# serial_nor16

--- config.mk ---
export PLATFORM = sky130hd
export DESIGN_NAME = serial_nor16
export DESIGN_NICKNAME = d
export VERILOG_FILES = /design/src/rtl/serial_nor16.sv
export SDC_FILE = /design/constraint.sdc
export NUM_CORES = 1
export LEC_CHECK = 0
export CORE_MARGIN = 4
export CORE_UTILIZATION = 55
export DETAILED_ROUTE_END_ITERATION = 8
export GPL_TIMING_DRIVEN = 0
export PLACE_DENSITY = 0.83
export SETUP_SLACK_MARGIN = 0.02
export SYNTH_ARGS = -nofsm -noshare
export SYNTH_HDL_FRONTEND = slang
export SYNTH_SLANG_ARGS = --single-unit
--- constraint.sdc ---
create_clock -name clk -period 5.3 [get_ports clk]
set_input_delay 0.53 -clock clk [delete_from_list [all_inputs] [get_ports clk]]
set_output_delay 0.53 -clock clk [all_outputs]
set_load 0.02 [all_outputs]
--- src/rtl/serial_nor16.sv ---
// serial_nor16: 16-bit serial frame receiver
// with parallel word and all-zeros (NOR) flag.
module serial_nor16 #(
  parameter bit LSB_FIRST = 1'b1
) (
  input  logic        clk,
  input  logic        reset,
  input  logic        start,
  input  logic        din_valid,
  input  logic        din,
  input  logic        ack,
  output logic        busy,
  output logic        done,
  output logic [15:0] word,
  output logic        out
);

  typedef enum logic [1:0] {
    IDLE,
    SHIFT,
    DONE
  } state_t;

  state_t      state, state_n;
  logic [4:0]  cnt, cnt_n;
  logic [15:0] sr, sr_n;
  logic [15:0] shifted;
  logic [15:0] word_n;
  logic        acc, acc_n;
  logic        out_n;
  logic        busy_n, done_n;

  // din enters at the far end so the first bit lands in the chosen slot
  assign shifted = LSB_FIRST ? {din, sr[15:1]}
                             : {sr[14:0], din};

  always_comb begin
    state_n = state;
    cnt_n   = cnt;
    sr_n    = sr;
    acc_n   = acc;
    word_n  = word;
    out_n   = out;
    unique case (state)
      IDLE: begin
        if (start) begin
          state_n = SHIFT;
          cnt_n   = 5'd0;
          acc_n   = 1'b0;
        end
      end
      SHIFT: begin
        if (din_valid) begin
          sr_n  = shifted;
          acc_n = acc | din;
          cnt_n = cnt + 5'd1;
          if (cnt == 5'd15) begin
            word_n  = shifted;
            out_n   = ~(acc | din);
            state_n = DONE;
          end
        end
      end
      DONE: begin
        if (ack) begin
          if (start) begin
            state_n = SHIFT;
            cnt_n   = 5'd0;
            acc_n   = 1'b0;
          end else begin
            state_n = IDLE;
          end
        end
      end
      default: state_n = IDLE;
    endcase
    busy_n = (state_n == SHIFT);
    done_n = (state_n == DONE);
  end

  always_ff @(posedge clk or posedge reset) begin
    if (reset) begin
      state <= IDLE;
      cnt   <= 5'd0;
      sr    <= 16'h0000;
      acc   <= 1'b0;
      word  <= 16'h0000;
      out   <= 1'b1;
      busy  <= 1'b0;
      done  <= 1'b0;
    end else begin
      state <= state_n;
      cnt   <= cnt_n;
      sr    <= sr_n;
      acc   <= acc_n;
      word  <= word_n;
      out   <= out_n;
      busy  <= busy_n;
      done  <= done_n;
    end
  end

endmodule

serial_nor16, zoomed window:
Scale bar: 5 microns. Window x 37 to 57, y 37 to 57 microns. Cells in gray, sequential cells in the stronger gray; small squares are vias.
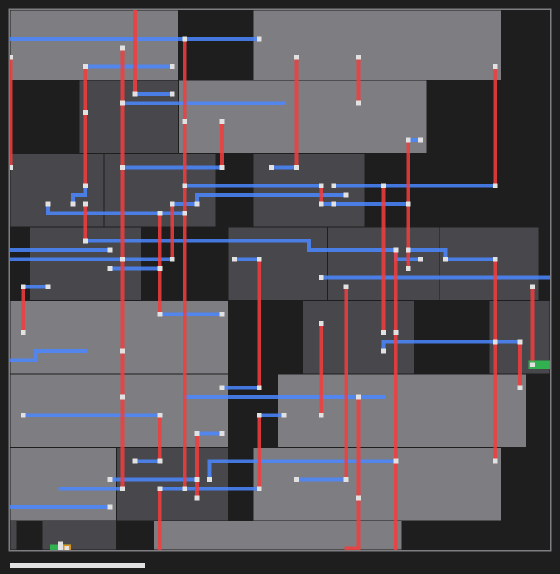
Key: red = met2; orange = met4; blue = met1; green = met3
Most frequent: mux2_2 (7), dfrtp_1 (7), clkdlybuf4s50_1 (4). 18 logic cells have their middle in the window. Netlist names of flops here include word (4), sr (3). Sequential cells in the window: 7.

serial_nor16, routed metal, one color a layer:
Scale bar: 20 microns. Only two layers are drawn.
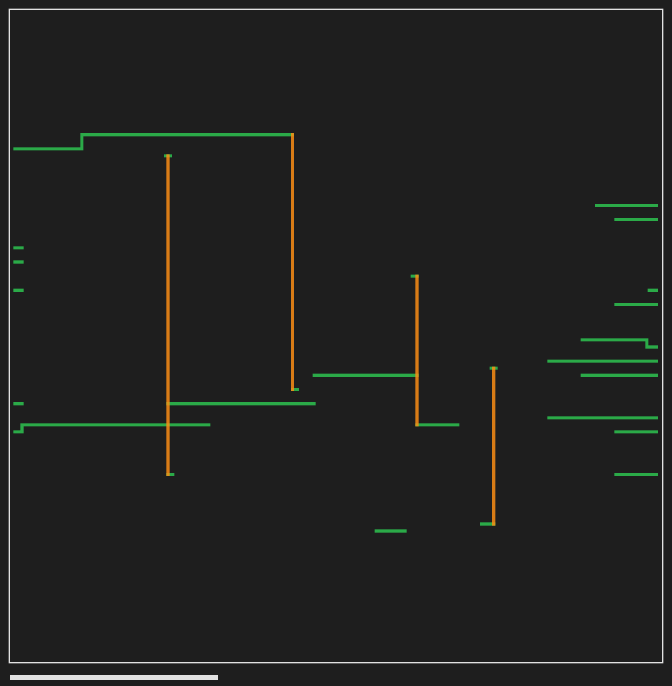
Key: green = met3 [wire length 141 microns]; orange = met4 [wire length 84.3 microns]

serial_nor16, congestion heat map:
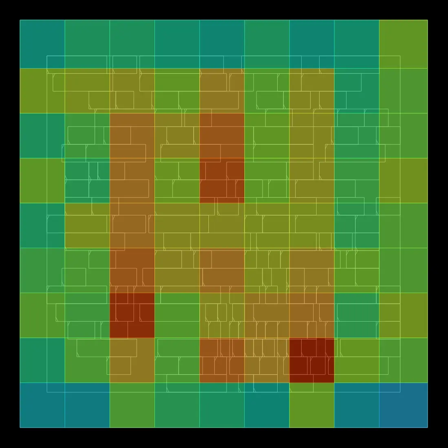
GR met1 Demand/Resource: 18.4%
met3 track demand over resource in global routing: 4.86%
Wirelength per Cell: 15.2 microns
final cell utilization of the core: 70.7%

==> results.rst <==
Run summary
-----------

.. list-table::
   :header-rows: 1

   * - Metric
     - Value
   * - Kind of end point of the critical path
     - primary output
   * - Leakage dissipation
     - 0.905 nW
   * - Top cell family by delay on the critical path
     - buffers and inverters
   * - Flop Count
     - 42
   * - Count of multi-input gates
     - 64
   * - Min-Delay Endpoint
     - out
   * - Critical path class
     - register to primary output
   * - Standard cell with the maximum stage delay on the critical path
     - sky130_fd_sc_hd__clkdlybuf4s50_1
   * - Number of violations reported at the end of detailed-routing iteration 0
     - 37
   * - Run status
     - completed
   * - Most used routing layer
     - met2
   * - Cell area after technology mapping
     - 1640 sq um
   * - Wire length on met2
     - 1.28 mm
   * - Leading registers by flop count
     - word: 16 flops, sr: 15 flops, cnt: 5 flops
   * - Clk pwr
     - 165 uW
   * - Vias in the first global route
     - 1,056
   * - Cell type with the largest total area
     - sky130_fd_sc_hd__dfrtp_1
   * - H-tree depth reported by CTS
     - 2
   * - Sum of routed wire length over all layers
     - 2.67 mm
   * - Post-route fraction of the period consumed by the critical path
     - 37.9%
   * - Clock buf/inv share
     - 3.22%

# dmni_mem_arbiter

dmni_mem_arbiter, the metal 1 layer:
Scale bar: 50 microns.
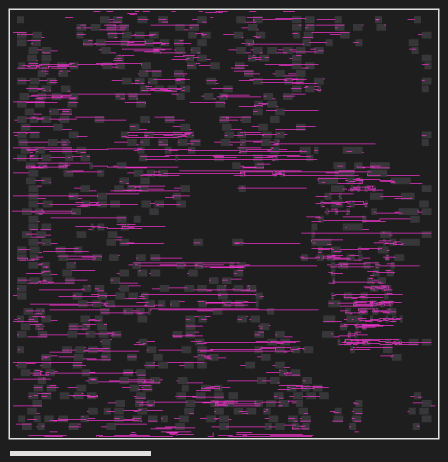
$ cat config.mk
export PLATFORM = sky130hd
export DESIGN_NAME = dmni_mem_arbiter
export DESIGN_NICKNAME = d
export VERILOG_FILES = /design/src/rtl/dmni_mem_arbiter.sv
export SDC_FILE = /design/constraint.sdc
export NUM_CORES = 1
export LEC_CHECK = 0
export CAP_MARGIN = 20
export CELL_PAD_IN_SITES_DETAIL_PLACEMENT = 1
export CELL_PAD_IN_SITES_GLOBAL_PLACEMENT = 2
export CORE_MARGIN = 1.5
export CORE_UTILIZATION = 11
export CTS_BUF_LIST = sky130_fd_sc_hd__clkbuf_4 sky130_fd_sc_hd__clkbuf_8
export CTS_CLUSTER_SIZE = 8
export DETAILED_ROUTE_END_ITERATION = 16
export GPL_TIMING_DRIVEN = 0
export PLACE_DENSITY_LB_ADDON = 0.1
export SLEW_MARGIN = 20
export SYNTH_ARGS = -nofsm -noshare
export SYNTH_HDL_FRONTEND = slang
export SYNTH_SLANG_ARGS = --single-unit
$ cat constraint.sdc
create_clock -name clk_i -period 8.15 [get_ports clk_i]
set_input_delay 1.63 -clock clk_i [delete_from_list [all_inputs] [get_ports clk_i]]
set_output_delay 1.63 -clock clk_i [all_outputs]
set_load 0.03 [all_outputs]
$ cat src/rtl/dmni_mem_arbiter.sv
// ============================================================================
// dmni_mem_arbiter : round-robin share of the DMNI memory port, burst-capped
// Rev 1.0
// ============================================================================
`default_nettype none

module dmni_mem_arbiter #(
  parameter int N_REQ     = 3,
  parameter int MAX_BURST = 16
) (
  input  logic                 clk_i,
  input  logic                 rst_ni,
  input  logic [N_REQ-1:0]     req_en_i,
  input  logic [N_REQ*4-1:0]   req_we_i,
  input  logic [N_REQ*32-1:0]  req_addr_i,
  input  logic [N_REQ*32-1:0]  req_data_i,
  output logic [N_REQ-1:0]     gnt_o,
  output logic [N_REQ-1:0]     rvalid_o,
  output logic [31:0]          rdata_o,
  output logic                 mem_en_o,
  output logic [3:0]           mem_we_o,
  output logic [31:0]          mem_addr_o,
  input  logic [31:0]          mem_data_i,
  output logic [31:0]          mem_data_o
);

  localparam int OW = (N_REQ > 1) ? $clog2(N_REQ) : 1;
  localparam int BW = $clog2(MAX_BURST + 1);
  localparam logic [BW-1:0] BURST_CAP   = BW'(MAX_BURST);
  localparam logic [OW-1:0] OWNER_RESET = OW'(N_REQ - 1);

  logic [OW-1:0]    owner_q, owner_d;
  logic [BW-1:0]    burst_q, burst_d;
  logic [N_REQ-1:0] rvalid_q, rvalid_d;

  logic [OW-1:0]    sel;
  logic             sel_valid;
  logic [N_REQ-1:0] gnt;

  // Scan from farthest to nearest so the closest requester after owner_q wins;
  // owner_q itself is the farthest candidate (k == N_REQ).
  always_comb begin
    int            tmp;
    logic [OW-1:0] cand;
    sel       = owner_q;
    sel_valid = 1'b0;
    tmp       = 0;
    cand      = '0;
    if (rst_ni) begin
      if (req_en_i[owner_q] && (burst_q != '0) && (burst_q < BURST_CAP)) begin
        sel       = owner_q;
        sel_valid = 1'b1;
      end else begin
        for (int k = N_REQ; k >= 1; k--) begin
          tmp = int'(owner_q) + k;
          if (tmp >= N_REQ) tmp = tmp - N_REQ;
          cand = OW'(tmp);
          if (req_en_i[cand]) begin
            sel       = cand;
            sel_valid = 1'b1;
          end
        end
      end
    end
  end

  always_comb begin
    mem_we_o   = '0;
    mem_addr_o = '0;
    mem_data_o = '0;
    rvalid_d   = '0;
    for (int i = 0; i < N_REQ; i++) begin
      gnt[i] = sel_valid && (sel == OW'(i));
      if (gnt[i]) begin
        mem_we_o   = mem_we_o   | req_we_i[i*4 +: 4];
        mem_addr_o = mem_addr_o | req_addr_i[i*32 +: 32];
        mem_data_o = mem_data_o | req_data_i[i*32 +: 32];
      end
      rvalid_d[i] = gnt[i] && (req_we_i[i*4 +: 4] == 4'h0);
    end
  end

  always_comb begin
    owner_d = owner_q;
    burst_d = burst_q;
    if (!sel_valid) begin
      burst_d = '0;
    end else if (sel != owner_q) begin
      owner_d = sel;
      burst_d = BW'(1);
    end else if (burst_q >= BURST_CAP) begin
      // lone owner hit the cap: restart the count, keep the port
      burst_d = BW'(1);
    end else begin
      burst_d = burst_q + BW'(1);
    end
  end

  always_ff @(posedge clk_i) begin
    if (!rst_ni) begin
      owner_q  <= OWNER_RESET;
      burst_q  <= '0;
      rvalid_q <= '0;
    end else begin
      owner_q  <= owner_d;
      burst_q  <= burst_d;
      rvalid_q <= rvalid_d;
    end
  end

  assign gnt_o    = gnt;
  assign mem_en_o = sel_valid;
  assign rvalid_o = rvalid_q;
  assign rdata_o  = mem_data_i;

endmodule

`default_nettype wire
==> results.rst <==
Run summary
-----------

.. list-table::
   :header-rows: 1

   * - Metric
     - Value
   * - Combinational gate area
     - 1800 sq um
   * - Post-Synth XOR/XNOR Area
     - 1.08%
   * - Setup slack after layout
     - 1640 ps
   * - # DRC
     - 0
   * - GR met1 Demand/Resource
     - 12.5%
   * - Clk Tree Root Cell
     - sky130_fd_sc_hd__clkbuf_8
   * - Clock buffers
     - 3
   * - Number of tap cells added at floorplan
     - 280
   * - Part of the total power dissipated in sequential elements
     - 3.5%
   * - Final-report hold violation count
     - 0
   * - Run status
     - completed
   * - Sequential Area
     - 200 sq um
   * - Cells after synthesis
     - 287
   * - Cts repair resizes
     - 0
   * - Number of flip-flops in the largest register
     - 5
Notes on 'the metal 1 layer' of dmni_mem_arbiter above:
717 nets have wire on it. The longest straight run is 56.6 microns. The layer carries 5,240 microns of wire. The layer holds 31% of the routed length.


# link_scan_ctrl_flat

[src/rtl/link_scan_pkg.sv]
// Shared types for the per-link bit-error scan sequencer: FSM states,
// result record layout and link index width.
package link_scan_pkg;

    localparam int LINK_W    = 4;
    localparam int MAX_LINKS = 16;

    typedef enum logic [2:0] {
        S_IDLE,
        S_SELECT,
        S_CLEAR,
        S_SETTLE,
        S_RUN,
        S_CAPTURE,
        S_REPORT,
        S_NEXT
    } scan_state_t;

    typedef struct packed {
        logic [LINK_W-1:0] link;
        logic [31:0]       errs;
        logic [31:0]       words;
        logic              fail;
        logic              timeout;
    } scan_rec_t;

endpackage

[src/rtl/link_scan_ctrl_if.sv]
// Result record stream (valid/ready) between the scan sequencer and its consumer.
interface link_scan_ctrl_if;
    import link_scan_pkg::*;

    logic              res_valid;
    logic              res_ready;
    logic [LINK_W-1:0] res_link;
    logic [31:0]       res_errs;
    logic [31:0]       res_words;
    logic              res_fail;
    logic              res_timeout;

    modport master (
        output res_valid, res_link, res_errs, res_words, res_fail, res_timeout,
        input  res_ready
    );

    modport slave (
        input  res_valid, res_link, res_errs, res_words, res_fail, res_timeout,
        output res_ready
    );

endinterface

[src/rtl/link_scan_ptr.sv]
// Priority encoder: lowest enabled link (first=1) or next enabled link above base.
module link_scan_ptr
    import link_scan_pkg::*;
#(
    parameter int NLINKS = 8
) (
    input  logic [NLINKS-1:0] mask,
    input  logic [LINK_W-1:0] base,
    input  logic              first,
    output logic [LINK_W-1:0] next_link,
    output logic              none_left
);

    always_comb begin
        // NOTE: every output gets a default before the search loop so no path
        // through this block leaves a value unassigned, which would infer a latch.
        next_link = '0;
        none_left = 1'b1;
        // Descending scan: the last hit written is the lowest qualifying index.
        for (int i = NLINKS - 1; i >= 0; i--) begin
            if (mask[i] && (first || i > int'(base))) begin
                next_link = LINK_W'(i);
                none_left = 1'b0;
            end
        end
    end

endmodule

[src/rtl/link_scan_ctrl.sv]
// Walks the enabled links, runs a comparator window on each one and emits
// one pass/fail result record per link.
module link_scan_ctrl
    import link_scan_pkg::*;
#(
    parameter int NLINKS         = 8,
    parameter int SETTLE_CYCLES  = 4,
    parameter int TIMEOUT_CYCLES = 65536
) (
    input  logic                 clk,
    input  logic                 aresetn,
    input  logic                 start,
    input  logic                 abort,
    input  logic [NLINKS-1:0]    link_enable,
    input  logic [31:0]          window_words,
    input  logic [31:0]          err_threshold,
    output logic                 cmp_reset,
    output logic                 cmp_latch,
    output logic [MAX_LINKS-1:0] cmp_active_links,
    output logic                 cmp_active_links_map,
    input  logic [31:0]          cmp_word_count,
    input  logic [31:0]          cmp_err_count,
    link_scan_ctrl_if.master     res,
    output logic                 busy,
    output logic                 done,
    output logic [NLINKS-1:0]    fail_mask
);

    localparam logic [31:0] SETTLE_LOAD = 32'(SETTLE_CYCLES);
    localparam logic [31:0] TMO_LIMIT   = 32'(TIMEOUT_CYCLES);

    scan_state_t       state;
    logic [LINK_W-1:0] p;
    logic [NLINKS-1:0] en_q;
    logic [31:0]       window_q;
    logic [31:0]       thresh_q;
    logic [31:0]       settle_cnt;
    logic [31:0]       tmo_cnt;
    logic [31:0]       last_words;
    scan_rec_t         rec;
    logic              res_valid_q;

    logic [NLINKS-1:0] ptr_mask;
    logic [LINK_W-1:0] nxt;
    logic              none_left;
    logic              window_hit;
    logic              tmo_hit;

    // In IDLE the encoder looks at the live enables to pick the first link.
    assign ptr_mask   = (state == S_IDLE) ? link_enable : en_q;
    assign window_hit = (cmp_word_count >= window_q);
    assign tmo_hit    = (tmo_cnt == TMO_LIMIT);

    link_scan_ptr #(.NLINKS(NLINKS)) u_ptr (
        .mask      (ptr_mask),
        .base      (p),
        .first     (state == S_IDLE),
        .next_link (nxt),
        .none_left (none_left)
    );

    assign cmp_active_links_map = 1'b1;

    assign res.res_valid   = res_valid_q;
    assign res.res_link    = rec.link;
    assign res.res_errs    = rec.errs;
    assign res.res_words   = rec.words;
    assign res.res_fail    = rec.fail;
    assign res.res_timeout = rec.timeout;

    // NOTE: all state below is updated with non-blocking assignments, so every
    // branch reads the values from before this edge regardless of statement order.
    always_ff @(posedge clk) begin
        if (!aresetn) begin
            state            <= S_IDLE;
            p                <= '0;
            en_q             <= '0;
            window_q         <= '0;
            thresh_q         <= '0;
            settle_cnt       <= '0;
            tmo_cnt          <= '0;
            last_words       <= '0;
            rec              <= '0;
            res_valid_q      <= 1'b0;
            cmp_reset        <= 1'b0;
            cmp_latch        <= 1'b0;
            cmp_active_links <= '0;
            busy             <= 1'b0;
            done             <= 1'b0;
            fail_mask        <= '0;
        end else if (abort) begin
            // Abandon the scan; the comparator is reset and partial fail bits kept.
            state       <= S_IDLE;
            cmp_reset   <= 1'b1;
            cmp_latch   <= 1'b0;
            res_valid_q <= 1'b0;
            busy        <= 1'b0;
            done        <= 1'b0;
        end else begin
            cmp_reset <= 1'b0;
            done      <= 1'b0;
            unique case (state)
                S_IDLE: begin
                    if (start) begin
                        en_q      <= link_enable;
                        window_q  <= (window_words == 32'd0) ? 32'd1 : window_words;
                        thresh_q  <= err_threshold;
                        fail_mask <= '0;
                        busy      <= 1'b1;
                        if (none_left) begin
                            state <= S_NEXT;
                        end else begin
                            p                <= nxt;
                            cmp_active_links <= MAX_LINKS'(1) << nxt;
                            state            <= S_SELECT;
                        end
                    end
                end
                S_SELECT: begin
                    cmp_reset <= 1'b1;
                    state     <= S_CLEAR;
                end
                S_CLEAR: begin
                    settle_cnt <= SETTLE_LOAD;
                    state      <= S_SETTLE;
                end
                S_SETTLE: begin
                    settle_cnt <= settle_cnt - 32'd1;
                    if (settle_cnt == 32'd1) begin
                        tmo_cnt    <= '0;
                        last_words <= cmp_word_count;
                        cmp_latch  <= 1'b1;
                        state      <= S_RUN;
                    end
                end
                S_RUN: begin
                    last_words <= cmp_word_count;
                    if (cmp_word_count != last_words) begin
                        tmo_cnt <= '0;
                    end else if (tmo_cnt != '1) begin
                        tmo_cnt <= tmo_cnt + 32'd1;
                    end
                    // A completed window wins over a coincident timeout.
                    if (window_hit || tmo_hit) begin
                        cmp_latch   <= 1'b0;
                        rec.link    <= p;
                        rec.errs    <= cmp_err_count;
                        rec.words   <= cmp_word_count;
                        rec.timeout <= !window_hit;
                        rec.fail    <= !window_hit || (cmp_err_count > thresh_q);
                        state       <= S_CAPTURE;
                    end
                end
                S_CAPTURE: begin
                    fail_mask   <= fail_mask | ({NLINKS{rec.fail}} & cmp_active_links[NLINKS-1:0]);
                    res_valid_q <= 1'b1;
                    state       <= S_REPORT;
                end
                S_REPORT: begin
                    if (res.res_ready) begin
                        res_valid_q <= 1'b0;
                        state       <= S_NEXT;
                    end
                end
                S_NEXT: begin
                    if (none_left) begin
                        done  <= 1'b1;
                        busy  <= 1'b0;
                        state <= S_IDLE;
                    end else begin
                        p                <= nxt;
                        cmp_active_links <= MAX_LINKS'(1) << nxt;
                        state            <= S_SELECT;
                    end
                end
                default: state <= S_IDLE;
            endcase
        end
    end

endmodule
[src/flat_wrapper.sv]
// flat-port wrapper written by rule: the top's interface ports become plain ports
module link_scan_ctrl_flat import link_scan_pkg::*;
#(
    parameter int NLINKS         = 8,
    parameter int SETTLE_CYCLES  = 4,
    parameter int TIMEOUT_CYCLES = 65536
)
  (clk, aresetn, start, abort, link_enable, window_words, err_threshold, cmp_reset, cmp_latch, cmp_active_links, cmp_active_links_map, cmp_word_count, cmp_err_count, busy, done, fail_mask, res_res_valid, res_res_link, res_res_errs, res_res_words, res_res_fail, res_res_timeout, res_res_ready);
  link_scan_ctrl_if res_i ();
  input  logic clk;
  input  logic aresetn;
  input  logic start;
  input  logic abort;
  input  logic [NLINKS-1:0] link_enable;
  input  logic [31:0] window_words;
  input  logic [31:0] err_threshold;
  output logic cmp_reset;
  output logic cmp_latch;
  output logic [MAX_LINKS-1:0] cmp_active_links;
  output logic cmp_active_links_map;
  input  logic [31:0] cmp_word_count;
  input  logic [31:0] cmp_err_count;
  output logic busy;
  output logic done;
  output logic [NLINKS-1:0] fail_mask;
  output wire logic [$bits(res_i.res_valid)-1:0] res_res_valid;
  output wire logic [$bits(res_i.res_link)-1:0] res_res_link;
  output wire logic [$bits(res_i.res_errs)-1:0] res_res_errs;
  output wire logic [$bits(res_i.res_words)-1:0] res_res_words;
  output wire logic [$bits(res_i.res_fail)-1:0] res_res_fail;
  output wire logic [$bits(res_i.res_timeout)-1:0] res_res_timeout;
  input wire logic [$bits(res_i.res_ready)-1:0] res_res_ready;
  assign res_res_valid = res_i.res_valid;
  assign res_res_link = res_i.res_link;
  assign res_res_errs = res_i.res_errs;
  assign res_res_words = res_i.res_words;
  assign res_res_fail = res_i.res_fail;
  assign res_res_timeout = res_i.res_timeout;
  assign res_i.res_ready = res_res_ready;
  link_scan_ctrl #(.NLINKS(NLINKS), .SETTLE_CYCLES(SETTLE_CYCLES), .TIMEOUT_CYCLES(TIMEOUT_CYCLES)) u_core (.clk(clk), .aresetn(aresetn), .start(start), .abort(abort), .link_enable(link_enable), .window_words(window_words), .err_threshold(err_threshold), .cmp_reset(cmp_reset), .cmp_latch(cmp_latch), .cmp_active_links(cmp_active_links), .cmp_active_links_map(cmp_active_links_map), .cmp_word_count(cmp_word_count), .cmp_err_count(cmp_err_count), .res(res_i), .busy(busy), .done(done), .fail_mask(fail_mask));
endmodule
[config.mk]
export PLATFORM = sky130hd
export DESIGN_NAME = link_scan_ctrl_flat
export DESIGN_NICKNAME = d
export VERILOG_FILES = /design/src/rtl/link_scan_pkg.sv /design/src/rtl/link_scan_ctrl_if.sv /design/src/rtl/link_scan_ptr.sv /design/src/rtl/link_scan_ctrl.sv /design/src/flat_wrapper.sv
export SDC_FILE = /design/constraint.sdc
export NUM_CORES = 1
export LEC_CHECK = 0
export CAP_MARGIN = 20
export CORE_ASPECT_RATIO = 1.75
export CORE_MARGIN = 3
export CORE_UTILIZATION = 57
export DETAILED_ROUTE_END_ITERATION = 16
export PLACE_DENSITY = 0.85
export SYNTH_ARGS = -nofsm -noshare
export SYNTH_HDL_FRONTEND = slang
export SYNTH_SLANG_ARGS = --single-unit
[constraint.sdc]
create_clock -name clk -period 5.2 [get_ports clk]
set_clock_uncertainty 0.15 [all_clocks]
set_input_delay 1.04 -clock clk [delete_from_list [all_inputs] [get_ports clk]]
set_output_delay 1.04 -clock clk [all_outputs]
set_load 0.01 [all_outputs]
==> results.rst <==
Run summary
-----------

.. list-table::
   :header-rows: 1

   * - Metric
     - Value
   * - Final slew viol count
     - 0
   * - Antenna Nets Post-Route
     - 0
   * - Flops after synth
     - 263
   * - Post-synth area hogs
     - sky130_fd_sc_hd__dfxtp_1, sky130_fd_sc_hd__nand2_1, sky130_fd_sc_hd__a21boi_0, sky130_fd_sc_hd__ha_1, sky130_fd_sc_hd__o21ai_0
   * - Unique cell type count in the Yosys netlist
     - 68
   * - Top comb family, area
     - simple AND/OR/NAND/NOR gates
   * - Sum of routed wire length over all layers
     - 35.5 mm
   * - Cells after synthesis
     - 1,638
   * - Leakage dissipation
     - 5.84 nW
   * - Maximum clock rate
     - 256 MHz
   * - Run status
     - completed
   * - Number of tap cells added at floorplan
     - 296
   * - Routability cong.
     - 0.879
   * - Routed length on met3
     - 2.03 mm
   * - CTS hold repair buffers
     - 0
   * - Critical Path Source
     - cmp_word_count[0]
   * - Pwr dens
     - 276 nW/um^2
   * - Share of cell area taken by muxes after synthesis
     - 0.0766%
   * - Post-synth EDFFs
     - 0
   * - Final tally of setup violations
     - 0
link_scan_ctrl_flat, routed metal per tile:
12 x 21 tiles, from white (low) to dark blue (high), scaled to the fullest tile. Values are wire area over tile area, all layers added.
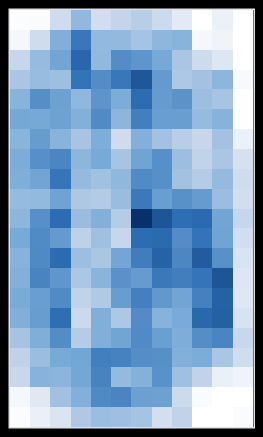
41% of the tiles are over half the peak. The emptiest ninth of the die: upper right. 4.8% of the tiles are nearly empty. The fullest tile reaches 0.54. The mean over all tiles is 0.24.

link_scan_ctrl_flat, the metal 1 layer:
Scale bar: 20 microns.
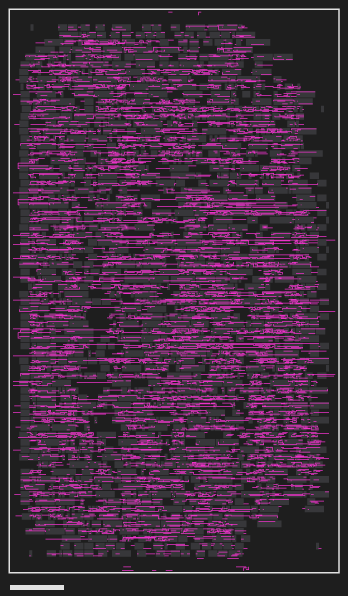
The layer carries 12,700 microns of wire. 1,847 nets have wire on it.

link_scan_ctrl_flat, zoomed window:
Scale bar: 5 microns. Window x 80 to 100, y 145 to 165 microns. Cells in gray, sequential cells in the stronger gray; small squares are vias.
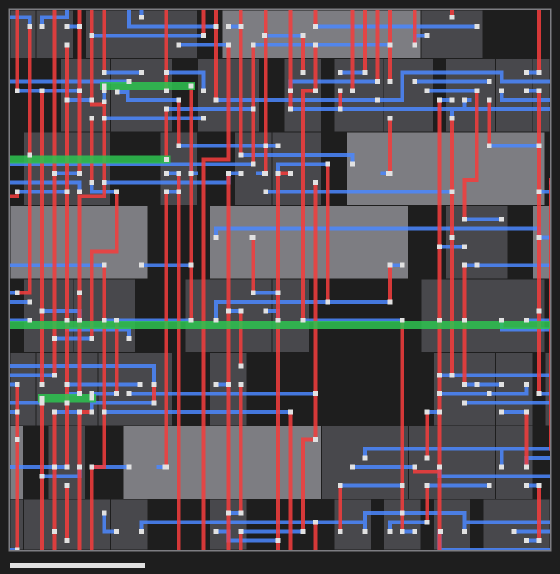
Key: green = met3; blue = met1; red = met2
Sequential cells in the window: 5. 43 logic cells have their middle in the window. Most frequent: nor2_1 (10), nand2_1 (6), dfxtp_1 (5). Netlist names of flops here include u_core.settle_cnt (5).


# tl_outstanding_limiter_flat

tl_outstanding_limiter_flat, sequential cells grouped by signal name:
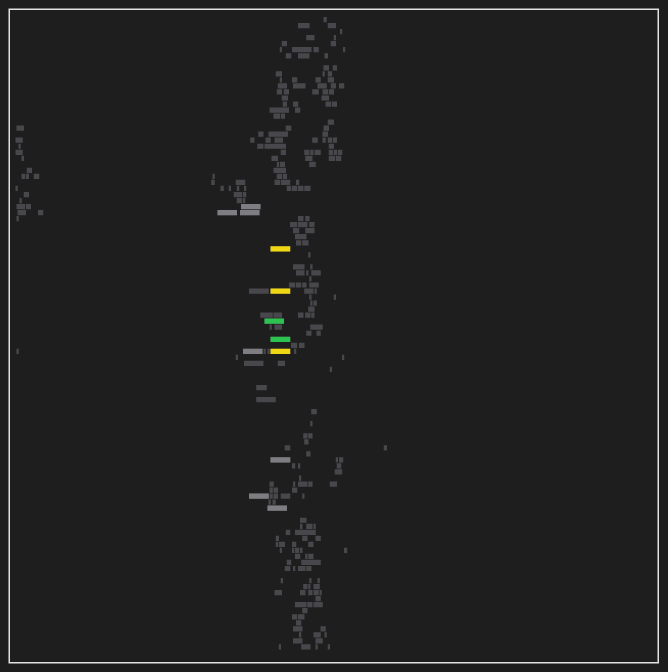
tl_outstanding_limiter_flat, congestion heat map:
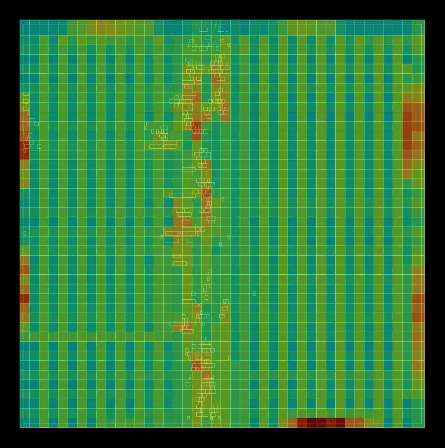
[config.mk]
export PLATFORM = sky130hd
export DESIGN_NAME = tl_outstanding_limiter_flat
export DESIGN_NICKNAME = d
export VERILOG_FILES = /design/src/rtl/tl_pkg.sv /design/src/rtl/TL_BUS.sv /design/src/rtl/tl_beat_counter.sv /design/src/rtl/tl_outstanding_limiter.sv /design/src/flat_wrapper.sv
export SDC_FILE = /design/constraint.sdc
export NUM_CORES = 1
export LEC_CHECK = 0
export CORE_AREA = 2 2 290 292
export CTS_CLUSTER_DIAMETER = 60
export DETAILED_ROUTE_END_ITERATION = 8
export DIE_AREA = 0 0 292 294
export GPL_ROUTABILITY_DRIVEN = 0
export PLACE_DENSITY_LB_ADDON = 0.15
export RECOVER_POWER = 100
export SLEW_MARGIN = 20
export SYNTH_ARGS = -nofsm -noshare
export SYNTH_HDL_FRONTEND = slang
export SYNTH_SLANG_ARGS = --single-unit
[constraint.sdc]
create_clock -name clk_i -period 3.3 [get_ports clk_i]
set_clock_uncertainty 0.05 [all_clocks]
set_input_delay 0.495 -clock clk_i [delete_from_list [all_inputs] [get_ports clk_i]]
set_output_delay 0.495 -clock clk_i [all_outputs]
set_load 0.1 [all_outputs]
[src/rtl/tl_pkg.sv]
// TileLink support package: channel opcodes, beat-count helpers and the
// outstanding-limiter drain state encoding.
//   TL_SZW            width of every *_size field (log2 bytes)
//   tl_num_beats()    beats in a data-bearing message of a given size
//   tl_a/d_has_data() which opcodes carry a data payload
package tl_pkg;

   localparam int TL_SZW = 4;

   typedef logic [2:0] tl_op_t;

   // A channel
   localparam tl_op_t PUT_FULL_DATA    = 3'd0;
   localparam tl_op_t PUT_PARTIAL_DATA = 3'd1;
   localparam tl_op_t ARITHMETIC_DATA  = 3'd2;
   localparam tl_op_t LOGICAL_DATA     = 3'd3;
   localparam tl_op_t GET              = 3'd4;
   localparam tl_op_t INTENT           = 3'd5;
   localparam tl_op_t ACQUIRE_BLOCK    = 3'd6;
   localparam tl_op_t ACQUIRE_PERM     = 3'd7;

   // D channel
   localparam tl_op_t ACCESS_ACK       = 3'd0;
   localparam tl_op_t ACCESS_ACK_DATA  = 3'd1;
   localparam tl_op_t HINT_ACK         = 3'd2;
   localparam tl_op_t GRANT            = 3'd4;
   localparam tl_op_t GRANT_DATA       = 3'd5;
   localparam tl_op_t RELEASE_ACK      = 3'd6;

   typedef enum logic [1:0] {RUN, DRAIN, DRAINED} limiter_state_e;

   // Messages no wider than one beat still take a single beat.
   function automatic int unsigned tl_num_beats(input logic [TL_SZW-1:0] size,
                                                input int unsigned beat_bytes);
      int unsigned lg;
      lg = $clog2(beat_bytes);
      if (32'(size) <= lg) return 32'd1;
      return 32'd1 << (32'(size) - lg);
   endfunction

   function automatic logic tl_a_has_data(input tl_op_t op);
      return op < GET;
   endfunction

   function automatic logic tl_d_has_data(input tl_op_t op);
      return (op == ACCESS_ACK_DATA) || (op == GRANT_DATA);
   endfunction

endpackage

[src/rtl/TL_BUS.sv]
// TileLink link bundle (channels A..E).
// Modports are named for what the port connects to:
//   Master  port facing a master: receives A/C/E requests, returns B/D
//   Slave   port facing a slave:  drives A/C/E, receives B/D
interface TL_BUS #(
   parameter int DW    = 64,
   parameter int AW    = 32,
   parameter int SRCW  = 4,
   parameter int SINKW = 4
);
   localparam int SZW = tl_pkg::TL_SZW;

   logic               a_valid, a_ready, a_corrupt;
   tl_pkg::tl_op_t     a_opcode;
   logic [2:0]         a_param;
   logic [SZW-1:0]     a_size;
   logic [SRCW-1:0]    a_source;
   logic [AW-1:0]      a_address;
   logic [DW/8-1:0]    a_mask;
   logic [DW-1:0]      a_data;

   logic               b_valid, b_ready;
   tl_pkg::tl_op_t     b_opcode;
   logic [2:0]         b_param;
   logic [SZW-1:0]     b_size;
   logic [SRCW-1:0]    b_source;
   logic [AW-1:0]      b_address;

   logic               c_valid, c_ready;
   tl_pkg::tl_op_t     c_opcode;
   logic [2:0]         c_param;
   logic [SZW-1:0]     c_size;
   logic [SRCW-1:0]    c_source;
   logic [AW-1:0]      c_address;
   logic [DW-1:0]      c_data;

   logic               d_valid, d_ready, d_denied, d_corrupt;
   tl_pkg::tl_op_t     d_opcode;
   logic [1:0]         d_param;
   logic [SZW-1:0]     d_size;
   logic [SRCW-1:0]    d_source;
   logic [SINKW-1:0]   d_sink;
   logic [DW-1:0]      d_data;

   logic               e_valid, e_ready;
   logic [SINKW-1:0]   e_sink;

   modport Master (
      input  a_valid, a_opcode, a_param, a_size, a_source, a_address, a_mask, a_data, a_corrupt,
      output a_ready,
      output b_valid, b_opcode, b_param, b_size, b_source, b_address,
      input  b_ready,
      input  c_valid, c_opcode, c_param, c_size, c_source, c_address, c_data,
      output c_ready,
      output d_valid, d_opcode, d_param, d_size, d_source, d_sink, d_denied, d_data, d_corrupt,
      input  d_ready,
      input  e_valid, e_sink,
      output e_ready
   );

   modport Slave (
      output a_valid, a_opcode, a_param, a_size, a_source, a_address, a_mask, a_data, a_corrupt,
      input  a_ready,
      input  b_valid, b_opcode, b_param, b_size, b_source, b_address,
      output b_ready,
      output c_valid, c_opcode, c_param, c_size, c_source, c_address, c_data,
      input  c_ready,
      input  d_valid, d_opcode, d_param, d_size, d_source, d_sink, d_denied, d_data, d_corrupt,
      output d_ready,
      output e_valid, e_sink,
      input  e_ready
   );
endinterface

[src/rtl/tl_beat_counter.sv]
// Tracks the beat position inside a (possibly multi-beat) TL message.
//   clk_i, rst_i  clock, async active-high reset
//   fire          a beat transfers this cycle
//   size          log2 bytes of the message in flight
//   has_data      message carries data (otherwise it is a single beat)
//   first         current beat is the first of its message
//   last          current beat is the last of its message
module tl_beat_counter
   import tl_pkg::*;
#(
   parameter int BEAT_BYTES    = 8,
   parameter int MAX_SIZE_LOG2 = 6
) (
   input  logic              clk_i,
   input  logic              rst_i,
   input  logic              fire,
   input  logic [TL_SZW-1:0] size,
   input  logic              has_data,
   output logic              first,
   output logic              last
);
   localparam int MAX_BEATS = ((1 << MAX_SIZE_LOG2) > BEAT_BYTES) ?
                              (1 << MAX_SIZE_LOG2) / BEAT_BYTES : 1;
   localparam int CW = (MAX_BEATS > 1) ? $clog2(MAX_BEATS) : 1;

   logic [CW-1:0] beat;
   int unsigned   beats;

   assign beats = has_data ? tl_num_beats(size, BEAT_BYTES) : 32'd1;
   assign first = (beat == '0);
   assign last  = (32'(beat) == beats - 32'd1);

   always_ff @(posedge clk_i or posedge rst_i) begin
      if (rst_i)     beat <= '0;
      else if (fire) beat <= last ? '0 : beat + CW'(1);
   end
endmodule

[src/rtl/tl_outstanding_limiter.sv]
// Caps the number of in-flight A-channel transactions and offers a drain
// handshake. Everything except A valid/ready passes straight through.
//   clk_i, rst_i   clock, async active-high reset
//   in             link from the master
//   out            link to the first buffer stage
//   drain_req_i    level; stop admitting new A messages while high
//   drained_o      drain requested and nothing left in flight
//   outstanding_o  transactions currently in flight
//   err_o          one-cycle pulse on a D response with nothing in flight
module tl_outstanding_limiter
   import tl_pkg::*;
#(
   parameter int MAX_OUTSTANDING = 4,
   parameter int BEAT_BYTES      = 8,
   parameter int MAX_SIZE_LOG2   = 6,
   localparam int CNTW           = $clog2(MAX_OUTSTANDING + 1)
) (
   input  logic            clk_i,
   input  logic            rst_i,
   TL_BUS.Master           in,
   TL_BUS.Slave            out,
   input  logic            drain_req_i,
   output logic            drained_o,
   output logic [CNTW-1:0] outstanding_o,
   output logic            err_o
);
   limiter_state_e  state_q, state_d;
   logic [CNTW-1:0] count_q, count_d;
   logic            err_q, underflow;
   logic            a_first, a_last, a_fire, a_idle_next, block;
   logic            d_first_unused, d_last, d_fire;
   logic            inc, dec;

   // ---- pass-through ----
   assign out.a_opcode  = in.a_opcode;
   assign out.a_param   = in.a_param;
   assign out.a_size    = in.a_size;
   assign out.a_source  = in.a_source;
   assign out.a_address = in.a_address;
   assign out.a_mask    = in.a_mask;
   assign out.a_data    = in.a_data;
   assign out.a_corrupt = in.a_corrupt;

   assign in.b_valid    = out.b_valid;
   assign in.b_opcode   = out.b_opcode;
   assign in.b_param    = out.b_param;
   assign in.b_size     = out.b_size;
   assign in.b_source   = out.b_source;
   assign in.b_address  = out.b_address;
   assign out.b_ready   = in.b_ready;

   assign out.c_valid   = in.c_valid;
   assign out.c_opcode  = in.c_opcode;
   assign out.c_param   = in.c_param;
   assign out.c_size    = in.c_size;
   assign out.c_source  = in.c_source;
   assign out.c_address = in.c_address;
   assign out.c_data    = in.c_data;
   assign in.c_ready    = out.c_ready;

   assign in.d_valid    = out.d_valid;
   assign in.d_opcode   = out.d_opcode;
   assign in.d_param    = out.d_param;
   assign in.d_size     = out.d_size;
   assign in.d_source   = out.d_source;
   assign in.d_sink     = out.d_sink;
   assign in.d_denied   = out.d_denied;
   assign in.d_data     = out.d_data;
   assign in.d_corrupt  = out.d_corrupt;
   assign out.d_ready   = in.d_ready;

   assign out.e_valid   = in.e_valid;
   assign out.e_sink    = in.e_sink;
   assign in.e_ready    = out.e_ready;

   // ---- A gating: only first beats are ever held back ----
   assign block       = a_first && ((count_q == CNTW'(MAX_OUTSTANDING)) || (state_q != RUN));
   assign out.a_valid = in.a_valid && !block;
   assign in.a_ready  = out.a_ready && !block;
   assign a_fire      = in.a_valid && in.a_ready;
   assign d_fire      = out.d_valid && in.d_ready;

   tl_beat_counter #(.BEAT_BYTES(BEAT_BYTES), .MAX_SIZE_LOG2(MAX_SIZE_LOG2)) u_a_beats (
      .clk_i(clk_i), .rst_i(rst_i), .fire(a_fire), .size(in.a_size),
      .has_data(tl_a_has_data(in.a_opcode)), .first(a_first), .last(a_last));

   // The D side only needs the last beat.
   tl_beat_counter #(.BEAT_BYTES(BEAT_BYTES), .MAX_SIZE_LOG2(MAX_SIZE_LOG2)) u_d_beats (
      .clk_i(clk_i), .rst_i(rst_i), .fire(d_fire), .size(out.d_size),
      .has_data(tl_d_has_data(out.d_opcode)), .first(d_first_unused), .last(d_last));

   // A beat position returns to zero after this edge.
   assign a_idle_next = a_fire ? a_last : a_first;

   // ReleaseAck answers C traffic, so it never retires an A transaction.
   assign inc = a_fire && a_first;
   assign dec = d_fire && d_last &&
                (out.d_opcode inside {ACCESS_ACK, ACCESS_ACK_DATA, HINT_ACK, GRANT, GRANT_DATA});

   always_comb begin
      count_d   = count_q;
      underflow = 1'b0;
      if (inc && !dec) begin
         count_d = count_q + CNTW'(1);
      end else if (dec && !inc) begin
         if (count_q == '0) underflow = 1'b1;
         else               count_d   = count_q - CNTW'(1);
      end
   end

   always_comb begin
      state_d = state_q;
      unique case (state_q)
         RUN:     if (drain_req_i) state_d = DRAIN;
         DRAIN:   if (!drain_req_i) state_d = RUN;
                  else if (count_d == '0 && a_idle_next) state_d = DRAINED;
         DRAINED: if (!drain_req_i) state_d = RUN;
         default: state_d = RUN;
      endcase
   end

   always_ff @(posedge clk_i or posedge rst_i) begin
      if (rst_i) begin
         state_q <= RUN;
         count_q <= '0;
         err_q   <= 1'b0;
      end else begin
         state_q <= state_d;
         count_q <= count_d;
         err_q   <= underflow;
      end
   end

   assign drained_o     = (state_q == DRAINED);
   assign outstanding_o = count_q;
   assign err_o         = err_q;
endmodule

[src/flat_wrapper.sv]
// flat-port wrapper written by rule: the top's interface ports become plain ports
module tl_outstanding_limiter_flat import tl_pkg::*;
#(
   parameter int MAX_OUTSTANDING = 4,
   parameter int BEAT_BYTES      = 8,
   parameter int MAX_SIZE_LOG2   = 6,
   localparam int CNTW           = $clog2(MAX_OUTSTANDING + 1)
)
  (clk_i, rst_i, drain_req_i, drained_o, outstanding_o, err_o, in_a_valid, in_a_opcode, in_a_param, in_a_size, in_a_source, in_a_address, in_a_mask, in_a_data, in_a_corrupt, in_a_ready, in_b_valid, in_b_opcode, in_b_param, in_b_size, in_b_source, in_b_address, in_b_ready, in_c_valid, in_c_opcode, in_c_param, in_c_size, in_c_source, in_c_address, in_c_data, in_c_ready, in_d_valid, in_d_opcode, in_d_param, in_d_size, in_d_source, in_d_sink, in_d_denied, in_d_data, in_d_corrupt, in_d_ready, in_e_valid, in_e_sink, in_e_ready, out_a_valid, out_a_opcode, out_a_param, out_a_size, out_a_source, out_a_address, out_a_mask, out_a_data, out_a_corrupt, out_a_ready, out_b_valid, out_b_opcode, out_b_param, out_b_size, out_b_source, out_b_address, out_b_ready, out_c_valid, out_c_opcode, out_c_param, out_c_size, out_c_source, out_c_address, out_c_data, out_c_ready, out_d_valid, out_d_opcode, out_d_param, out_d_size, out_d_source, out_d_sink, out_d_denied, out_d_data, out_d_corrupt, out_d_ready, out_e_valid, out_e_sink, out_e_ready);
  TL_BUS #(.DW(64)) in_i ();
  TL_BUS #(.DW(64)) out_i ();
  input  logic clk_i;
  input  logic rst_i;
  input  logic drain_req_i;
  output logic drained_o;
  output logic [CNTW-1:0] outstanding_o;
  output logic err_o;
  input wire logic [$bits(in_i.a_valid)-1:0] in_a_valid;
  input wire logic [$bits(in_i.a_opcode)-1:0] in_a_opcode;
  input wire logic [$bits(in_i.a_param)-1:0] in_a_param;
  input wire logic [$bits(in_i.a_size)-1:0] in_a_size;
  input wire logic [$bits(in_i.a_source)-1:0] in_a_source;
  input wire logic [$bits(in_i.a_address)-1:0] in_a_address;
  input wire logic [$bits(in_i.a_mask)-1:0] in_a_mask;
  input wire logic [$bits(in_i.a_data)-1:0] in_a_data;
  input wire logic [$bits(in_i.a_corrupt)-1:0] in_a_corrupt;
  output wire logic [$bits(in_i.a_ready)-1:0] in_a_ready;
  output wire logic [$bits(in_i.b_valid)-1:0] in_b_valid;
  output wire logic [$bits(in_i.b_opcode)-1:0] in_b_opcode;
  output wire logic [$bits(in_i.b_param)-1:0] in_b_param;
  output wire logic [$bits(in_i.b_size)-1:0] in_b_size;
  output wire logic [$bits(in_i.b_source)-1:0] in_b_source;
  output wire logic [$bits(in_i.b_address)-1:0] in_b_address;
  input wire logic [$bits(in_i.b_ready)-1:0] in_b_ready;
  input wire logic [$bits(in_i.c_valid)-1:0] in_c_valid;
  input wire logic [$bits(in_i.c_opcode)-1:0] in_c_opcode;
  input wire logic [$bits(in_i.c_param)-1:0] in_c_param;
  input wire logic [$bits(in_i.c_size)-1:0] in_c_size;
  input wire logic [$bits(in_i.c_source)-1:0] in_c_source;
  input wire logic [$bits(in_i.c_address)-1:0] in_c_address;
  input wire logic [$bits(in_i.c_data)-1:0] in_c_data;
  output wire logic [$bits(in_i.c_ready)-1:0] in_c_ready;
  output wire logic [$bits(in_i.d_valid)-1:0] in_d_valid;
  output wire logic [$bits(in_i.d_opcode)-1:0] in_d_opcode;
  output wire logic [$bits(in_i.d_param)-1:0] in_d_param;
  output wire logic [$bits(in_i.d_size)-1:0] in_d_size;
  output wire logic [$bits(in_i.d_source)-1:0] in_d_source;
  output wire logic [$bits(in_i.d_sink)-1:0] in_d_sink;
  output wire logic [$bits(in_i.d_denied)-1:0] in_d_denied;
  output wire logic [$bits(in_i.d_data)-1:0] in_d_data;
  output wire logic [$bits(in_i.d_corrupt)-1:0] in_d_corrupt;
  input wire logic [$bits(in_i.d_ready)-1:0] in_d_ready;
  input wire logic [$bits(in_i.e_valid)-1:0] in_e_valid;
  input wire logic [$bits(in_i.e_sink)-1:0] in_e_sink;
  output wire logic [$bits(in_i.e_ready)-1:0] in_e_ready;
  output wire logic [$bits(out_i.a_valid)-1:0] out_a_valid;
  output wire logic [$bits(out_i.a_opcode)-1:0] out_a_opcode;
  output wire logic [$bits(out_i.a_param)-1:0] out_a_param;
  output wire logic [$bits(out_i.a_size)-1:0] out_a_size;
  output wire logic [$bits(out_i.a_source)-1:0] out_a_source;
  output wire logic [$bits(out_i.a_address)-1:0] out_a_address;
  output wire logic [$bits(out_i.a_mask)-1:0] out_a_mask;
  output wire logic [$bits(out_i.a_data)-1:0] out_a_data;
  output wire logic [$bits(out_i.a_corrupt)-1:0] out_a_corrupt;
  input wire logic [$bits(out_i.a_ready)-1:0] out_a_ready;
  input wire logic [$bits(out_i.b_valid)-1:0] out_b_valid;
  input wire logic [$bits(out_i.b_opcode)-1:0] out_b_opcode;
  input wire logic [$bits(out_i.b_param)-1:0] out_b_param;
  input wire logic [$bits(out_i.b_size)-1:0] out_b_size;
  input wire logic [$bits(out_i.b_source)-1:0] out_b_source;
  input wire logic [$bits(out_i.b_address)-1:0] out_b_address;
  output wire logic [$bits(out_i.b_ready)-1:0] out_b_ready;
  output wire logic [$bits(out_i.c_valid)-1:0] out_c_valid;
  output wire logic [$bits(out_i.c_opcode)-1:0] out_c_opcode;
  output wire logic [$bits(out_i.c_param)-1:0] out_c_param;
  output wire logic [$bits(out_i.c_size)-1:0] out_c_size;
  output wire logic [$bits(out_i.c_source)-1:0] out_c_source;
  output wire logic [$bits(out_i.c_address)-1:0] out_c_address;
  output wire logic [$bits(out_i.c_data)-1:0] out_c_data;
  input wire logic [$bits(out_i.c_ready)-1:0] out_c_ready;
  input wire logic [$bits(out_i.d_valid)-1:0] out_d_valid;
  input wire logic [$bits(out_i.d_opcode)-1:0] out_d_opcode;
  input wire logic [$bits(out_i.d_param)-1:0] out_d_param;
  input wire logic [$bits(out_i.d_size)-1:0] out_d_size;
  input wire logic [$bits(out_i.d_source)-1:0] out_d_source;
  input wire logic [$bits(out_i.d_sink)-1:0] out_d_sink;
  input wire logic [$bits(out_i.d_denied)-1:0] out_d_denied;
  input wire logic [$bits(out_i.d_data)-1:0] out_d_data;
  input wire logic [$bits(out_i.d_corrupt)-1:0] out_d_corrupt;
  output wire logic [$bits(out_i.d_ready)-1:0] out_d_ready;
  output wire logic [$bits(out_i.e_valid)-1:0] out_e_valid;
  output wire logic [$bits(out_i.e_sink)-1:0] out_e_sink;
  input wire logic [$bits(out_i.e_ready)-1:0] out_e_ready;
  assign in_i.a_valid = in_a_valid;
  assign in_i.a_opcode = in_a_opcode;
  assign in_i.a_param = in_a_param;
  assign in_i.a_size = in_a_size;
  assign in_i.a_source = in_a_source;
  assign in_i.a_address = in_a_address;
  assign in_i.a_mask = in_a_mask;
  assign in_i.a_data = in_a_data;
  assign in_i.a_corrupt = in_a_corrupt;
  assign in_a_ready = in_i.a_ready;
  assign in_b_valid = in_i.b_valid;
  assign in_b_opcode = in_i.b_opcode;
  assign in_b_param = in_i.b_param;
  assign in_b_size = in_i.b_size;
  assign in_b_source = in_i.b_source;
  assign in_b_address = in_i.b_address;
  assign in_i.b_ready = in_b_ready;
  assign in_i.c_valid = in_c_valid;
  assign in_i.c_opcode = in_c_opcode;
  assign in_i.c_param = in_c_param;
  assign in_i.c_size = in_c_size;
  assign in_i.c_source = in_c_source;
  assign in_i.c_address = in_c_address;
  assign in_i.c_data = in_c_data;
  assign in_c_ready = in_i.c_ready;
  assign in_d_valid = in_i.d_valid;
  assign in_d_opcode = in_i.d_opcode;
  assign in_d_param = in_i.d_param;
  assign in_d_size = in_i.d_size;
  assign in_d_source = in_i.d_source;
  assign in_d_sink = in_i.d_sink;
  assign in_d_denied = in_i.d_denied;
  assign in_d_data = in_i.d_data;
  assign in_d_corrupt = in_i.d_corrupt;
  assign in_i.d_ready = in_d_ready;
  assign in_i.e_valid = in_e_valid;
  assign in_i.e_sink = in_e_sink;
  assign in_e_ready = in_i.e_ready;
  assign out_a_valid = out_i.a_valid;
  assign out_a_opcode = out_i.a_opcode;
  assign out_a_param = out_i.a_param;
  assign out_a_size = out_i.a_size;
  assign out_a_source = out_i.a_source;
  assign out_a_address = out_i.a_address;
  assign out_a_mask = out_i.a_mask;
  assign out_a_data = out_i.a_data;
  assign out_a_corrupt = out_i.a_corrupt;
  assign out_i.a_ready = out_a_ready;
  assign out_i.b_valid = out_b_valid;
  assign out_i.b_opcode = out_b_opcode;
  assign out_i.b_param = out_b_param;
  assign out_i.b_size = out_b_size;
  assign out_i.b_source = out_b_source;
  assign out_i.b_address = out_b_address;
  assign out_b_ready = out_i.b_ready;
  assign out_c_valid = out_i.c_valid;
  assign out_c_opcode = out_i.c_opcode;
  assign out_c_param = out_i.c_param;
  assign out_c_size = out_i.c_size;
  assign out_c_source = out_i.c_source;
  assign out_c_address = out_i.c_address;
  assign out_c_data = out_i.c_data;
  assign out_i.c_ready = out_c_ready;
  assign out_i.d_valid = out_d_valid;
  assign out_i.d_opcode = out_d_opcode;
  assign out_i.d_param = out_d_param;
  assign out_i.d_size = out_d_size;
  assign out_i.d_source = out_d_source;
  assign out_i.d_sink = out_d_sink;
  assign out_i.d_denied = out_d_denied;
  assign out_i.d_data = out_d_data;
  assign out_i.d_corrupt = out_d_corrupt;
  assign out_d_ready = out_i.d_ready;
  assign out_e_valid = out_i.e_valid;
  assign out_e_sink = out_i.e_sink;
  assign out_i.e_ready = out_e_ready;
  tl_outstanding_limiter #(.MAX_OUTSTANDING(MAX_OUTSTANDING), .BEAT_BYTES(BEAT_BYTES), .MAX_SIZE_LOG2(MAX_SIZE_LOG2)) u_core (.clk_i(clk_i), .rst_i(rst_i), .in(in_i), .out(out_i), .drain_req_i(drain_req_i), .drained_o(drained_o), .outstanding_o(outstanding_o), .err_o(err_o));
endmodule
==> results.rst <==
Run summary
-----------

.. list-table::
   :header-rows: 1

   * - Metric
     - Value
   * - Top cell family by delay on the critical path
     - AND-OR/OR-AND gates
   * - CP most frequent cell
     - sky130_fd_sc_hd__ha_4
   * - Power group with the largest share
     - combinational cells
   * - Largest net degree at the start of global routing
     - 13
   * - Max capacitance violation total
     - 1
   * - Insertion Delay late pin
     - 250 ps
   * - Tally of non-filler cells in the final layout
     - 1,342
   * - Share of flip-flops with an asynchronous set or reset after synthesis
     - 100%
   * - Clk pin slew, worst setup/hold paths
     - 40 ps
   * - Internal cell power
     - 693 uW
   * - Total CTS buffers
     - 3
   * - Unique cell type count in the Yosys netlist
     - 54
   * - Synth warnings
     - 0
   * - Cts repair resizes
     - 40
   * - Final cell utilization of the core
     - 4.38%
   * - Crit-path cells
     - buf_8 > ha_4 > and4bb_4 > nor2_2 > and2_4 > ha_4 > buf_6 > xor2_2 > nor4_1 > a22oi_1 > o22ai_2 > nand3_2 > mux2_4 > a211o_1 > o311a_1
   * - CTS hold repair buffers
     - 0
   * - Residual overflow from global routing
     - 0
   * - Run status
     - finished, violations left
   * - Failing checks
     - capacitance limit
   * - Worst flop-to-flop path startpoint
     - u_core.outstanding_o[0]
   * - Cell area after technology mapping
     - 4180 sq um
   * - Count of warning messages emitted by the tools
     - 33
   * - Worst hold slack
     - 521 ps
   * - Critical Path Source
     - out_d_size[0]
   * - Maximum clock rate
     - 304 MHz
   * - Met1 layer wirelength in the final routing
     - 3.80 mm
   * - Maximum single-stage delay on the critical path
     - 340 ps
Notes on 'sequential cells grouped by signal name' of tl_outstanding_limiter_flat above:
Key: green = u_core.state_q [flops 2]; yellow = u_core.outstanding_o [flops 3]

Notes on 'congestion heat map' of tl_outstanding_limiter_flat above:
GRT Resource Usage Total: 3.40%
most used routing layer: met2
Wirelength per Cell: 11.8 microns
GR met1 Demand/Resource: 2.35%


# mem_port_arbiter_flat

mem_port_arbiter_flat, the metal 1 layer:
Scale bar: 50 microns.
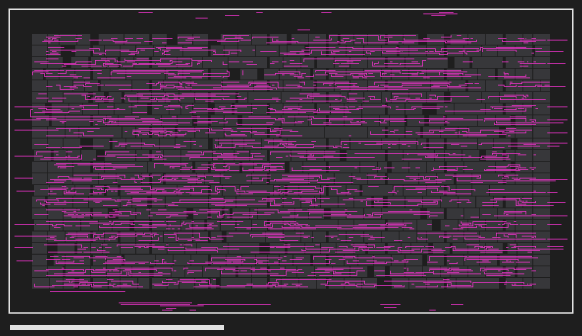
mem_port_arbiter_flat, zoomed window:
Scale bar: 5 microns. Window x 89 to 109, y 43 to 63 microns. Cells in gray, sequential cells in the stronger gray; small squares are vias.
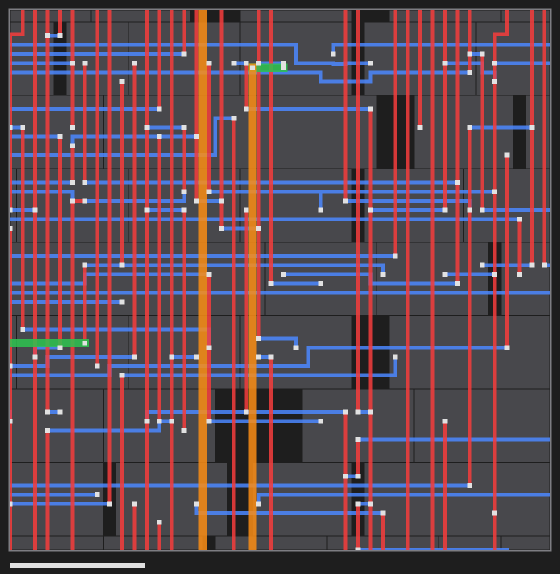
mem_port_arbiter_flat, routed metal, one color a layer:
Scale bar: 50 microns. Only two layers are drawn.
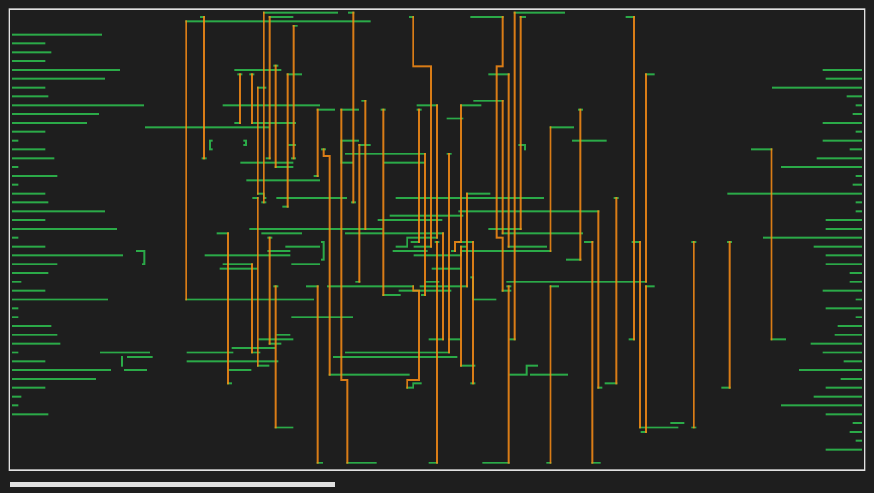
### config.mk
export PLATFORM = sky130hd
export DESIGN_NAME = mem_port_arbiter_flat
export DESIGN_NICKNAME = d
export VERILOG_FILES = /design/src/rtl/mem_port_arbiter_if.sv /design/src/rtl/mem_port_arbiter.sv /design/src/flat_wrapper.sv
export SDC_FILE = /design/constraint.sdc
export NUM_CORES = 1
export LEC_CHECK = 0
export ABC_AREA = 0
export ABC_CLOCK_PERIOD_IN_PS = 1700
export CAP_MARGIN = 10
export CORE_ASPECT_RATIO = 0.5
export CORE_MARGIN = 5
export CORE_UTILIZATION = 23
export CTS_CLUSTER_DIAMETER = 50
export CTS_CLUSTER_SIZE = 12
export DETAILED_ROUTE_END_ITERATION = 10
export PLACE_DENSITY_LB_ADDON = 0.3
export SETUP_SLACK_MARGIN = 0.4
export SYNTH_ARGS = -nofsm -noshare
export SYNTH_HDL_FRONTEND = slang
export SYNTH_SLANG_ARGS = --single-unit
### constraint.sdc
create_clock -name i_clk -period 1.7 [get_ports i_clk]
set_input_delay 0.17 -clock i_clk [delete_from_list [all_inputs] [get_ports i_clk]]
set_output_delay 0.17 -clock i_clk [all_outputs]
set_load 0.03 [all_outputs]
### src/rtl/mem_port_arbiter_if.sv
// Handshake bundle between the IF/D requesters, the arbiter and the RAM.
// slave: arbiter side; master: requester and RAM side.
interface mem_port_arbiter_if #(
  parameter int ADDR_WIDTH = 32,
  parameter int DATA_WIDTH = 32
);
  localparam int STRB_WIDTH = DATA_WIDTH / 8;

  logic                  if_req;
  logic [ADDR_WIDTH-1:0] if_addr;
  logic                  if_gnt;
  logic                  if_rvalid;
  logic [DATA_WIDTH-1:0] if_rdata;

  logic                  d_req;
  logic                  d_we;
  logic [ADDR_WIDTH-1:0] d_addr;
  logic [DATA_WIDTH-1:0] d_wdata;
  logic [STRB_WIDTH-1:0] d_wstrb;
  logic                  d_gnt;
  logic                  d_rvalid;
  logic [DATA_WIDTH-1:0] d_rdata;

  logic                  mem_en;
  logic [STRB_WIDTH-1:0] mem_we;
  logic [ADDR_WIDTH-1:0] mem_addr;
  logic [DATA_WIDTH-1:0] mem_wdata;
  logic [DATA_WIDTH-1:0] mem_rdata;

  modport slave (
    input  if_req, if_addr,
    input  d_req, d_we, d_addr, d_wdata, d_wstrb,
    input  mem_rdata,
    output if_gnt, if_rvalid, if_rdata,
    output d_gnt, d_rvalid, d_rdata,
    output mem_en, mem_we, mem_addr, mem_wdata
  );

  modport master (
    output if_req, if_addr,
    output d_req, d_we, d_addr, d_wdata, d_wstrb,
    output mem_rdata,
    input  if_gnt, if_rvalid, if_rdata,
    input  d_gnt, d_rvalid, d_rdata,
    input  mem_en, mem_we, mem_addr, mem_wdata
  );
endinterface

### src/rtl/mem_port_arbiter.sv
// Shares one single-port sync RAM between fetch (IF) and load/store (D).
// Ports: i_clk, i_rst (sync, active high), bus (IF/D/RAM handshake bundle).
module mem_port_arbiter #(
  parameter int ADDR_WIDTH  = 32,
  parameter int DATA_WIDTH  = 32,
  parameter int MEM_LATENCY = 1
) (
  input  logic               i_clk,
  input  logic               i_rst,
  mem_port_arbiter_if.slave  bus
);

  localparam logic [1:0] CNT_INIT = 2'(MEM_LATENCY - 1);

  typedef enum logic {
    IDLE,
    WAIT
  } state_t;

  typedef enum logic {
    OWN_IF,
    OWN_D
  } owner_t;

  state_t     state_q;
  state_t     state_d;
  logic [1:0] cnt_q;
  logic [1:0] cnt_d;
  owner_t     owner_q;
  owner_t     owner_d;
  owner_t     last_q;
  owner_t     last_d;
  logic       wr_q;
  logic       wr_d;

  logic                  if_win;
  logic                  d_win;
  logic [ADDR_WIDTH-1:0] win_addr;
  logic [DATA_WIDTH-1:0] rsp_data;

  // On a tie the port that did not win last time goes first.
  always_comb begin
    if_win = 1'b0;
    d_win  = 1'b0;
    unique case (1'b1)
      bus.if_req && !bus.d_req: if_win = 1'b1;
      bus.d_req && !bus.if_req: d_win  = 1'b1;
      bus.if_req && bus.d_req: begin
        if_win = (last_q == OWN_D);
        d_win  = (last_q == OWN_IF);
      end
      default: ;
    endcase
  end

  assign win_addr = if_win ? bus.if_addr : bus.d_addr;

  // Writes are acked with zero data, reads forward the RAM word.
  assign rsp_data = wr_q ? '0 : bus.mem_rdata;

  always_comb begin
    state_d       = state_q;
    cnt_d         = cnt_q;
    owner_d       = owner_q;
    last_d        = last_q;
    wr_d          = wr_q;
    bus.if_gnt    = 1'b0;
    bus.if_rvalid = 1'b0;
    bus.if_rdata  = '0;
    bus.d_gnt     = 1'b0;
    bus.d_rvalid  = 1'b0;
    bus.d_rdata   = '0;
    bus.mem_en    = 1'b0;
    bus.mem_we    = '0;
    bus.mem_addr  = '0;
    bus.mem_wdata = '0;
    // Everything stays quiet while reset is held, even with a request up.
    if (!i_rst) begin
      unique case (state_q)
        IDLE: begin
          if (if_win || d_win) begin
            bus.mem_en   = 1'b1;
            bus.mem_addr = win_addr;
            state_d      = WAIT;
            cnt_d        = CNT_INIT;
          end
          if (if_win) begin
            bus.if_gnt = 1'b1;
            owner_d    = OWN_IF;
            last_d     = OWN_IF;
            wr_d       = 1'b0;
          end
          if (d_win) begin
            bus.d_gnt     = 1'b1;
            bus.mem_wdata = bus.d_wdata;
            bus.mem_we    = bus.d_we ? bus.d_wstrb : '0;
            owner_d       = OWN_D;
            last_d        = OWN_D;
            wr_d          = bus.d_we;
          end
        end
        WAIT: begin
          if (cnt_q != 2'd0) begin
            cnt_d = cnt_q - 2'd1;
          end else begin
            state_d = IDLE;
            if (owner_q == OWN_IF) begin
              bus.if_rvalid = 1'b1;
              bus.if_rdata  = rsp_data;
            end else begin
              bus.d_rvalid = 1'b1;
              bus.d_rdata  = rsp_data;
            end
          end
        end
        default: state_d = IDLE;
      endcase
    end
  end

  always_ff @(posedge i_clk) begin
    if (i_rst) begin
      state_q <= IDLE;
      cnt_q   <= 2'd0;
      owner_q <= OWN_IF;
      last_q  <= OWN_D;
      wr_q    <= 1'b0;
    end else begin
      state_q <= state_d;
      cnt_q   <= cnt_d;
      owner_q <= owner_d;
      last_q  <= last_d;
      wr_q    <= wr_d;
    end
  end

endmodule
### src/flat_wrapper.sv
// flat-port wrapper written by rule: the top's interface ports become plain ports
module mem_port_arbiter_flat 
#(
  parameter int ADDR_WIDTH  = 32,
  parameter int DATA_WIDTH  = 32,
  parameter int MEM_LATENCY = 1
)
  (i_clk, i_rst, bus_if_req, bus_if_addr, bus_d_req, bus_d_we, bus_d_addr, bus_d_wdata, bus_d_wstrb, bus_mem_rdata, bus_if_gnt, bus_if_rvalid, bus_if_rdata, bus_d_gnt, bus_d_rvalid, bus_d_rdata, bus_mem_en, bus_mem_we, bus_mem_addr, bus_mem_wdata);
  mem_port_arbiter_if #(.ADDR_WIDTH(ADDR_WIDTH), .DATA_WIDTH(DATA_WIDTH)) bus_i ();
  input  logic i_clk;
  input  logic i_rst;
  input wire logic [$bits(bus_i.if_req)-1:0] bus_if_req;
  input wire logic [$bits(bus_i.if_addr)-1:0] bus_if_addr;
  input wire logic [$bits(bus_i.d_req)-1:0] bus_d_req;
  input wire logic [$bits(bus_i.d_we)-1:0] bus_d_we;
  input wire logic [$bits(bus_i.d_addr)-1:0] bus_d_addr;
  input wire logic [$bits(bus_i.d_wdata)-1:0] bus_d_wdata;
  input wire logic [$bits(bus_i.d_wstrb)-1:0] bus_d_wstrb;
  input wire logic [$bits(bus_i.mem_rdata)-1:0] bus_mem_rdata;
  output wire logic [$bits(bus_i.if_gnt)-1:0] bus_if_gnt;
  output wire logic [$bits(bus_i.if_rvalid)-1:0] bus_if_rvalid;
  output wire logic [$bits(bus_i.if_rdata)-1:0] bus_if_rdata;
  output wire logic [$bits(bus_i.d_gnt)-1:0] bus_d_gnt;
  output wire logic [$bits(bus_i.d_rvalid)-1:0] bus_d_rvalid;
  output wire logic [$bits(bus_i.d_rdata)-1:0] bus_d_rdata;
  output wire logic [$bits(bus_i.mem_en)-1:0] bus_mem_en;
  output wire logic [$bits(bus_i.mem_we)-1:0] bus_mem_we;
  output wire logic [$bits(bus_i.mem_addr)-1:0] bus_mem_addr;
  output wire logic [$bits(bus_i.mem_wdata)-1:0] bus_mem_wdata;
  assign bus_i.if_req = bus_if_req;
  assign bus_i.if_addr = bus_if_addr;
  assign bus_i.d_req = bus_d_req;
  assign bus_i.d_we = bus_d_we;
  assign bus_i.d_addr = bus_d_addr;
  assign bus_i.d_wdata = bus_d_wdata;
  assign bus_i.d_wstrb = bus_d_wstrb;
  assign bus_i.mem_rdata = bus_mem_rdata;
  assign bus_if_gnt = bus_i.if_gnt;
  assign bus_if_rvalid = bus_i.if_rvalid;
  assign bus_if_rdata = bus_i.if_rdata;
  assign bus_d_gnt = bus_i.d_gnt;
  assign bus_d_rvalid = bus_i.d_rvalid;
  assign bus_d_rdata = bus_i.d_rdata;
  assign bus_mem_en = bus_i.mem_en;
  assign bus_mem_we = bus_i.mem_we;
  assign bus_mem_addr = bus_i.mem_addr;
  assign bus_mem_wdata = bus_i.mem_wdata;
  mem_port_arbiter #(.ADDR_WIDTH(ADDR_WIDTH), .DATA_WIDTH(DATA_WIDTH), .MEM_LATENCY(MEM_LATENCY)) u_core (.i_clk(i_clk), .i_rst(i_rst), .bus(bus_i));
endmodule
==> results.rst <==
Run summary
-----------

.. list-table::
   :header-rows: 1

   * - Metric
     - Value
   * - Run status
     - finished, violations left
   * - Failing checks
     - setup timing
   * - GRT Resource Usage Total
     - 30.0%
   * - Final tally of setup violations
     - 135
   * - Final-report hold violation count
     - 0
   * - Worst flop-to-flop path startpoint
     - u_core.state_q
   * - Total clock sinks
     - 6
   * - Skew final
     - 3.70 ps
   * - Setup slack after layout
     - -209 ps
   * - Vias
     - 4,008
   * - Clk Tree Root Cell
     - sky130_fd_sc_hd__clkbuf_16
   * - Top routing layer in use
     - met4
   * - Clock buffers
     - 3
   * - Critical path destination
     - bus_if_rdata[24]
   * - Core region area
     - 7270 sq um
   * - CP Max Fanout
     - 6
   * - Clk pin slew, worst setup/hold paths
     - 40 ps
   * - Worst reg2reg path depth
     - 8
   * - Non-Clock Buffer Area Fraction
     - 60.1%
   * - Buffers inserted during post-CTS setup optimization
     - 26
   * - Half-perimeter wire length of the detailed placement result
     - 8.79 mm
Notes on 'the metal 1 layer' of mem_port_arbiter_flat above:
The wires run mostly horizontal. The longest straight run is 47.4 microns. 677 nets have wire on it. The layer holds 34% of the routed length.

Notes on 'zoomed window' of mem_port_arbiter_flat above:
Key: blue = met1; orange = met4; red = met2; green = met3
28 logic cells have their middle in the window. Most frequent: buf_6 (10), nor2_4 (7), clkdlybuf4s50_1 (5). Sequential cells in the window: 0.

Notes on 'routed metal, one color a layer' of mem_port_arbiter_flat above:
Key: orange = met4 [wire length 1,380 microns]; green = met3 [wire length 1,210 microns]


# data_path

===== src/rtl/data_path.sv =====
// data_path: register/bus/ALU datapath of the 8-bit computer, driven by the control unit's strobes.
// Define DATA_PATH_BUS_TRACE_EN to add the trace_bus2/trace_valid debug outputs.
module data_path #(
   parameter int DATA_WIDTH = 8
) (
   input  logic                  Clk,
   input  logic                  Reset,
   input  logic                  IR_Load,
   input  logic                  MAR_Load,
   input  logic                  PC_Load,
   input  logic                  PC_Inc,
   input  logic                  A_Load,
   input  logic                  B_Load,
   input  logic                  CCR_Load,
   input  logic [2:0]            ALU_Sel,
   input  logic [1:0]            Bus1_Sel,
   input  logic [1:0]            Bus2_Sel,
   input  logic [DATA_WIDTH-1:0] from_memory,
   output logic [DATA_WIDTH-1:0] IR,
   output logic [3:0]            CCR_Result,
   output logic [DATA_WIDTH-1:0] address,
`ifdef DATA_PATH_BUS_TRACE_EN
   output logic [DATA_WIDTH-1:0] to_memory,
   output logic [DATA_WIDTH-1:0] trace_bus2,
   output logic                  trace_valid
`else
   output logic [DATA_WIDTH-1:0] to_memory
`endif
);

   localparam int MSB = DATA_WIDTH - 1;
   localparam logic [DATA_WIDTH-1:0] ONE = DATA_WIDTH'(1);

   logic [DATA_WIDTH-1:0] ir_q, ir_d, mar_q, mar_d, pc_q, pc_d;
   logic [DATA_WIDTH-1:0] a_q, a_d, b_q, b_d;
   logic [3:0]            ccr_q, ccr_d;

   logic [DATA_WIDTH-1:0] bus1, bus2, alu_result, op2;
   logic [DATA_WIDTH:0]   sum_ext;
   logic [3:0]            alu_flags;
   logic                  carry, ovf;

   always_comb begin
      case (Bus1_Sel)
         2'b00:   bus1 = pc_q;
         2'b01:   bus1 = a_q;
         2'b10:   bus1 = b_q;
         default: bus1 = '0;
      endcase
   end

   // In1 is always B, In2 is Bus1; INC/DEC reuse the add/sub path with a constant one.
   always_comb begin
      alu_result = '0;
      sum_ext    = '0;
      op2        = '0;
      carry      = 1'b0;
      ovf        = 1'b0;
      case (ALU_Sel)
         3'b000, 3'b100: begin
            op2        = ALU_Sel[2] ? ONE : bus1;
            sum_ext    = {1'b0, b_q} + {1'b0, op2};
            alu_result = sum_ext[MSB:0];
            carry      = sum_ext[DATA_WIDTH];
            ovf        = (b_q[MSB] == op2[MSB]) && (alu_result[MSB] != b_q[MSB]);
         end
         3'b001, 3'b101: begin
            op2        = ALU_Sel[2] ? ONE : bus1;
            sum_ext    = {1'b0, b_q} - {1'b0, op2};
            alu_result = sum_ext[MSB:0];
            carry      = sum_ext[DATA_WIDTH];
            ovf        = (b_q[MSB] != op2[MSB]) && (alu_result[MSB] != b_q[MSB]);
         end
         3'b010:  alu_result = b_q & bus1;
         3'b011:  alu_result = b_q | bus1;
         3'b110:  alu_result = b_q ^ bus1;
         default: alu_result = ~b_q;
      endcase
      alu_flags = {alu_result[MSB], (alu_result == '0), ovf, carry};
   end

   always_comb begin
      case (Bus2_Sel)
         2'b00:   bus2 = alu_result;
         2'b01:   bus2 = bus1;
         2'b10:   bus2 = from_memory;
         default: bus2 = '0;
      endcase
   end

   always_comb begin
      ir_d  = IR_Load  ? bus2 : ir_q;
      mar_d = MAR_Load ? bus2 : mar_q;
      a_d   = A_Load   ? bus2 : a_q;
      b_d   = B_Load   ? bus2 : b_q;
      ccr_d = CCR_Load ? alu_flags : ccr_q;
      if (PC_Load)
         pc_d = bus2;
      else if (PC_Inc)
         pc_d = pc_q + ONE;
      else
         pc_d = pc_q;
   end

   always_ff @(posedge Clk) begin
      if (Reset) begin
         ir_q  <= '0;
         mar_q <= '0;
         pc_q  <= '0;
         a_q   <= '0;
         b_q   <= '0;
         ccr_q <= '0;
      end else begin
         ir_q  <= ir_d;
         mar_q <= mar_d;
         pc_q  <= pc_d;
         a_q   <= a_d;
         b_q   <= b_d;
         ccr_q <= ccr_d;
      end
   end

`ifdef DATA_PATH_BUS_TRACE_EN
   logic trace_valid_q, trace_valid_d;

   assign trace_valid_d = IR_Load | MAR_Load | PC_Load | A_Load | B_Load;

   always_ff @(posedge Clk) begin
      if (Reset)
         trace_valid_q <= 1'b0;
      else
         trace_valid_q <= trace_valid_d;
   end

   assign trace_bus2  = Reset ? '0 : bus2;
   assign trace_valid = trace_valid_q;
`endif

   assign IR         = ir_q;
   assign CCR_Result = ccr_q;
   assign address    = mar_q;
   assign to_memory  = bus1;

endmodule


===== config.mk =====
export PLATFORM = sky130hd
export DESIGN_NAME = data_path
export DESIGN_NICKNAME = d
export VERILOG_FILES = /design/src/rtl/data_path.sv
export SDC_FILE = /design/constraint.sdc
export NUM_CORES = 1
export LEC_CHECK = 0
export ABC_AREA = 1
export CORE_MARGIN = 3
export CORE_UTILIZATION = 61
export CTS_BUF_LIST = sky130_fd_sc_hd__clkbuf_8
export DETAILED_ROUTE_END_ITERATION = 6
export HOLD_SLACK_MARGIN = 0.15
export PLACE_DENSITY = 0.95
export SYNTH_ARGS = -nofsm -noshare
export SYNTH_HDL_FRONTEND = slang
export SYNTH_SLANG_ARGS = --single-unit

===== constraint.sdc =====
create_clock -name Clk -period 7.8 [get_ports Clk]
set_input_delay 1.56 -clock Clk [delete_from_list [all_inputs] [get_ports Clk]]
set_output_delay 1.56 -clock Clk [all_outputs]
set_load 0.05 [all_outputs]

data_path, congestion heat map:
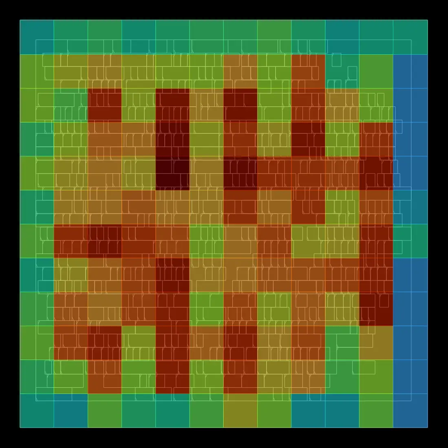
Wirelength per Cell: 15.0 microns
GRT Resource Usage Total: 28.9%
met3 track demand over resource in global routing: 4.76%

data_path, routed metal, one color a layer:
Scale bar: 20 microns. Only two layers are drawn.
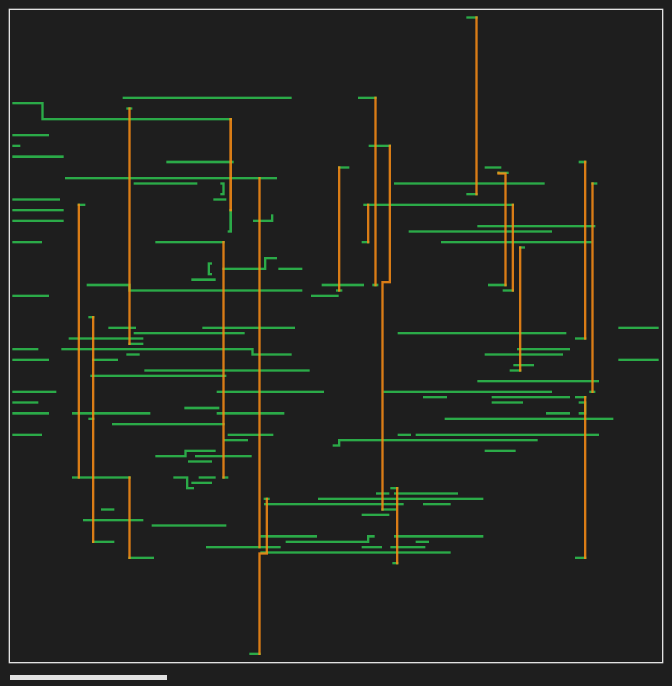
Key: green = met3 [wire length 872 microns]; orange = met4 [wire length 447 microns]

==> results.rst <==
Run summary
-----------

.. list-table::
   :header-rows: 1

   * - Metric
     - Value
   * - Critical path destination
     - to_memory[6]
   * - Main flop type after synthesis
     - sky130_fd_sc_hd__dfxtp_1
   * - Buffers inserted during post-CTS setup optimization
     - 0
   * - Clk pin slew, worst setup/hold paths
     - 90 ps
   * - Count of boundary I/O pins
     - 52
   * - Clk pwr
     - 186 uW
   * - Count of warning messages emitted by the tools
     - 44
   * - Max IR drop VDD
     - 0.156 mV
   * - CTS hold repair buffers
     - 0
   * - Post-layout min period
     - 5400 ps
   * - Sequential fraction of total cell area
     - 20.7%
   * - Count of plain and timing-repair buffers
     - 52
   * - Vias
     - 3,893
   * - Crit path depth
     - 5
   * - Hold path cells
     - 2
   * - Antenna cells
     - 0
   * - CP Max Fanout
     - 5
   * - Most used routing layer
     - met2
   * - Top cell family by delay on the critical path
     - buffers and inverters
   * - Run status
     - completed
   * - Critical Path RT
     - 6240 ps

# pipeline_skid_barrier

pipeline_skid_barrier, routed metal, one color a layer:
Scale bar: 50 microns. Only two layers are drawn.
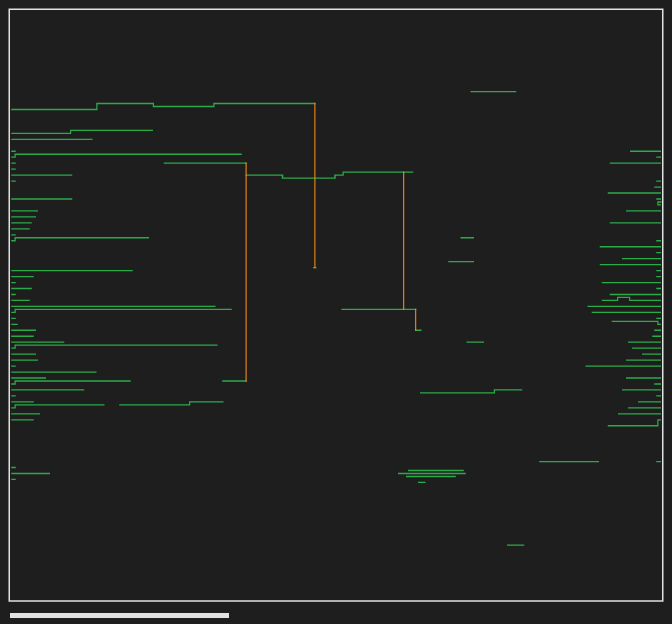
pipeline_skid_barrier, zoomed window:
Scale bar: 5 microns. Window x 101 to 121, y 91 to 111 microns. Cells in gray, sequential cells in the stronger gray; small squares are vias.
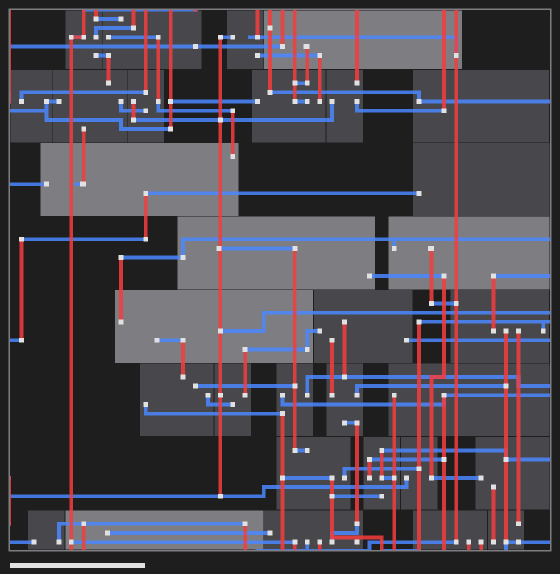
### src/rtl/pipeline_skid_barrier.sv
// pipeline_skid_barrier: pipeline-stage register with a valid/ready handshake
// and a two-entry skid buffer (main + skid). It carries a data payload and a
// control bundle between adjacent pipeline stages. A flush inserts a bubble by
// resetting the control fields and leaves the payload registers untouched.
//
// Ports:
//   clk        rising-edge clock
//   rst        synchronous, active-low reset
//   flush      synchronous bubble insertion, active-high
//   inValid    upstream beat present
//   inReady    registered; the barrier accepts a beat this cycle
//   inData     upstream payload     (DATA_WIDTH)
//   inCtrl     upstream control     (CTRL_WIDTH)
//   outValid   head entry valid (registered)
//   outReady   downstream accepts; low means stall
//   outData    head payload         (register output)
//   outCtrl    head control         (register output)
//   occupancy  number of held entries: 0, 1 or 2
module pipeline_skid_barrier #(
  parameter int unsigned            DATA_WIDTH = 69,
  parameter int unsigned            CTRL_WIDTH = 4,
  parameter logic [CTRL_WIDTH-1:0]  CTRL_RESET = '0
) (
  input  logic                  clk,
  input  logic                  rst,
  input  logic                  flush,
  input  logic                  inValid,
  output logic                  inReady,
  input  logic [DATA_WIDTH-1:0] inData,
  input  logic [CTRL_WIDTH-1:0] inCtrl,
  output logic                  outValid,
  input  logic                  outReady,
  output logic [DATA_WIDTH-1:0] outData,
  output logic [CTRL_WIDTH-1:0] outCtrl,
  output logic [1:0]            occupancy
);

  // State encoding doubles as the occupancy count.
  typedef enum logic [1:0] {
    EMPTY = 2'd0,
    HALF  = 2'd1,
    FULL  = 2'd2
  } state_e;

  state_e                  state_q, state_d;
  logic                    in_ready_q;
  logic [DATA_WIDTH-1:0]   main_data_q, main_data_d;
  logic [CTRL_WIDTH-1:0]   main_ctrl_q, main_ctrl_d;
  logic [DATA_WIDTH-1:0]   skid_data_q, skid_data_d;
  logic [CTRL_WIDTH-1:0]   skid_ctrl_q, skid_ctrl_d;

  logic accept_c;
  logic emit_c;

  assign accept_c = inValid && in_ready_q;
  assign emit_c   = (state_q != EMPTY) && outReady;

  // Next-state and storage update.
  always_comb begin
    state_d     = state_q;
    main_data_d = main_data_q;
    main_ctrl_d = main_ctrl_q;
    skid_data_d = skid_data_q;
    skid_ctrl_d = skid_ctrl_q;

    if (flush) begin
      // Bubble: drop everything held or arriving, keep payload bits as is.
      state_d     = EMPTY;
      main_ctrl_d = CTRL_RESET;
      skid_ctrl_d = CTRL_RESET;
    end else begin
      unique case (state_q)
        EMPTY: begin
          if (accept_c) begin
            state_d     = HALF;
            main_data_d = inData;
            main_ctrl_d = inCtrl;
          end
        end
        HALF: begin
          if (accept_c && emit_c) begin
            main_data_d = inData;
            main_ctrl_d = inCtrl;
          end else if (accept_c) begin
            state_d     = FULL;
            skid_data_d = inData;
            skid_ctrl_d = inCtrl;
          end else if (emit_c) begin
            // An empty head must present the reset control value.
            state_d     = EMPTY;
            main_ctrl_d = CTRL_RESET;
          end
        end
        FULL: begin
          // inReady is low here, so only the drain case applies.
          if (emit_c) begin
            state_d     = HALF;
            main_data_d = skid_data_q;
            main_ctrl_d = skid_ctrl_q;
          end
        end
        default: begin
          state_d     = EMPTY;
          main_ctrl_d = CTRL_RESET;
          skid_ctrl_d = CTRL_RESET;
        end
      endcase
    end
  end

  // State register; reset overrides flush and handshakes.
  always_ff @(posedge clk) begin
    if (!rst) begin
      state_q     <= EMPTY;
      in_ready_q  <= 1'b1;
      main_data_q <= '0;
      main_ctrl_q <= CTRL_RESET;
      skid_data_q <= '0;
      skid_ctrl_q <= CTRL_RESET;
    end else begin
      state_q     <= state_d;
      // Registered from next state: no outReady -> inReady combinational path.
      in_ready_q  <= (state_d != FULL);
      main_data_q <= main_data_d;
      main_ctrl_q <= main_ctrl_d;
      skid_data_q <= skid_data_d;
      skid_ctrl_q <= skid_ctrl_d;
    end
  end

  assign inReady   = in_ready_q;
  assign outValid  = (state_q != EMPTY);
  assign outData   = main_data_q;
  assign outCtrl   = main_ctrl_q;
  assign occupancy = state_q;

endmodule
### config.mk
export PLATFORM = sky130hd
export DESIGN_NAME = pipeline_skid_barrier
export DESIGN_NICKNAME = d
export VERILOG_FILES = /design/src/rtl/pipeline_skid_barrier.sv
export SDC_FILE = /design/constraint.sdc
export NUM_CORES = 1
export LEC_CHECK = 0
export CAP_MARGIN = 20
export CORE_ASPECT_RATIO = 0.9
export CORE_MARGIN = 4
export CORE_UTILIZATION = 35
export CTS_CLUSTER_DIAMETER = 80
export DETAILED_ROUTE_END_ITERATION = 8
export PLACE_DENSITY_LB_ADDON = 0.2
export SYNTH_ARGS = -nofsm -noshare
export SYNTH_HDL_FRONTEND = slang
export SYNTH_SLANG_ARGS = --single-unit
### constraint.sdc
create_clock -name clk -period 1.9 [get_ports clk]
set_input_delay 0.475 -clock clk [delete_from_list [all_inputs] [get_ports clk]]
set_output_delay 0.475 -clock clk [all_outputs]
set_load 0.02 [all_outputs]
==> results.rst <==
Run summary
-----------

.. list-table::
   :header-rows: 1

   * - Metric
     - Value
   * - Insertion Delay late pin
     - 410 ps
   * - Clock Power Share
     - 44.3%
   * - Clock tree buffer depth
     - 2
   * - GRT Resource Usage Total
     - 15.7%
   * - Critical path destination
     - outData[33]
   * - Non-Clock Inverter Count
     - 1
   * - Global routing met2 resource utilization
     - 25.2%
   * - Synth warnings
     - 0
   * - Total clock sinks
     - 149
   * - Clk pin slew, worst setup/hold paths
     - 60 ps
   * - Run status
     - completed
   * - Seq power
     - 3.35 mW
   * - Worst hold slack
     - 450 ps
   * - Final tally of setup violations
     - 0
   * - Synthesized-area fraction occupied by and/or/nand/nor cells
     - 15.4%
   * - Unique cell type count in the Yosys netlist
     - 30
   * - CP Max Fanout
     - 2
   * - Count of warning messages emitted by the tools
     - 26
   * - Switching power as a share of total power
     - 23.0%
   * - Clk Tree Root Cell
     - sky130_fd_sc_hd__clkbuf_16
   * - Number of violations reported at the end of detailed-routing iteration 0
     - 310
   * - Final layout net count
     - 890
   * - Capture instance of the worst register-to-register path
     - outData[48]
   * - Final non-filler cell area
     - 8870 sq um
   * - Standard cell with the maximum stage delay on the critical path
     - sky130_fd_sc_hd__clkdlybuf4s50_1
## Picture notes: 'routed metal, one color a layer' of pipeline_skid_barrier
Key: orange = met4 [wire length 123 microns]; green = met3 [wire length 1,080 microns]

## Picture notes: 'zoomed window' of pipeline_skid_barrier
Key: red = met2; blue = met1
Most frequent: nand2_1 (11), dfxtp_1 (6), a21boi_1 (5). Sequential cells in the window: 6. Netlist names of flops here include skid_data_q (4), outData (2). 30 logic cells have their middle in the window.


# atmega_spi_s_flat

--- src/rtl/atmega_spi_s_if.sv ---
// Register-bus side of the SPI slave: CPU address/strobe/data, interrupt and pin-connect request.
interface atmega_spi_s_if #(
  parameter int BUS_ADDR_DATA_LEN = 8
);
  logic [BUS_ADDR_DATA_LEN-1:0] addr;
  logic                         wr;
  logic                         rd;
  logic [7:0]                   bus_in;
  logic [7:0]                   bus_out;
  logic                         irq;
  logic                         int_rst;
  logic                         io_connect;

  modport master (
    output addr, wr, rd, bus_in, int_rst,
    input  bus_out, irq, io_connect
  );

  modport slave (
    input  addr, wr, rd, bus_in, int_rst,
    output bus_out, irq, io_connect
  );
endinterface

--- src/rtl/atmega_spi_s.sv ---
// ATmega-style SPI slave (SPCR/SPSR/SPDR); SPIF sets SYNC_STAGES+1 clk after the physical sample edge.
// Build option ATMEGA_SPI_S_RX_OVERRUN_EN: drop a byte that completes while SPIF is still set and flag OVR.
module atmega_spi_s #(
  parameter int                           BUS_ADDR_DATA_LEN = 8,
  parameter logic [BUS_ADDR_DATA_LEN-1:0] SPCR_ADDR         = 'h20,
  parameter logic [BUS_ADDR_DATA_LEN-1:0] SPSR_ADDR         = 'h21,
  parameter logic [BUS_ADDR_DATA_LEN-1:0] SPDR_ADDR         = 'h22,
  parameter int                           SYNC_STAGES       = 2
) (
  input  logic                 clk,
  input  logic                 rst,
  atmega_spi_s_if.slave        bus,
  input  logic                 sck,
  input  logic                 ss_n,
  input  logic                 mosi,
  output logic                 miso,
  output logic                 miso_oe
);

  typedef enum logic {IDLE, ACTIVE} state_t;
  state_t state, state_nxt;

  logic [SYNC_STAGES-1:0] sck_sync, ss_sync, mosi_sync;
  logic sck_d, ss_d;
  logic sck_s, ss_s, mosi_s;
  logic sck_rise, sck_fall, ss_fall;

  logic [7:0] spcr, tx_hold, rx_data, rx_shift, tx_shift, rx_next;
  logic       spif, wcol, ovr, keep_old;
  logic [2:0] bit_cnt;
  logic       spe, dord, cpol, cpha;
  logic       lead_edge, trail_edge, run, sample, shift, byte_done, enter;
  logic       spcr_wr, spdr_wr, spsr_rd, status_clr, collide;

  always_ff @(posedge clk or negedge rst) begin
    if (!rst) begin
      sck_sync  <= '0;
      ss_sync   <= '1;
      mosi_sync <= '0;
      sck_d     <= 1'b0;
      ss_d      <= 1'b1;
    end else begin
      sck_sync  <= {sck_sync[SYNC_STAGES-2:0], sck};
      ss_sync   <= {ss_sync[SYNC_STAGES-2:0], ss_n};
      mosi_sync <= {mosi_sync[SYNC_STAGES-2:0], mosi};
      sck_d     <= sck_s;
      ss_d      <= ss_s;
    end
  end

  assign sck_s    = sck_sync[SYNC_STAGES-1];
  assign ss_s     = ss_sync[SYNC_STAGES-1];
  assign mosi_s   = mosi_sync[SYNC_STAGES-1];
  assign sck_rise = sck_s & ~sck_d;
  assign sck_fall = ~sck_s & sck_d;
  assign ss_fall  = ~ss_s & ss_d;

  assign spe  = spcr[6];
  assign dord = spcr[5];
  assign cpol = spcr[3];
  assign cpha = spcr[2];

  assign lead_edge  = cpol ? sck_fall : sck_rise;
  assign trail_edge = cpol ? sck_rise : sck_fall;
  assign run        = (state == ACTIVE) && spe && !ss_s;
  assign sample     = run && (cpha ? trail_edge : lead_edge);
  // No shift before the first sample of a byte: the loaded first bit must stay on miso.
  assign shift      = run && (cpha ? lead_edge : trail_edge) && (bit_cnt != 3'd0);
  assign byte_done  = sample && (bit_cnt == 3'd7);
  assign rx_next    = dord ? {mosi_s, rx_shift[7:1]} : {rx_shift[6:0], mosi_s};

  assign spcr_wr    = bus.wr && (bus.addr == SPCR_ADDR);
  assign spdr_wr    = bus.wr && (bus.addr == SPDR_ADDR);
  assign spsr_rd    = bus.rd && (bus.addr == SPSR_ADDR);
  assign status_clr = spsr_rd || bus.int_rst;
  assign collide    = spdr_wr && (state == ACTIVE) && (bit_cnt != 3'd0);

  always_ff @(posedge clk or negedge rst) begin
    if (!rst) state <= IDLE;
    else      state <= state_nxt;
  end

  always_comb begin
    state_nxt = state;
    enter     = 1'b0;
    miso_oe   = 1'b0;
    miso      = 1'b1;
    case (state)
      IDLE: begin
        if (spe && ss_fall) begin
          state_nxt = ACTIVE;
          enter     = 1'b1;
        end
      end
      ACTIVE: begin
        miso_oe = 1'b1;
        miso    = dord ? tx_shift[0] : tx_shift[7];
        if (!spe || ss_s) state_nxt = IDLE;
      end
      default: state_nxt = IDLE;
    endcase
  end

  always_ff @(posedge clk or negedge rst) begin
    if (!rst) begin
      spcr     <= '0;
      tx_hold  <= '0;
      rx_data  <= '0;
      rx_shift <= '0;
      tx_shift <= '0;
      bit_cnt  <= '0;
      spif     <= 1'b0;
      wcol     <= 1'b0;
    end else begin
      if (spcr_wr) spcr <= bus.bus_in;
      if (spdr_wr && !collide) tx_hold <= bus.bus_in;

      if (state == IDLE) begin
        bit_cnt <= '0;
        if (enter) tx_shift <= tx_hold;
      end else if (sample) begin
        rx_shift <= rx_next;
        bit_cnt  <= bit_cnt + 3'd1;
        if (byte_done) tx_shift <= tx_hold;
      end else if (shift) begin
        tx_shift <= dord ? {1'b0, tx_shift[7:1]} : {tx_shift[6:0], 1'b0};
      end

      if (byte_done && !keep_old) rx_data <= rx_next;

      if (byte_done)       spif <= 1'b1;
      else if (status_clr) spif <= 1'b0;

      if (collide)         wcol <= 1'b1;
      else if (status_clr) wcol <= 1'b0;
    end
  end

`ifdef ATMEGA_SPI_S_RX_OVERRUN_EN
  assign keep_old = spif;

  always_ff @(posedge clk or negedge rst) begin
    if (!rst)                  ovr <= 1'b0;
    else if (byte_done && spif) ovr <= 1'b1;
    else if (spsr_rd)          ovr <= 1'b0;
  end
`else
  assign keep_old = 1'b0;
  assign ovr      = 1'b0;
`endif

  always_comb begin
    bus.bus_out = '0;
    if (bus.rd) begin
      if (bus.addr == SPCR_ADDR)      bus.bus_out = spcr;
      else if (bus.addr == SPSR_ADDR) bus.bus_out = {spif, wcol, ovr, 5'b0};
      else if (bus.addr == SPDR_ADDR) bus.bus_out = rx_data;
    end
  end

  assign bus.irq        = spcr[7] & spif;
  assign bus.io_connect = spcr[6];

endmodule

--- src/flat_wrapper.sv ---
// flat-port wrapper written by rule: the top's interface ports become plain ports
module atmega_spi_s_flat 
#(
  parameter int                           BUS_ADDR_DATA_LEN = 8,
  parameter logic [BUS_ADDR_DATA_LEN-1:0] SPCR_ADDR         = 'h20,
  parameter logic [BUS_ADDR_DATA_LEN-1:0] SPSR_ADDR         = 'h21,
  parameter logic [BUS_ADDR_DATA_LEN-1:0] SPDR_ADDR         = 'h22,
  parameter int                           SYNC_STAGES       = 2
)
  (clk, rst, sck, ss_n, mosi, miso, miso_oe, bus_addr, bus_wr, bus_rd, bus_bus_in, bus_int_rst, bus_bus_out, bus_irq, bus_io_connect);
  atmega_spi_s_if #(.BUS_ADDR_DATA_LEN(BUS_ADDR_DATA_LEN)) bus_i ();
  input  logic clk;
  input  logic rst;
  input  logic sck;
  input  logic ss_n;
  input  logic mosi;
  output logic miso;
  output logic miso_oe;
  input wire logic [$bits(bus_i.addr)-1:0] bus_addr;
  input wire logic [$bits(bus_i.wr)-1:0] bus_wr;
  input wire logic [$bits(bus_i.rd)-1:0] bus_rd;
  input wire logic [$bits(bus_i.bus_in)-1:0] bus_bus_in;
  input wire logic [$bits(bus_i.int_rst)-1:0] bus_int_rst;
  output wire logic [$bits(bus_i.bus_out)-1:0] bus_bus_out;
  output wire logic [$bits(bus_i.irq)-1:0] bus_irq;
  output wire logic [$bits(bus_i.io_connect)-1:0] bus_io_connect;
  assign bus_i.addr = bus_addr;
  assign bus_i.wr = bus_wr;
  assign bus_i.rd = bus_rd;
  assign bus_i.bus_in = bus_bus_in;
  assign bus_i.int_rst = bus_int_rst;
  assign bus_bus_out = bus_i.bus_out;
  assign bus_irq = bus_i.irq;
  assign bus_io_connect = bus_i.io_connect;
  atmega_spi_s #(.BUS_ADDR_DATA_LEN(BUS_ADDR_DATA_LEN), .SPCR_ADDR(SPCR_ADDR), .SPSR_ADDR(SPSR_ADDR), .SPDR_ADDR(SPDR_ADDR), .SYNC_STAGES(SYNC_STAGES)) u_core (.clk(clk), .rst(rst), .bus(bus_i), .sck(sck), .ss_n(ss_n), .mosi(mosi), .miso(miso), .miso_oe(miso_oe));
endmodule
--- config.mk ---
export PLATFORM = sky130hd
export DESIGN_NAME = atmega_spi_s_flat
export DESIGN_NICKNAME = d
export VERILOG_FILES = /design/src/rtl/atmega_spi_s_if.sv /design/src/rtl/atmega_spi_s.sv /design/src/flat_wrapper.sv
export SDC_FILE = /design/constraint.sdc
export NUM_CORES = 1
export LEC_CHECK = 0
export CAP_MARGIN = 25
export CORE_UTILIZATION = 50
export CTS_BUF_LIST = sky130_fd_sc_hd__clkbuf_8 sky130_fd_sc_hd__clkbuf_16
export CTS_CLUSTER_SIZE = 30
export DETAILED_ROUTE_END_ITERATION = 16
export PLACE_DENSITY = 0.76
export SLEW_MARGIN = 20
export SYNTH_ARGS = -nofsm -noshare
export SYNTH_HDL_FRONTEND = slang
export SYNTH_SLANG_ARGS = --single-unit
--- constraint.sdc ---
create_clock -name clk -period 5.54 [get_ports clk]
set_clock_uncertainty 0.15 [all_clocks]
set_input_delay 0.831 -clock clk [delete_from_list [all_inputs] [get_ports clk]]
set_output_delay 0.831 -clock clk [all_outputs]
set_load 0.01 [all_outputs]
atmega_spi_s_flat, routed metal, one color a layer:
Scale bar: 20 microns. Only two layers are drawn.
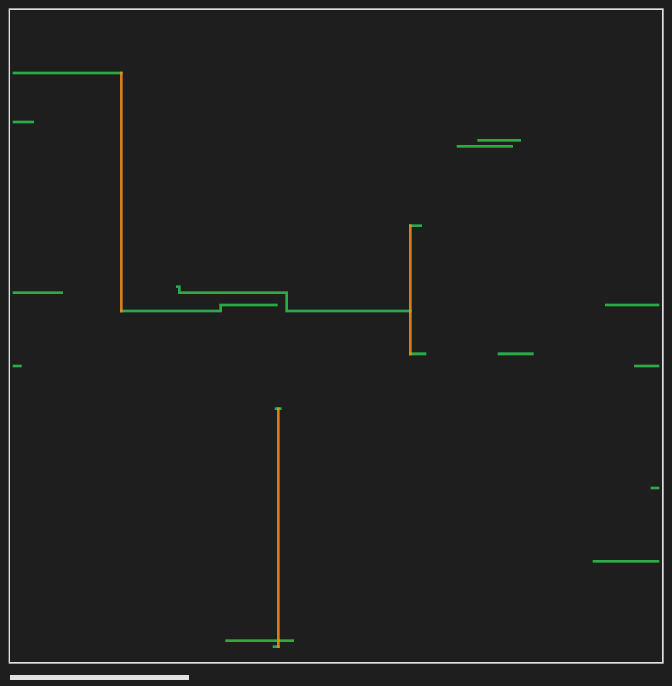
Key: orange = met4 [wire length 67.3 microns]; green = met3 [wire length 108 microns]

==> results.rst <==
Run summary
-----------

.. list-table::
   :header-rows: 1

   * - Metric
     - Value
   * - Run status
     - completed
   * - Seq power
     - 440 uW
   * - Crit path DAT
     - 3140 ps
   * - Worst slew margin relative to its limit
     - 38.5%
   * - Compound-gate portion of the synthesized area
     - 12.3%
   * - Half-perimeter wire length of the detailed placement result
     - 3.34 mm
   * - Vias
     - 1,709
   * - Max IR drop VDD
     - 0.206 mV
   * - Sequential Area
     - 1360 sq um
   * - Part of the total power dissipated in sequential elements
     - 56.0%
   * - Share of flip-flops with an asynchronous set or reset after synthesis
     - 100%
   * - Vias in the first global route
     - 1,760
   * - Combinational gate area
     - 1110 sq um
   * - Power group with the largest share
     - sequential cells
   * - Post-layout min period
     - 4120 ps
   * - Floorplan row count
     - 25
   * - Met3 track demand over resource in global routing
     - 3.59%
   * - Leakage dissipation
     - 1.30 nW
   * - Count of warning messages emitted by the tools
     - 27
   * - Buffers inserted during post-CTS setup optimization
     - 0
   * - Main flop type after synthesis
     - sky130_fd_sc_hd__dfrtp_1
   * - Clock buf/inv share
     - 3.85%
   * - Worst reg2reg path depth
     - 5
   * - Cell type with the largest total area
     - sky130_fd_sc_hd__dfrtp_1
   * - Clock tree buffer depth
     - 2
   * - Capture instance of the worst register-to-register path
     - u_core.tx_shift[0]
   * - Total clock sinks
     - 54

# reaction_game_ctrl

[config.mk]
export PLATFORM = sky130hd
export DESIGN_NAME = reaction_game_ctrl
export DESIGN_NICKNAME = d
export VERILOG_FILES = /design/src/rtl/reaction_game_pkg.sv /design/src/rtl/reaction_game_seg7.sv /design/src/rtl/reaction_game_ctrl.sv
export SDC_FILE = /design/constraint.sdc
export NUM_CORES = 1
export LEC_CHECK = 0
export CELL_PAD_IN_SITES_DETAIL_PLACEMENT = 0
export CELL_PAD_IN_SITES_GLOBAL_PLACEMENT = 2
export CORE_MARGIN = 8
export CORE_UTILIZATION = 33
export CTS_CLUSTER_SIZE = 12
export DETAILED_ROUTE_END_ITERATION = 6
export PLACE_DENSITY_LB_ADDON = 0.1
export SLEW_MARGIN = 30
export SYNTH_ARGS = -nofsm -noshare
export SYNTH_HDL_FRONTEND = slang
export SYNTH_HIERARCHICAL = 1
export SYNTH_SLANG_ARGS = --single-unit
[constraint.sdc]
create_clock -name clk -period 2.2 [get_ports clk]
set_input_delay 0.44 -clock clk [delete_from_list [all_inputs] [get_ports clk]]
set_output_delay 0.44 -clock clk [all_outputs]
set_load 0.02 [all_outputs]
[src/rtl/reaction_game_pkg.sv]
// reaction_game_pkg: shared state encoding, segment patterns and constants for the reaction game
package reaction_game_pkg;
  typedef enum logic [2:0] {IDLE, COUNTDOWN, HOLD, GO, RESULT, DISQ} state_t;
  localparam logic [6:0] SEG_DASH  = 7'b0111111;
  localparam logic [6:0] SEG_BLANK = 7'b1111111;
  localparam logic [6:0] SEG_D     = 7'b0100001;
  localparam logic [6:0] SEG_I     = 7'b1001111;
  localparam logic [6:0] SEG_S     = 7'b0010010;
  localparam logic [15:0] LFSR_TAPS = 16'hB400;
  localparam logic [9:0] MAX_MS = 10'd999;
endpackage

[src/rtl/reaction_game_seg7.sv]
// reaction_game_seg7: BCD digit (bcd) to active-low {g..a} segments (seg); 10..15 blank
module reaction_game_seg7
  import reaction_game_pkg::*;
(
  input  logic [3:0] bcd,
  output logic [6:0] seg
);
  always_comb begin
    seg = SEG_BLANK;
    case (bcd)
      4'd0: seg = 7'b1000000;
      4'd1: seg = 7'b1111001;
      4'd2: seg = 7'b0100100;
      4'd3: seg = 7'b0110000;
      4'd4: seg = 7'b0011001;
      4'd5: seg = 7'b0010010;
      4'd6: seg = 7'b0000010;
      4'd7: seg = 7'b1111000;
      4'd8: seg = 7'b0000000;
      4'd9: seg = 7'b0010000;
      default: seg = SEG_BLANK;
    endcase
  end
endmodule

[src/rtl/reaction_game_ctrl.sv]
// reaction_game_ctrl: reaction-time game sequencer (countdown, random hold-off, GO timing, result / disqualify display)
// Ports: clk, reset_n (async active-low); msec_tick 1 ms pulse; start request; button_n raw button, low = pressed;
//        ledg countdown/GO LEDs; result_ms + result_valid last time; disq early press; best_ms best time;
//        hex2..hex0 active-low segments {g..a}, hex2 most significant.
// Macro REACTION_GAME_BEST_EN builds the best-time register; without it best_ms is tied to 999.
module reaction_game_ctrl
  import reaction_game_pkg::*;
#(
  parameter int          COUNT_STEPS = 4,
  parameter int          STEP_MS     = 1000,
  parameter int          RAND_MIN_MS = 500,
  parameter logic [15:0] LFSR_SEED   = 16'hACE1
) (
  input  logic       clk,
  input  logic       reset_n,
  input  logic       msec_tick,
  input  logic       start,
  input  logic       button_n,
  output logic [7:0] ledg,
  output logic [9:0] result_ms,
  output logic       result_valid,
  output logic       disq,
  output logic [9:0] best_ms,
  output logic [6:0] hex2,
  output logic [6:0] hex1,
  output logic [6:0] hex0
);
  localparam logic [7:0] THERMO_INIT = 8'((1 << COUNT_STEPS) - 1);
  localparam logic [9:0] STEP_LAST   = 10'(STEP_MS - 1);
  state_t      state;
  logic        b_s1, b_s2, b_prev, press_evt;
  logic [15:0] lfsr, hold;
  logic [7:0]  thermo;
  logic [9:0]  step_cnt, cnt;
  logic [3:0]  d2, d1, d0;
  logic [6:0]  seg2, seg1, seg0;
  reaction_game_seg7 u_seg2 (.bcd(d2), .seg(seg2));
  reaction_game_seg7 u_seg1 (.bcd(d1), .seg(seg1));
  reaction_game_seg7 u_seg0 (.bcd(d0), .seg(seg0));
`ifndef REACTION_GAME_BEST_EN
  assign best_ms = MAX_MS;
`endif
  always_ff @(posedge clk or negedge reset_n) begin
    if (!reset_n) begin
      state        <= IDLE;
      b_s1         <= 1'b1;
      b_s2         <= 1'b1;
      b_prev       <= 1'b1;
      press_evt    <= 1'b0;
      lfsr         <= LFSR_SEED;
      hold         <= '0;
      thermo       <= '0;
      step_cnt     <= '0;
      cnt          <= '0;
      {d2, d1, d0} <= '0;
      ledg         <= '0;
      result_ms    <= '0;
      result_valid <= 1'b0;
      disq         <= 1'b0;
      hex2         <= SEG_DASH;
      hex1         <= SEG_DASH;
      hex0         <= SEG_DASH;
`ifdef REACTION_GAME_BEST_EN
      best_ms      <= MAX_MS;
`endif
    end else begin
      b_s1      <= button_n;
      b_s2      <= b_s1;
      b_prev    <= b_s2;
      press_evt <= b_prev & ~b_s2;
      lfsr      <= lfsr[0] ? (lfsr >> 1) ^ LFSR_TAPS : lfsr >> 1;
      unique case (state)
        IDLE, RESULT, DISQ: begin
          if (start) begin
            state    <= COUNTDOWN;
            thermo   <= THERMO_INIT;
            step_cnt <= '0;
          end
        end
        COUNTDOWN: begin
          if (press_evt) state <= DISQ;
          else if (msec_tick) begin
            if (step_cnt == STEP_LAST) begin
              step_cnt <= '0;
              thermo   <= thermo >> 1;
              if (thermo == 8'd1) begin
                hold  <= 16'(RAND_MIN_MS) + 16'(lfsr[9:0]);
                state <= HOLD;
              end
            end else step_cnt <= step_cnt + 10'd1;
          end
        end
        HOLD: begin
          if (press_evt) state <= DISQ;
          else if (hold == 16'd0 || (msec_tick && hold == 16'd1)) begin
            state        <= GO;
            cnt          <= '0;
            {d2, d1, d0} <= '0;
          end else if (msec_tick) hold <= hold - 16'd1;
        end
        GO: begin
          if (press_evt) begin
            state     <= RESULT;
            result_ms <= cnt;
`ifdef REACTION_GAME_BEST_EN
            if (cnt < best_ms) best_ms <= cnt;
`endif
          end else if (msec_tick) begin
            cnt <= cnt + 10'd1;
            d0  <= d0 == 4'd9 ? 4'd0 : d0 + 4'd1;
            d1  <= d0 != 4'd9 ? d1 : d1 == 4'd9 ? 4'd0 : d1 + 4'd1;
            d2  <= (d0 == 4'd9 && d1 == 4'd9) ? d2 + 4'd1 : d2;
            if (cnt == MAX_MS - 10'd1) begin
              state     <= RESULT;
              result_ms <= MAX_MS;
            end
          end
        end
        default: state <= IDLE;
      endcase
      ledg         <= state == COUNTDOWN ? thermo : state == GO ? 8'hFF : 8'h00;
      result_valid <= state == RESULT;
      disq         <= state == DISQ;
      hex2         <= state == RESULT ? seg2 : state == DISQ ? SEG_D : SEG_DASH;
      hex1         <= state == RESULT ? seg1 : state == DISQ ? SEG_I : SEG_DASH;
      hex0         <= state == RESULT ? seg0 : state == DISQ ? SEG_S : SEG_DASH;
    end
  end
endmodule

reaction_game_ctrl, routed metal per tile:
30 x 30 tiles, from white (low) to dark blue (high), scaled to the fullest tile. Values are wire area over tile area, all layers added.
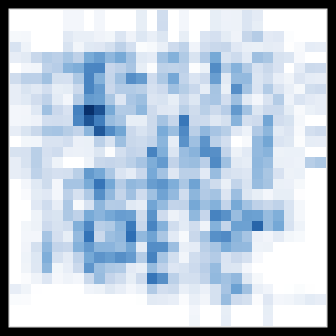
The emptiest ninth of the die: lower right. The mean over all tiles is 0.11. 21% of the tiles are nearly empty. The fullest tile reaches 0.51.

==> results.rst <==
Run summary
-----------

.. list-table::
   :header-rows: 1

   * - Metric
     - Value
   * - Reg-to-reg setup timing slack
     - -20 ps
   * - Setup slack after layout
     - -15.1 ps
   * - Total clock sinks
     - 113
   * - Pwr dens
     - 1220 nW/um^2
   * - Run status
     - finished, violations left
   * - Half-perimeter wire length of the detailed placement result
     - 11.2 mm
   * - Maximum single-stage delay on the critical path
     - 580 ps
   * - Share of total power in combinational logic
     - 37.8%
   * - Clk Tree Root Cell
     - sky130_fd_sc_hd__clkbuf_16
   * - Power dissipated in combinational cells
     - 3.59 mW
   * - Area fraction of the dominant cell type after synthesis
     - 34.7%
   * - Failing checks
     - setup timing
   * - Internal cell power
     - 6.16 mW
   * - Skew final
     - 10.3 ps
   * - Final tally of setup violations
     - 2


==> gallery <==
Routed metal per tile.
(a)
30 x 30 tiles, from white (low) to dark blue (high), scaled to the fullest tile. Values are wire area over tile area, all layers added.
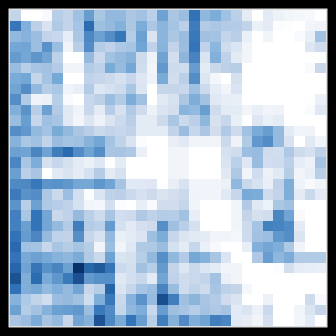
(b)
17 x 17 tiles, from white (low) to dark blue (high), scaled to the fullest tile. Values are wire area over tile area, all layers added.
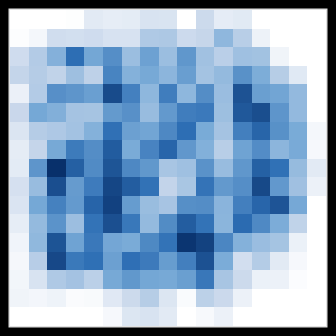
(c)
13 x 13 tiles, from white (low) to dark blue (high), scaled to the fullest tile. Values are wire area over tile area, all layers added.
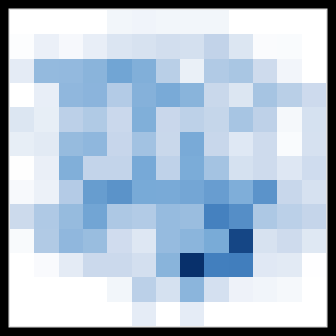
(d)
30 x 27 tiles, from white (low) to dark blue (high), scaled to the fullest tile. Values are wire area over tile area, all layers added.
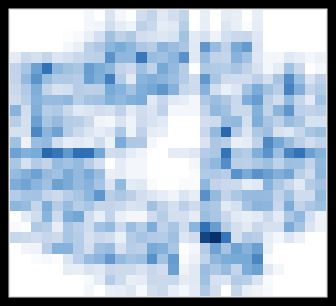
(e)
15 x 15 tiles, from white (low) to dark blue (high), scaled to the fullest tile. Values are wire area over tile area, all layers added.
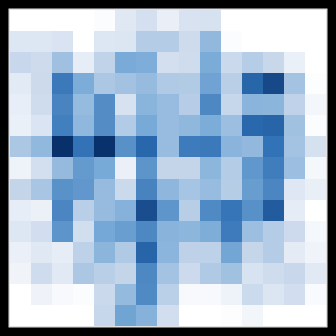
(f)
29 x 29 tiles, from white (low) to dark blue (high), scaled to the fullest tile. Values are wire area over tile area, all layers added.
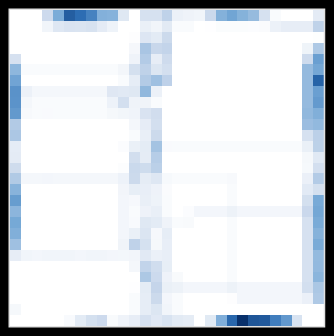
tl_outstanding_limiter_flat: (f)
data_path: (b)
dmni_mem_arbiter: (a)
pipeline_skid_barrier: (d)
serial_nor16: (c)
atmega_spi_s_flat: (e)

Key to (f):
The emptiest ninth of the die: lower left. The fullest tile reaches 0.53. 2.6% of the tiles are over half the peak.


==> screenshots <==
Congestion heat map.
image #1
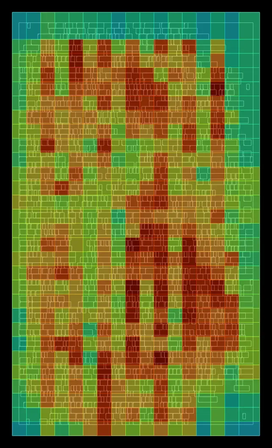
image #2
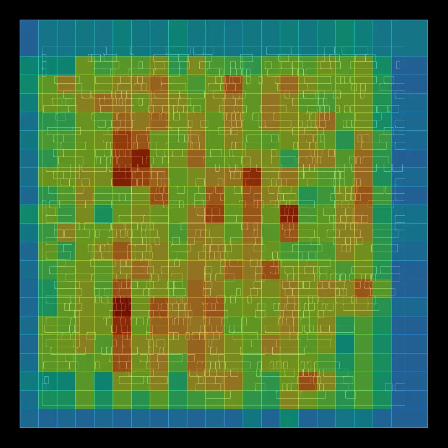
image #3
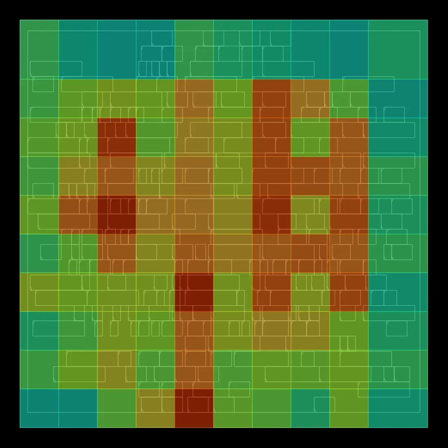
image #4
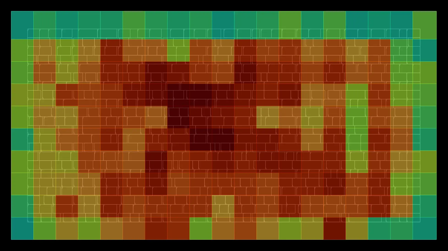
image #5
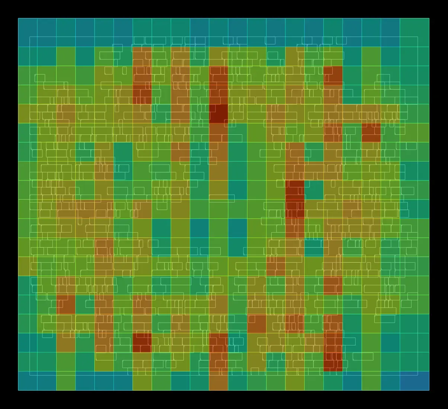
image #6
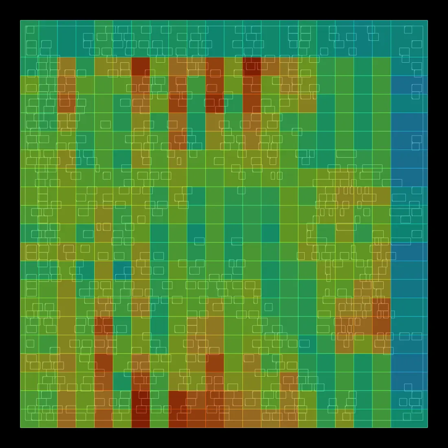
- pipeline_skid_barrier = image #5
- mem_port_arbiter_flat = image #4
- dmni_mem_arbiter = image #6
- link_scan_ctrl_flat = image #1
- atmega_spi_s_flat = image #3
- reaction_game_ctrl = image #2

Power is estimated from default activity; no workload was simulated.
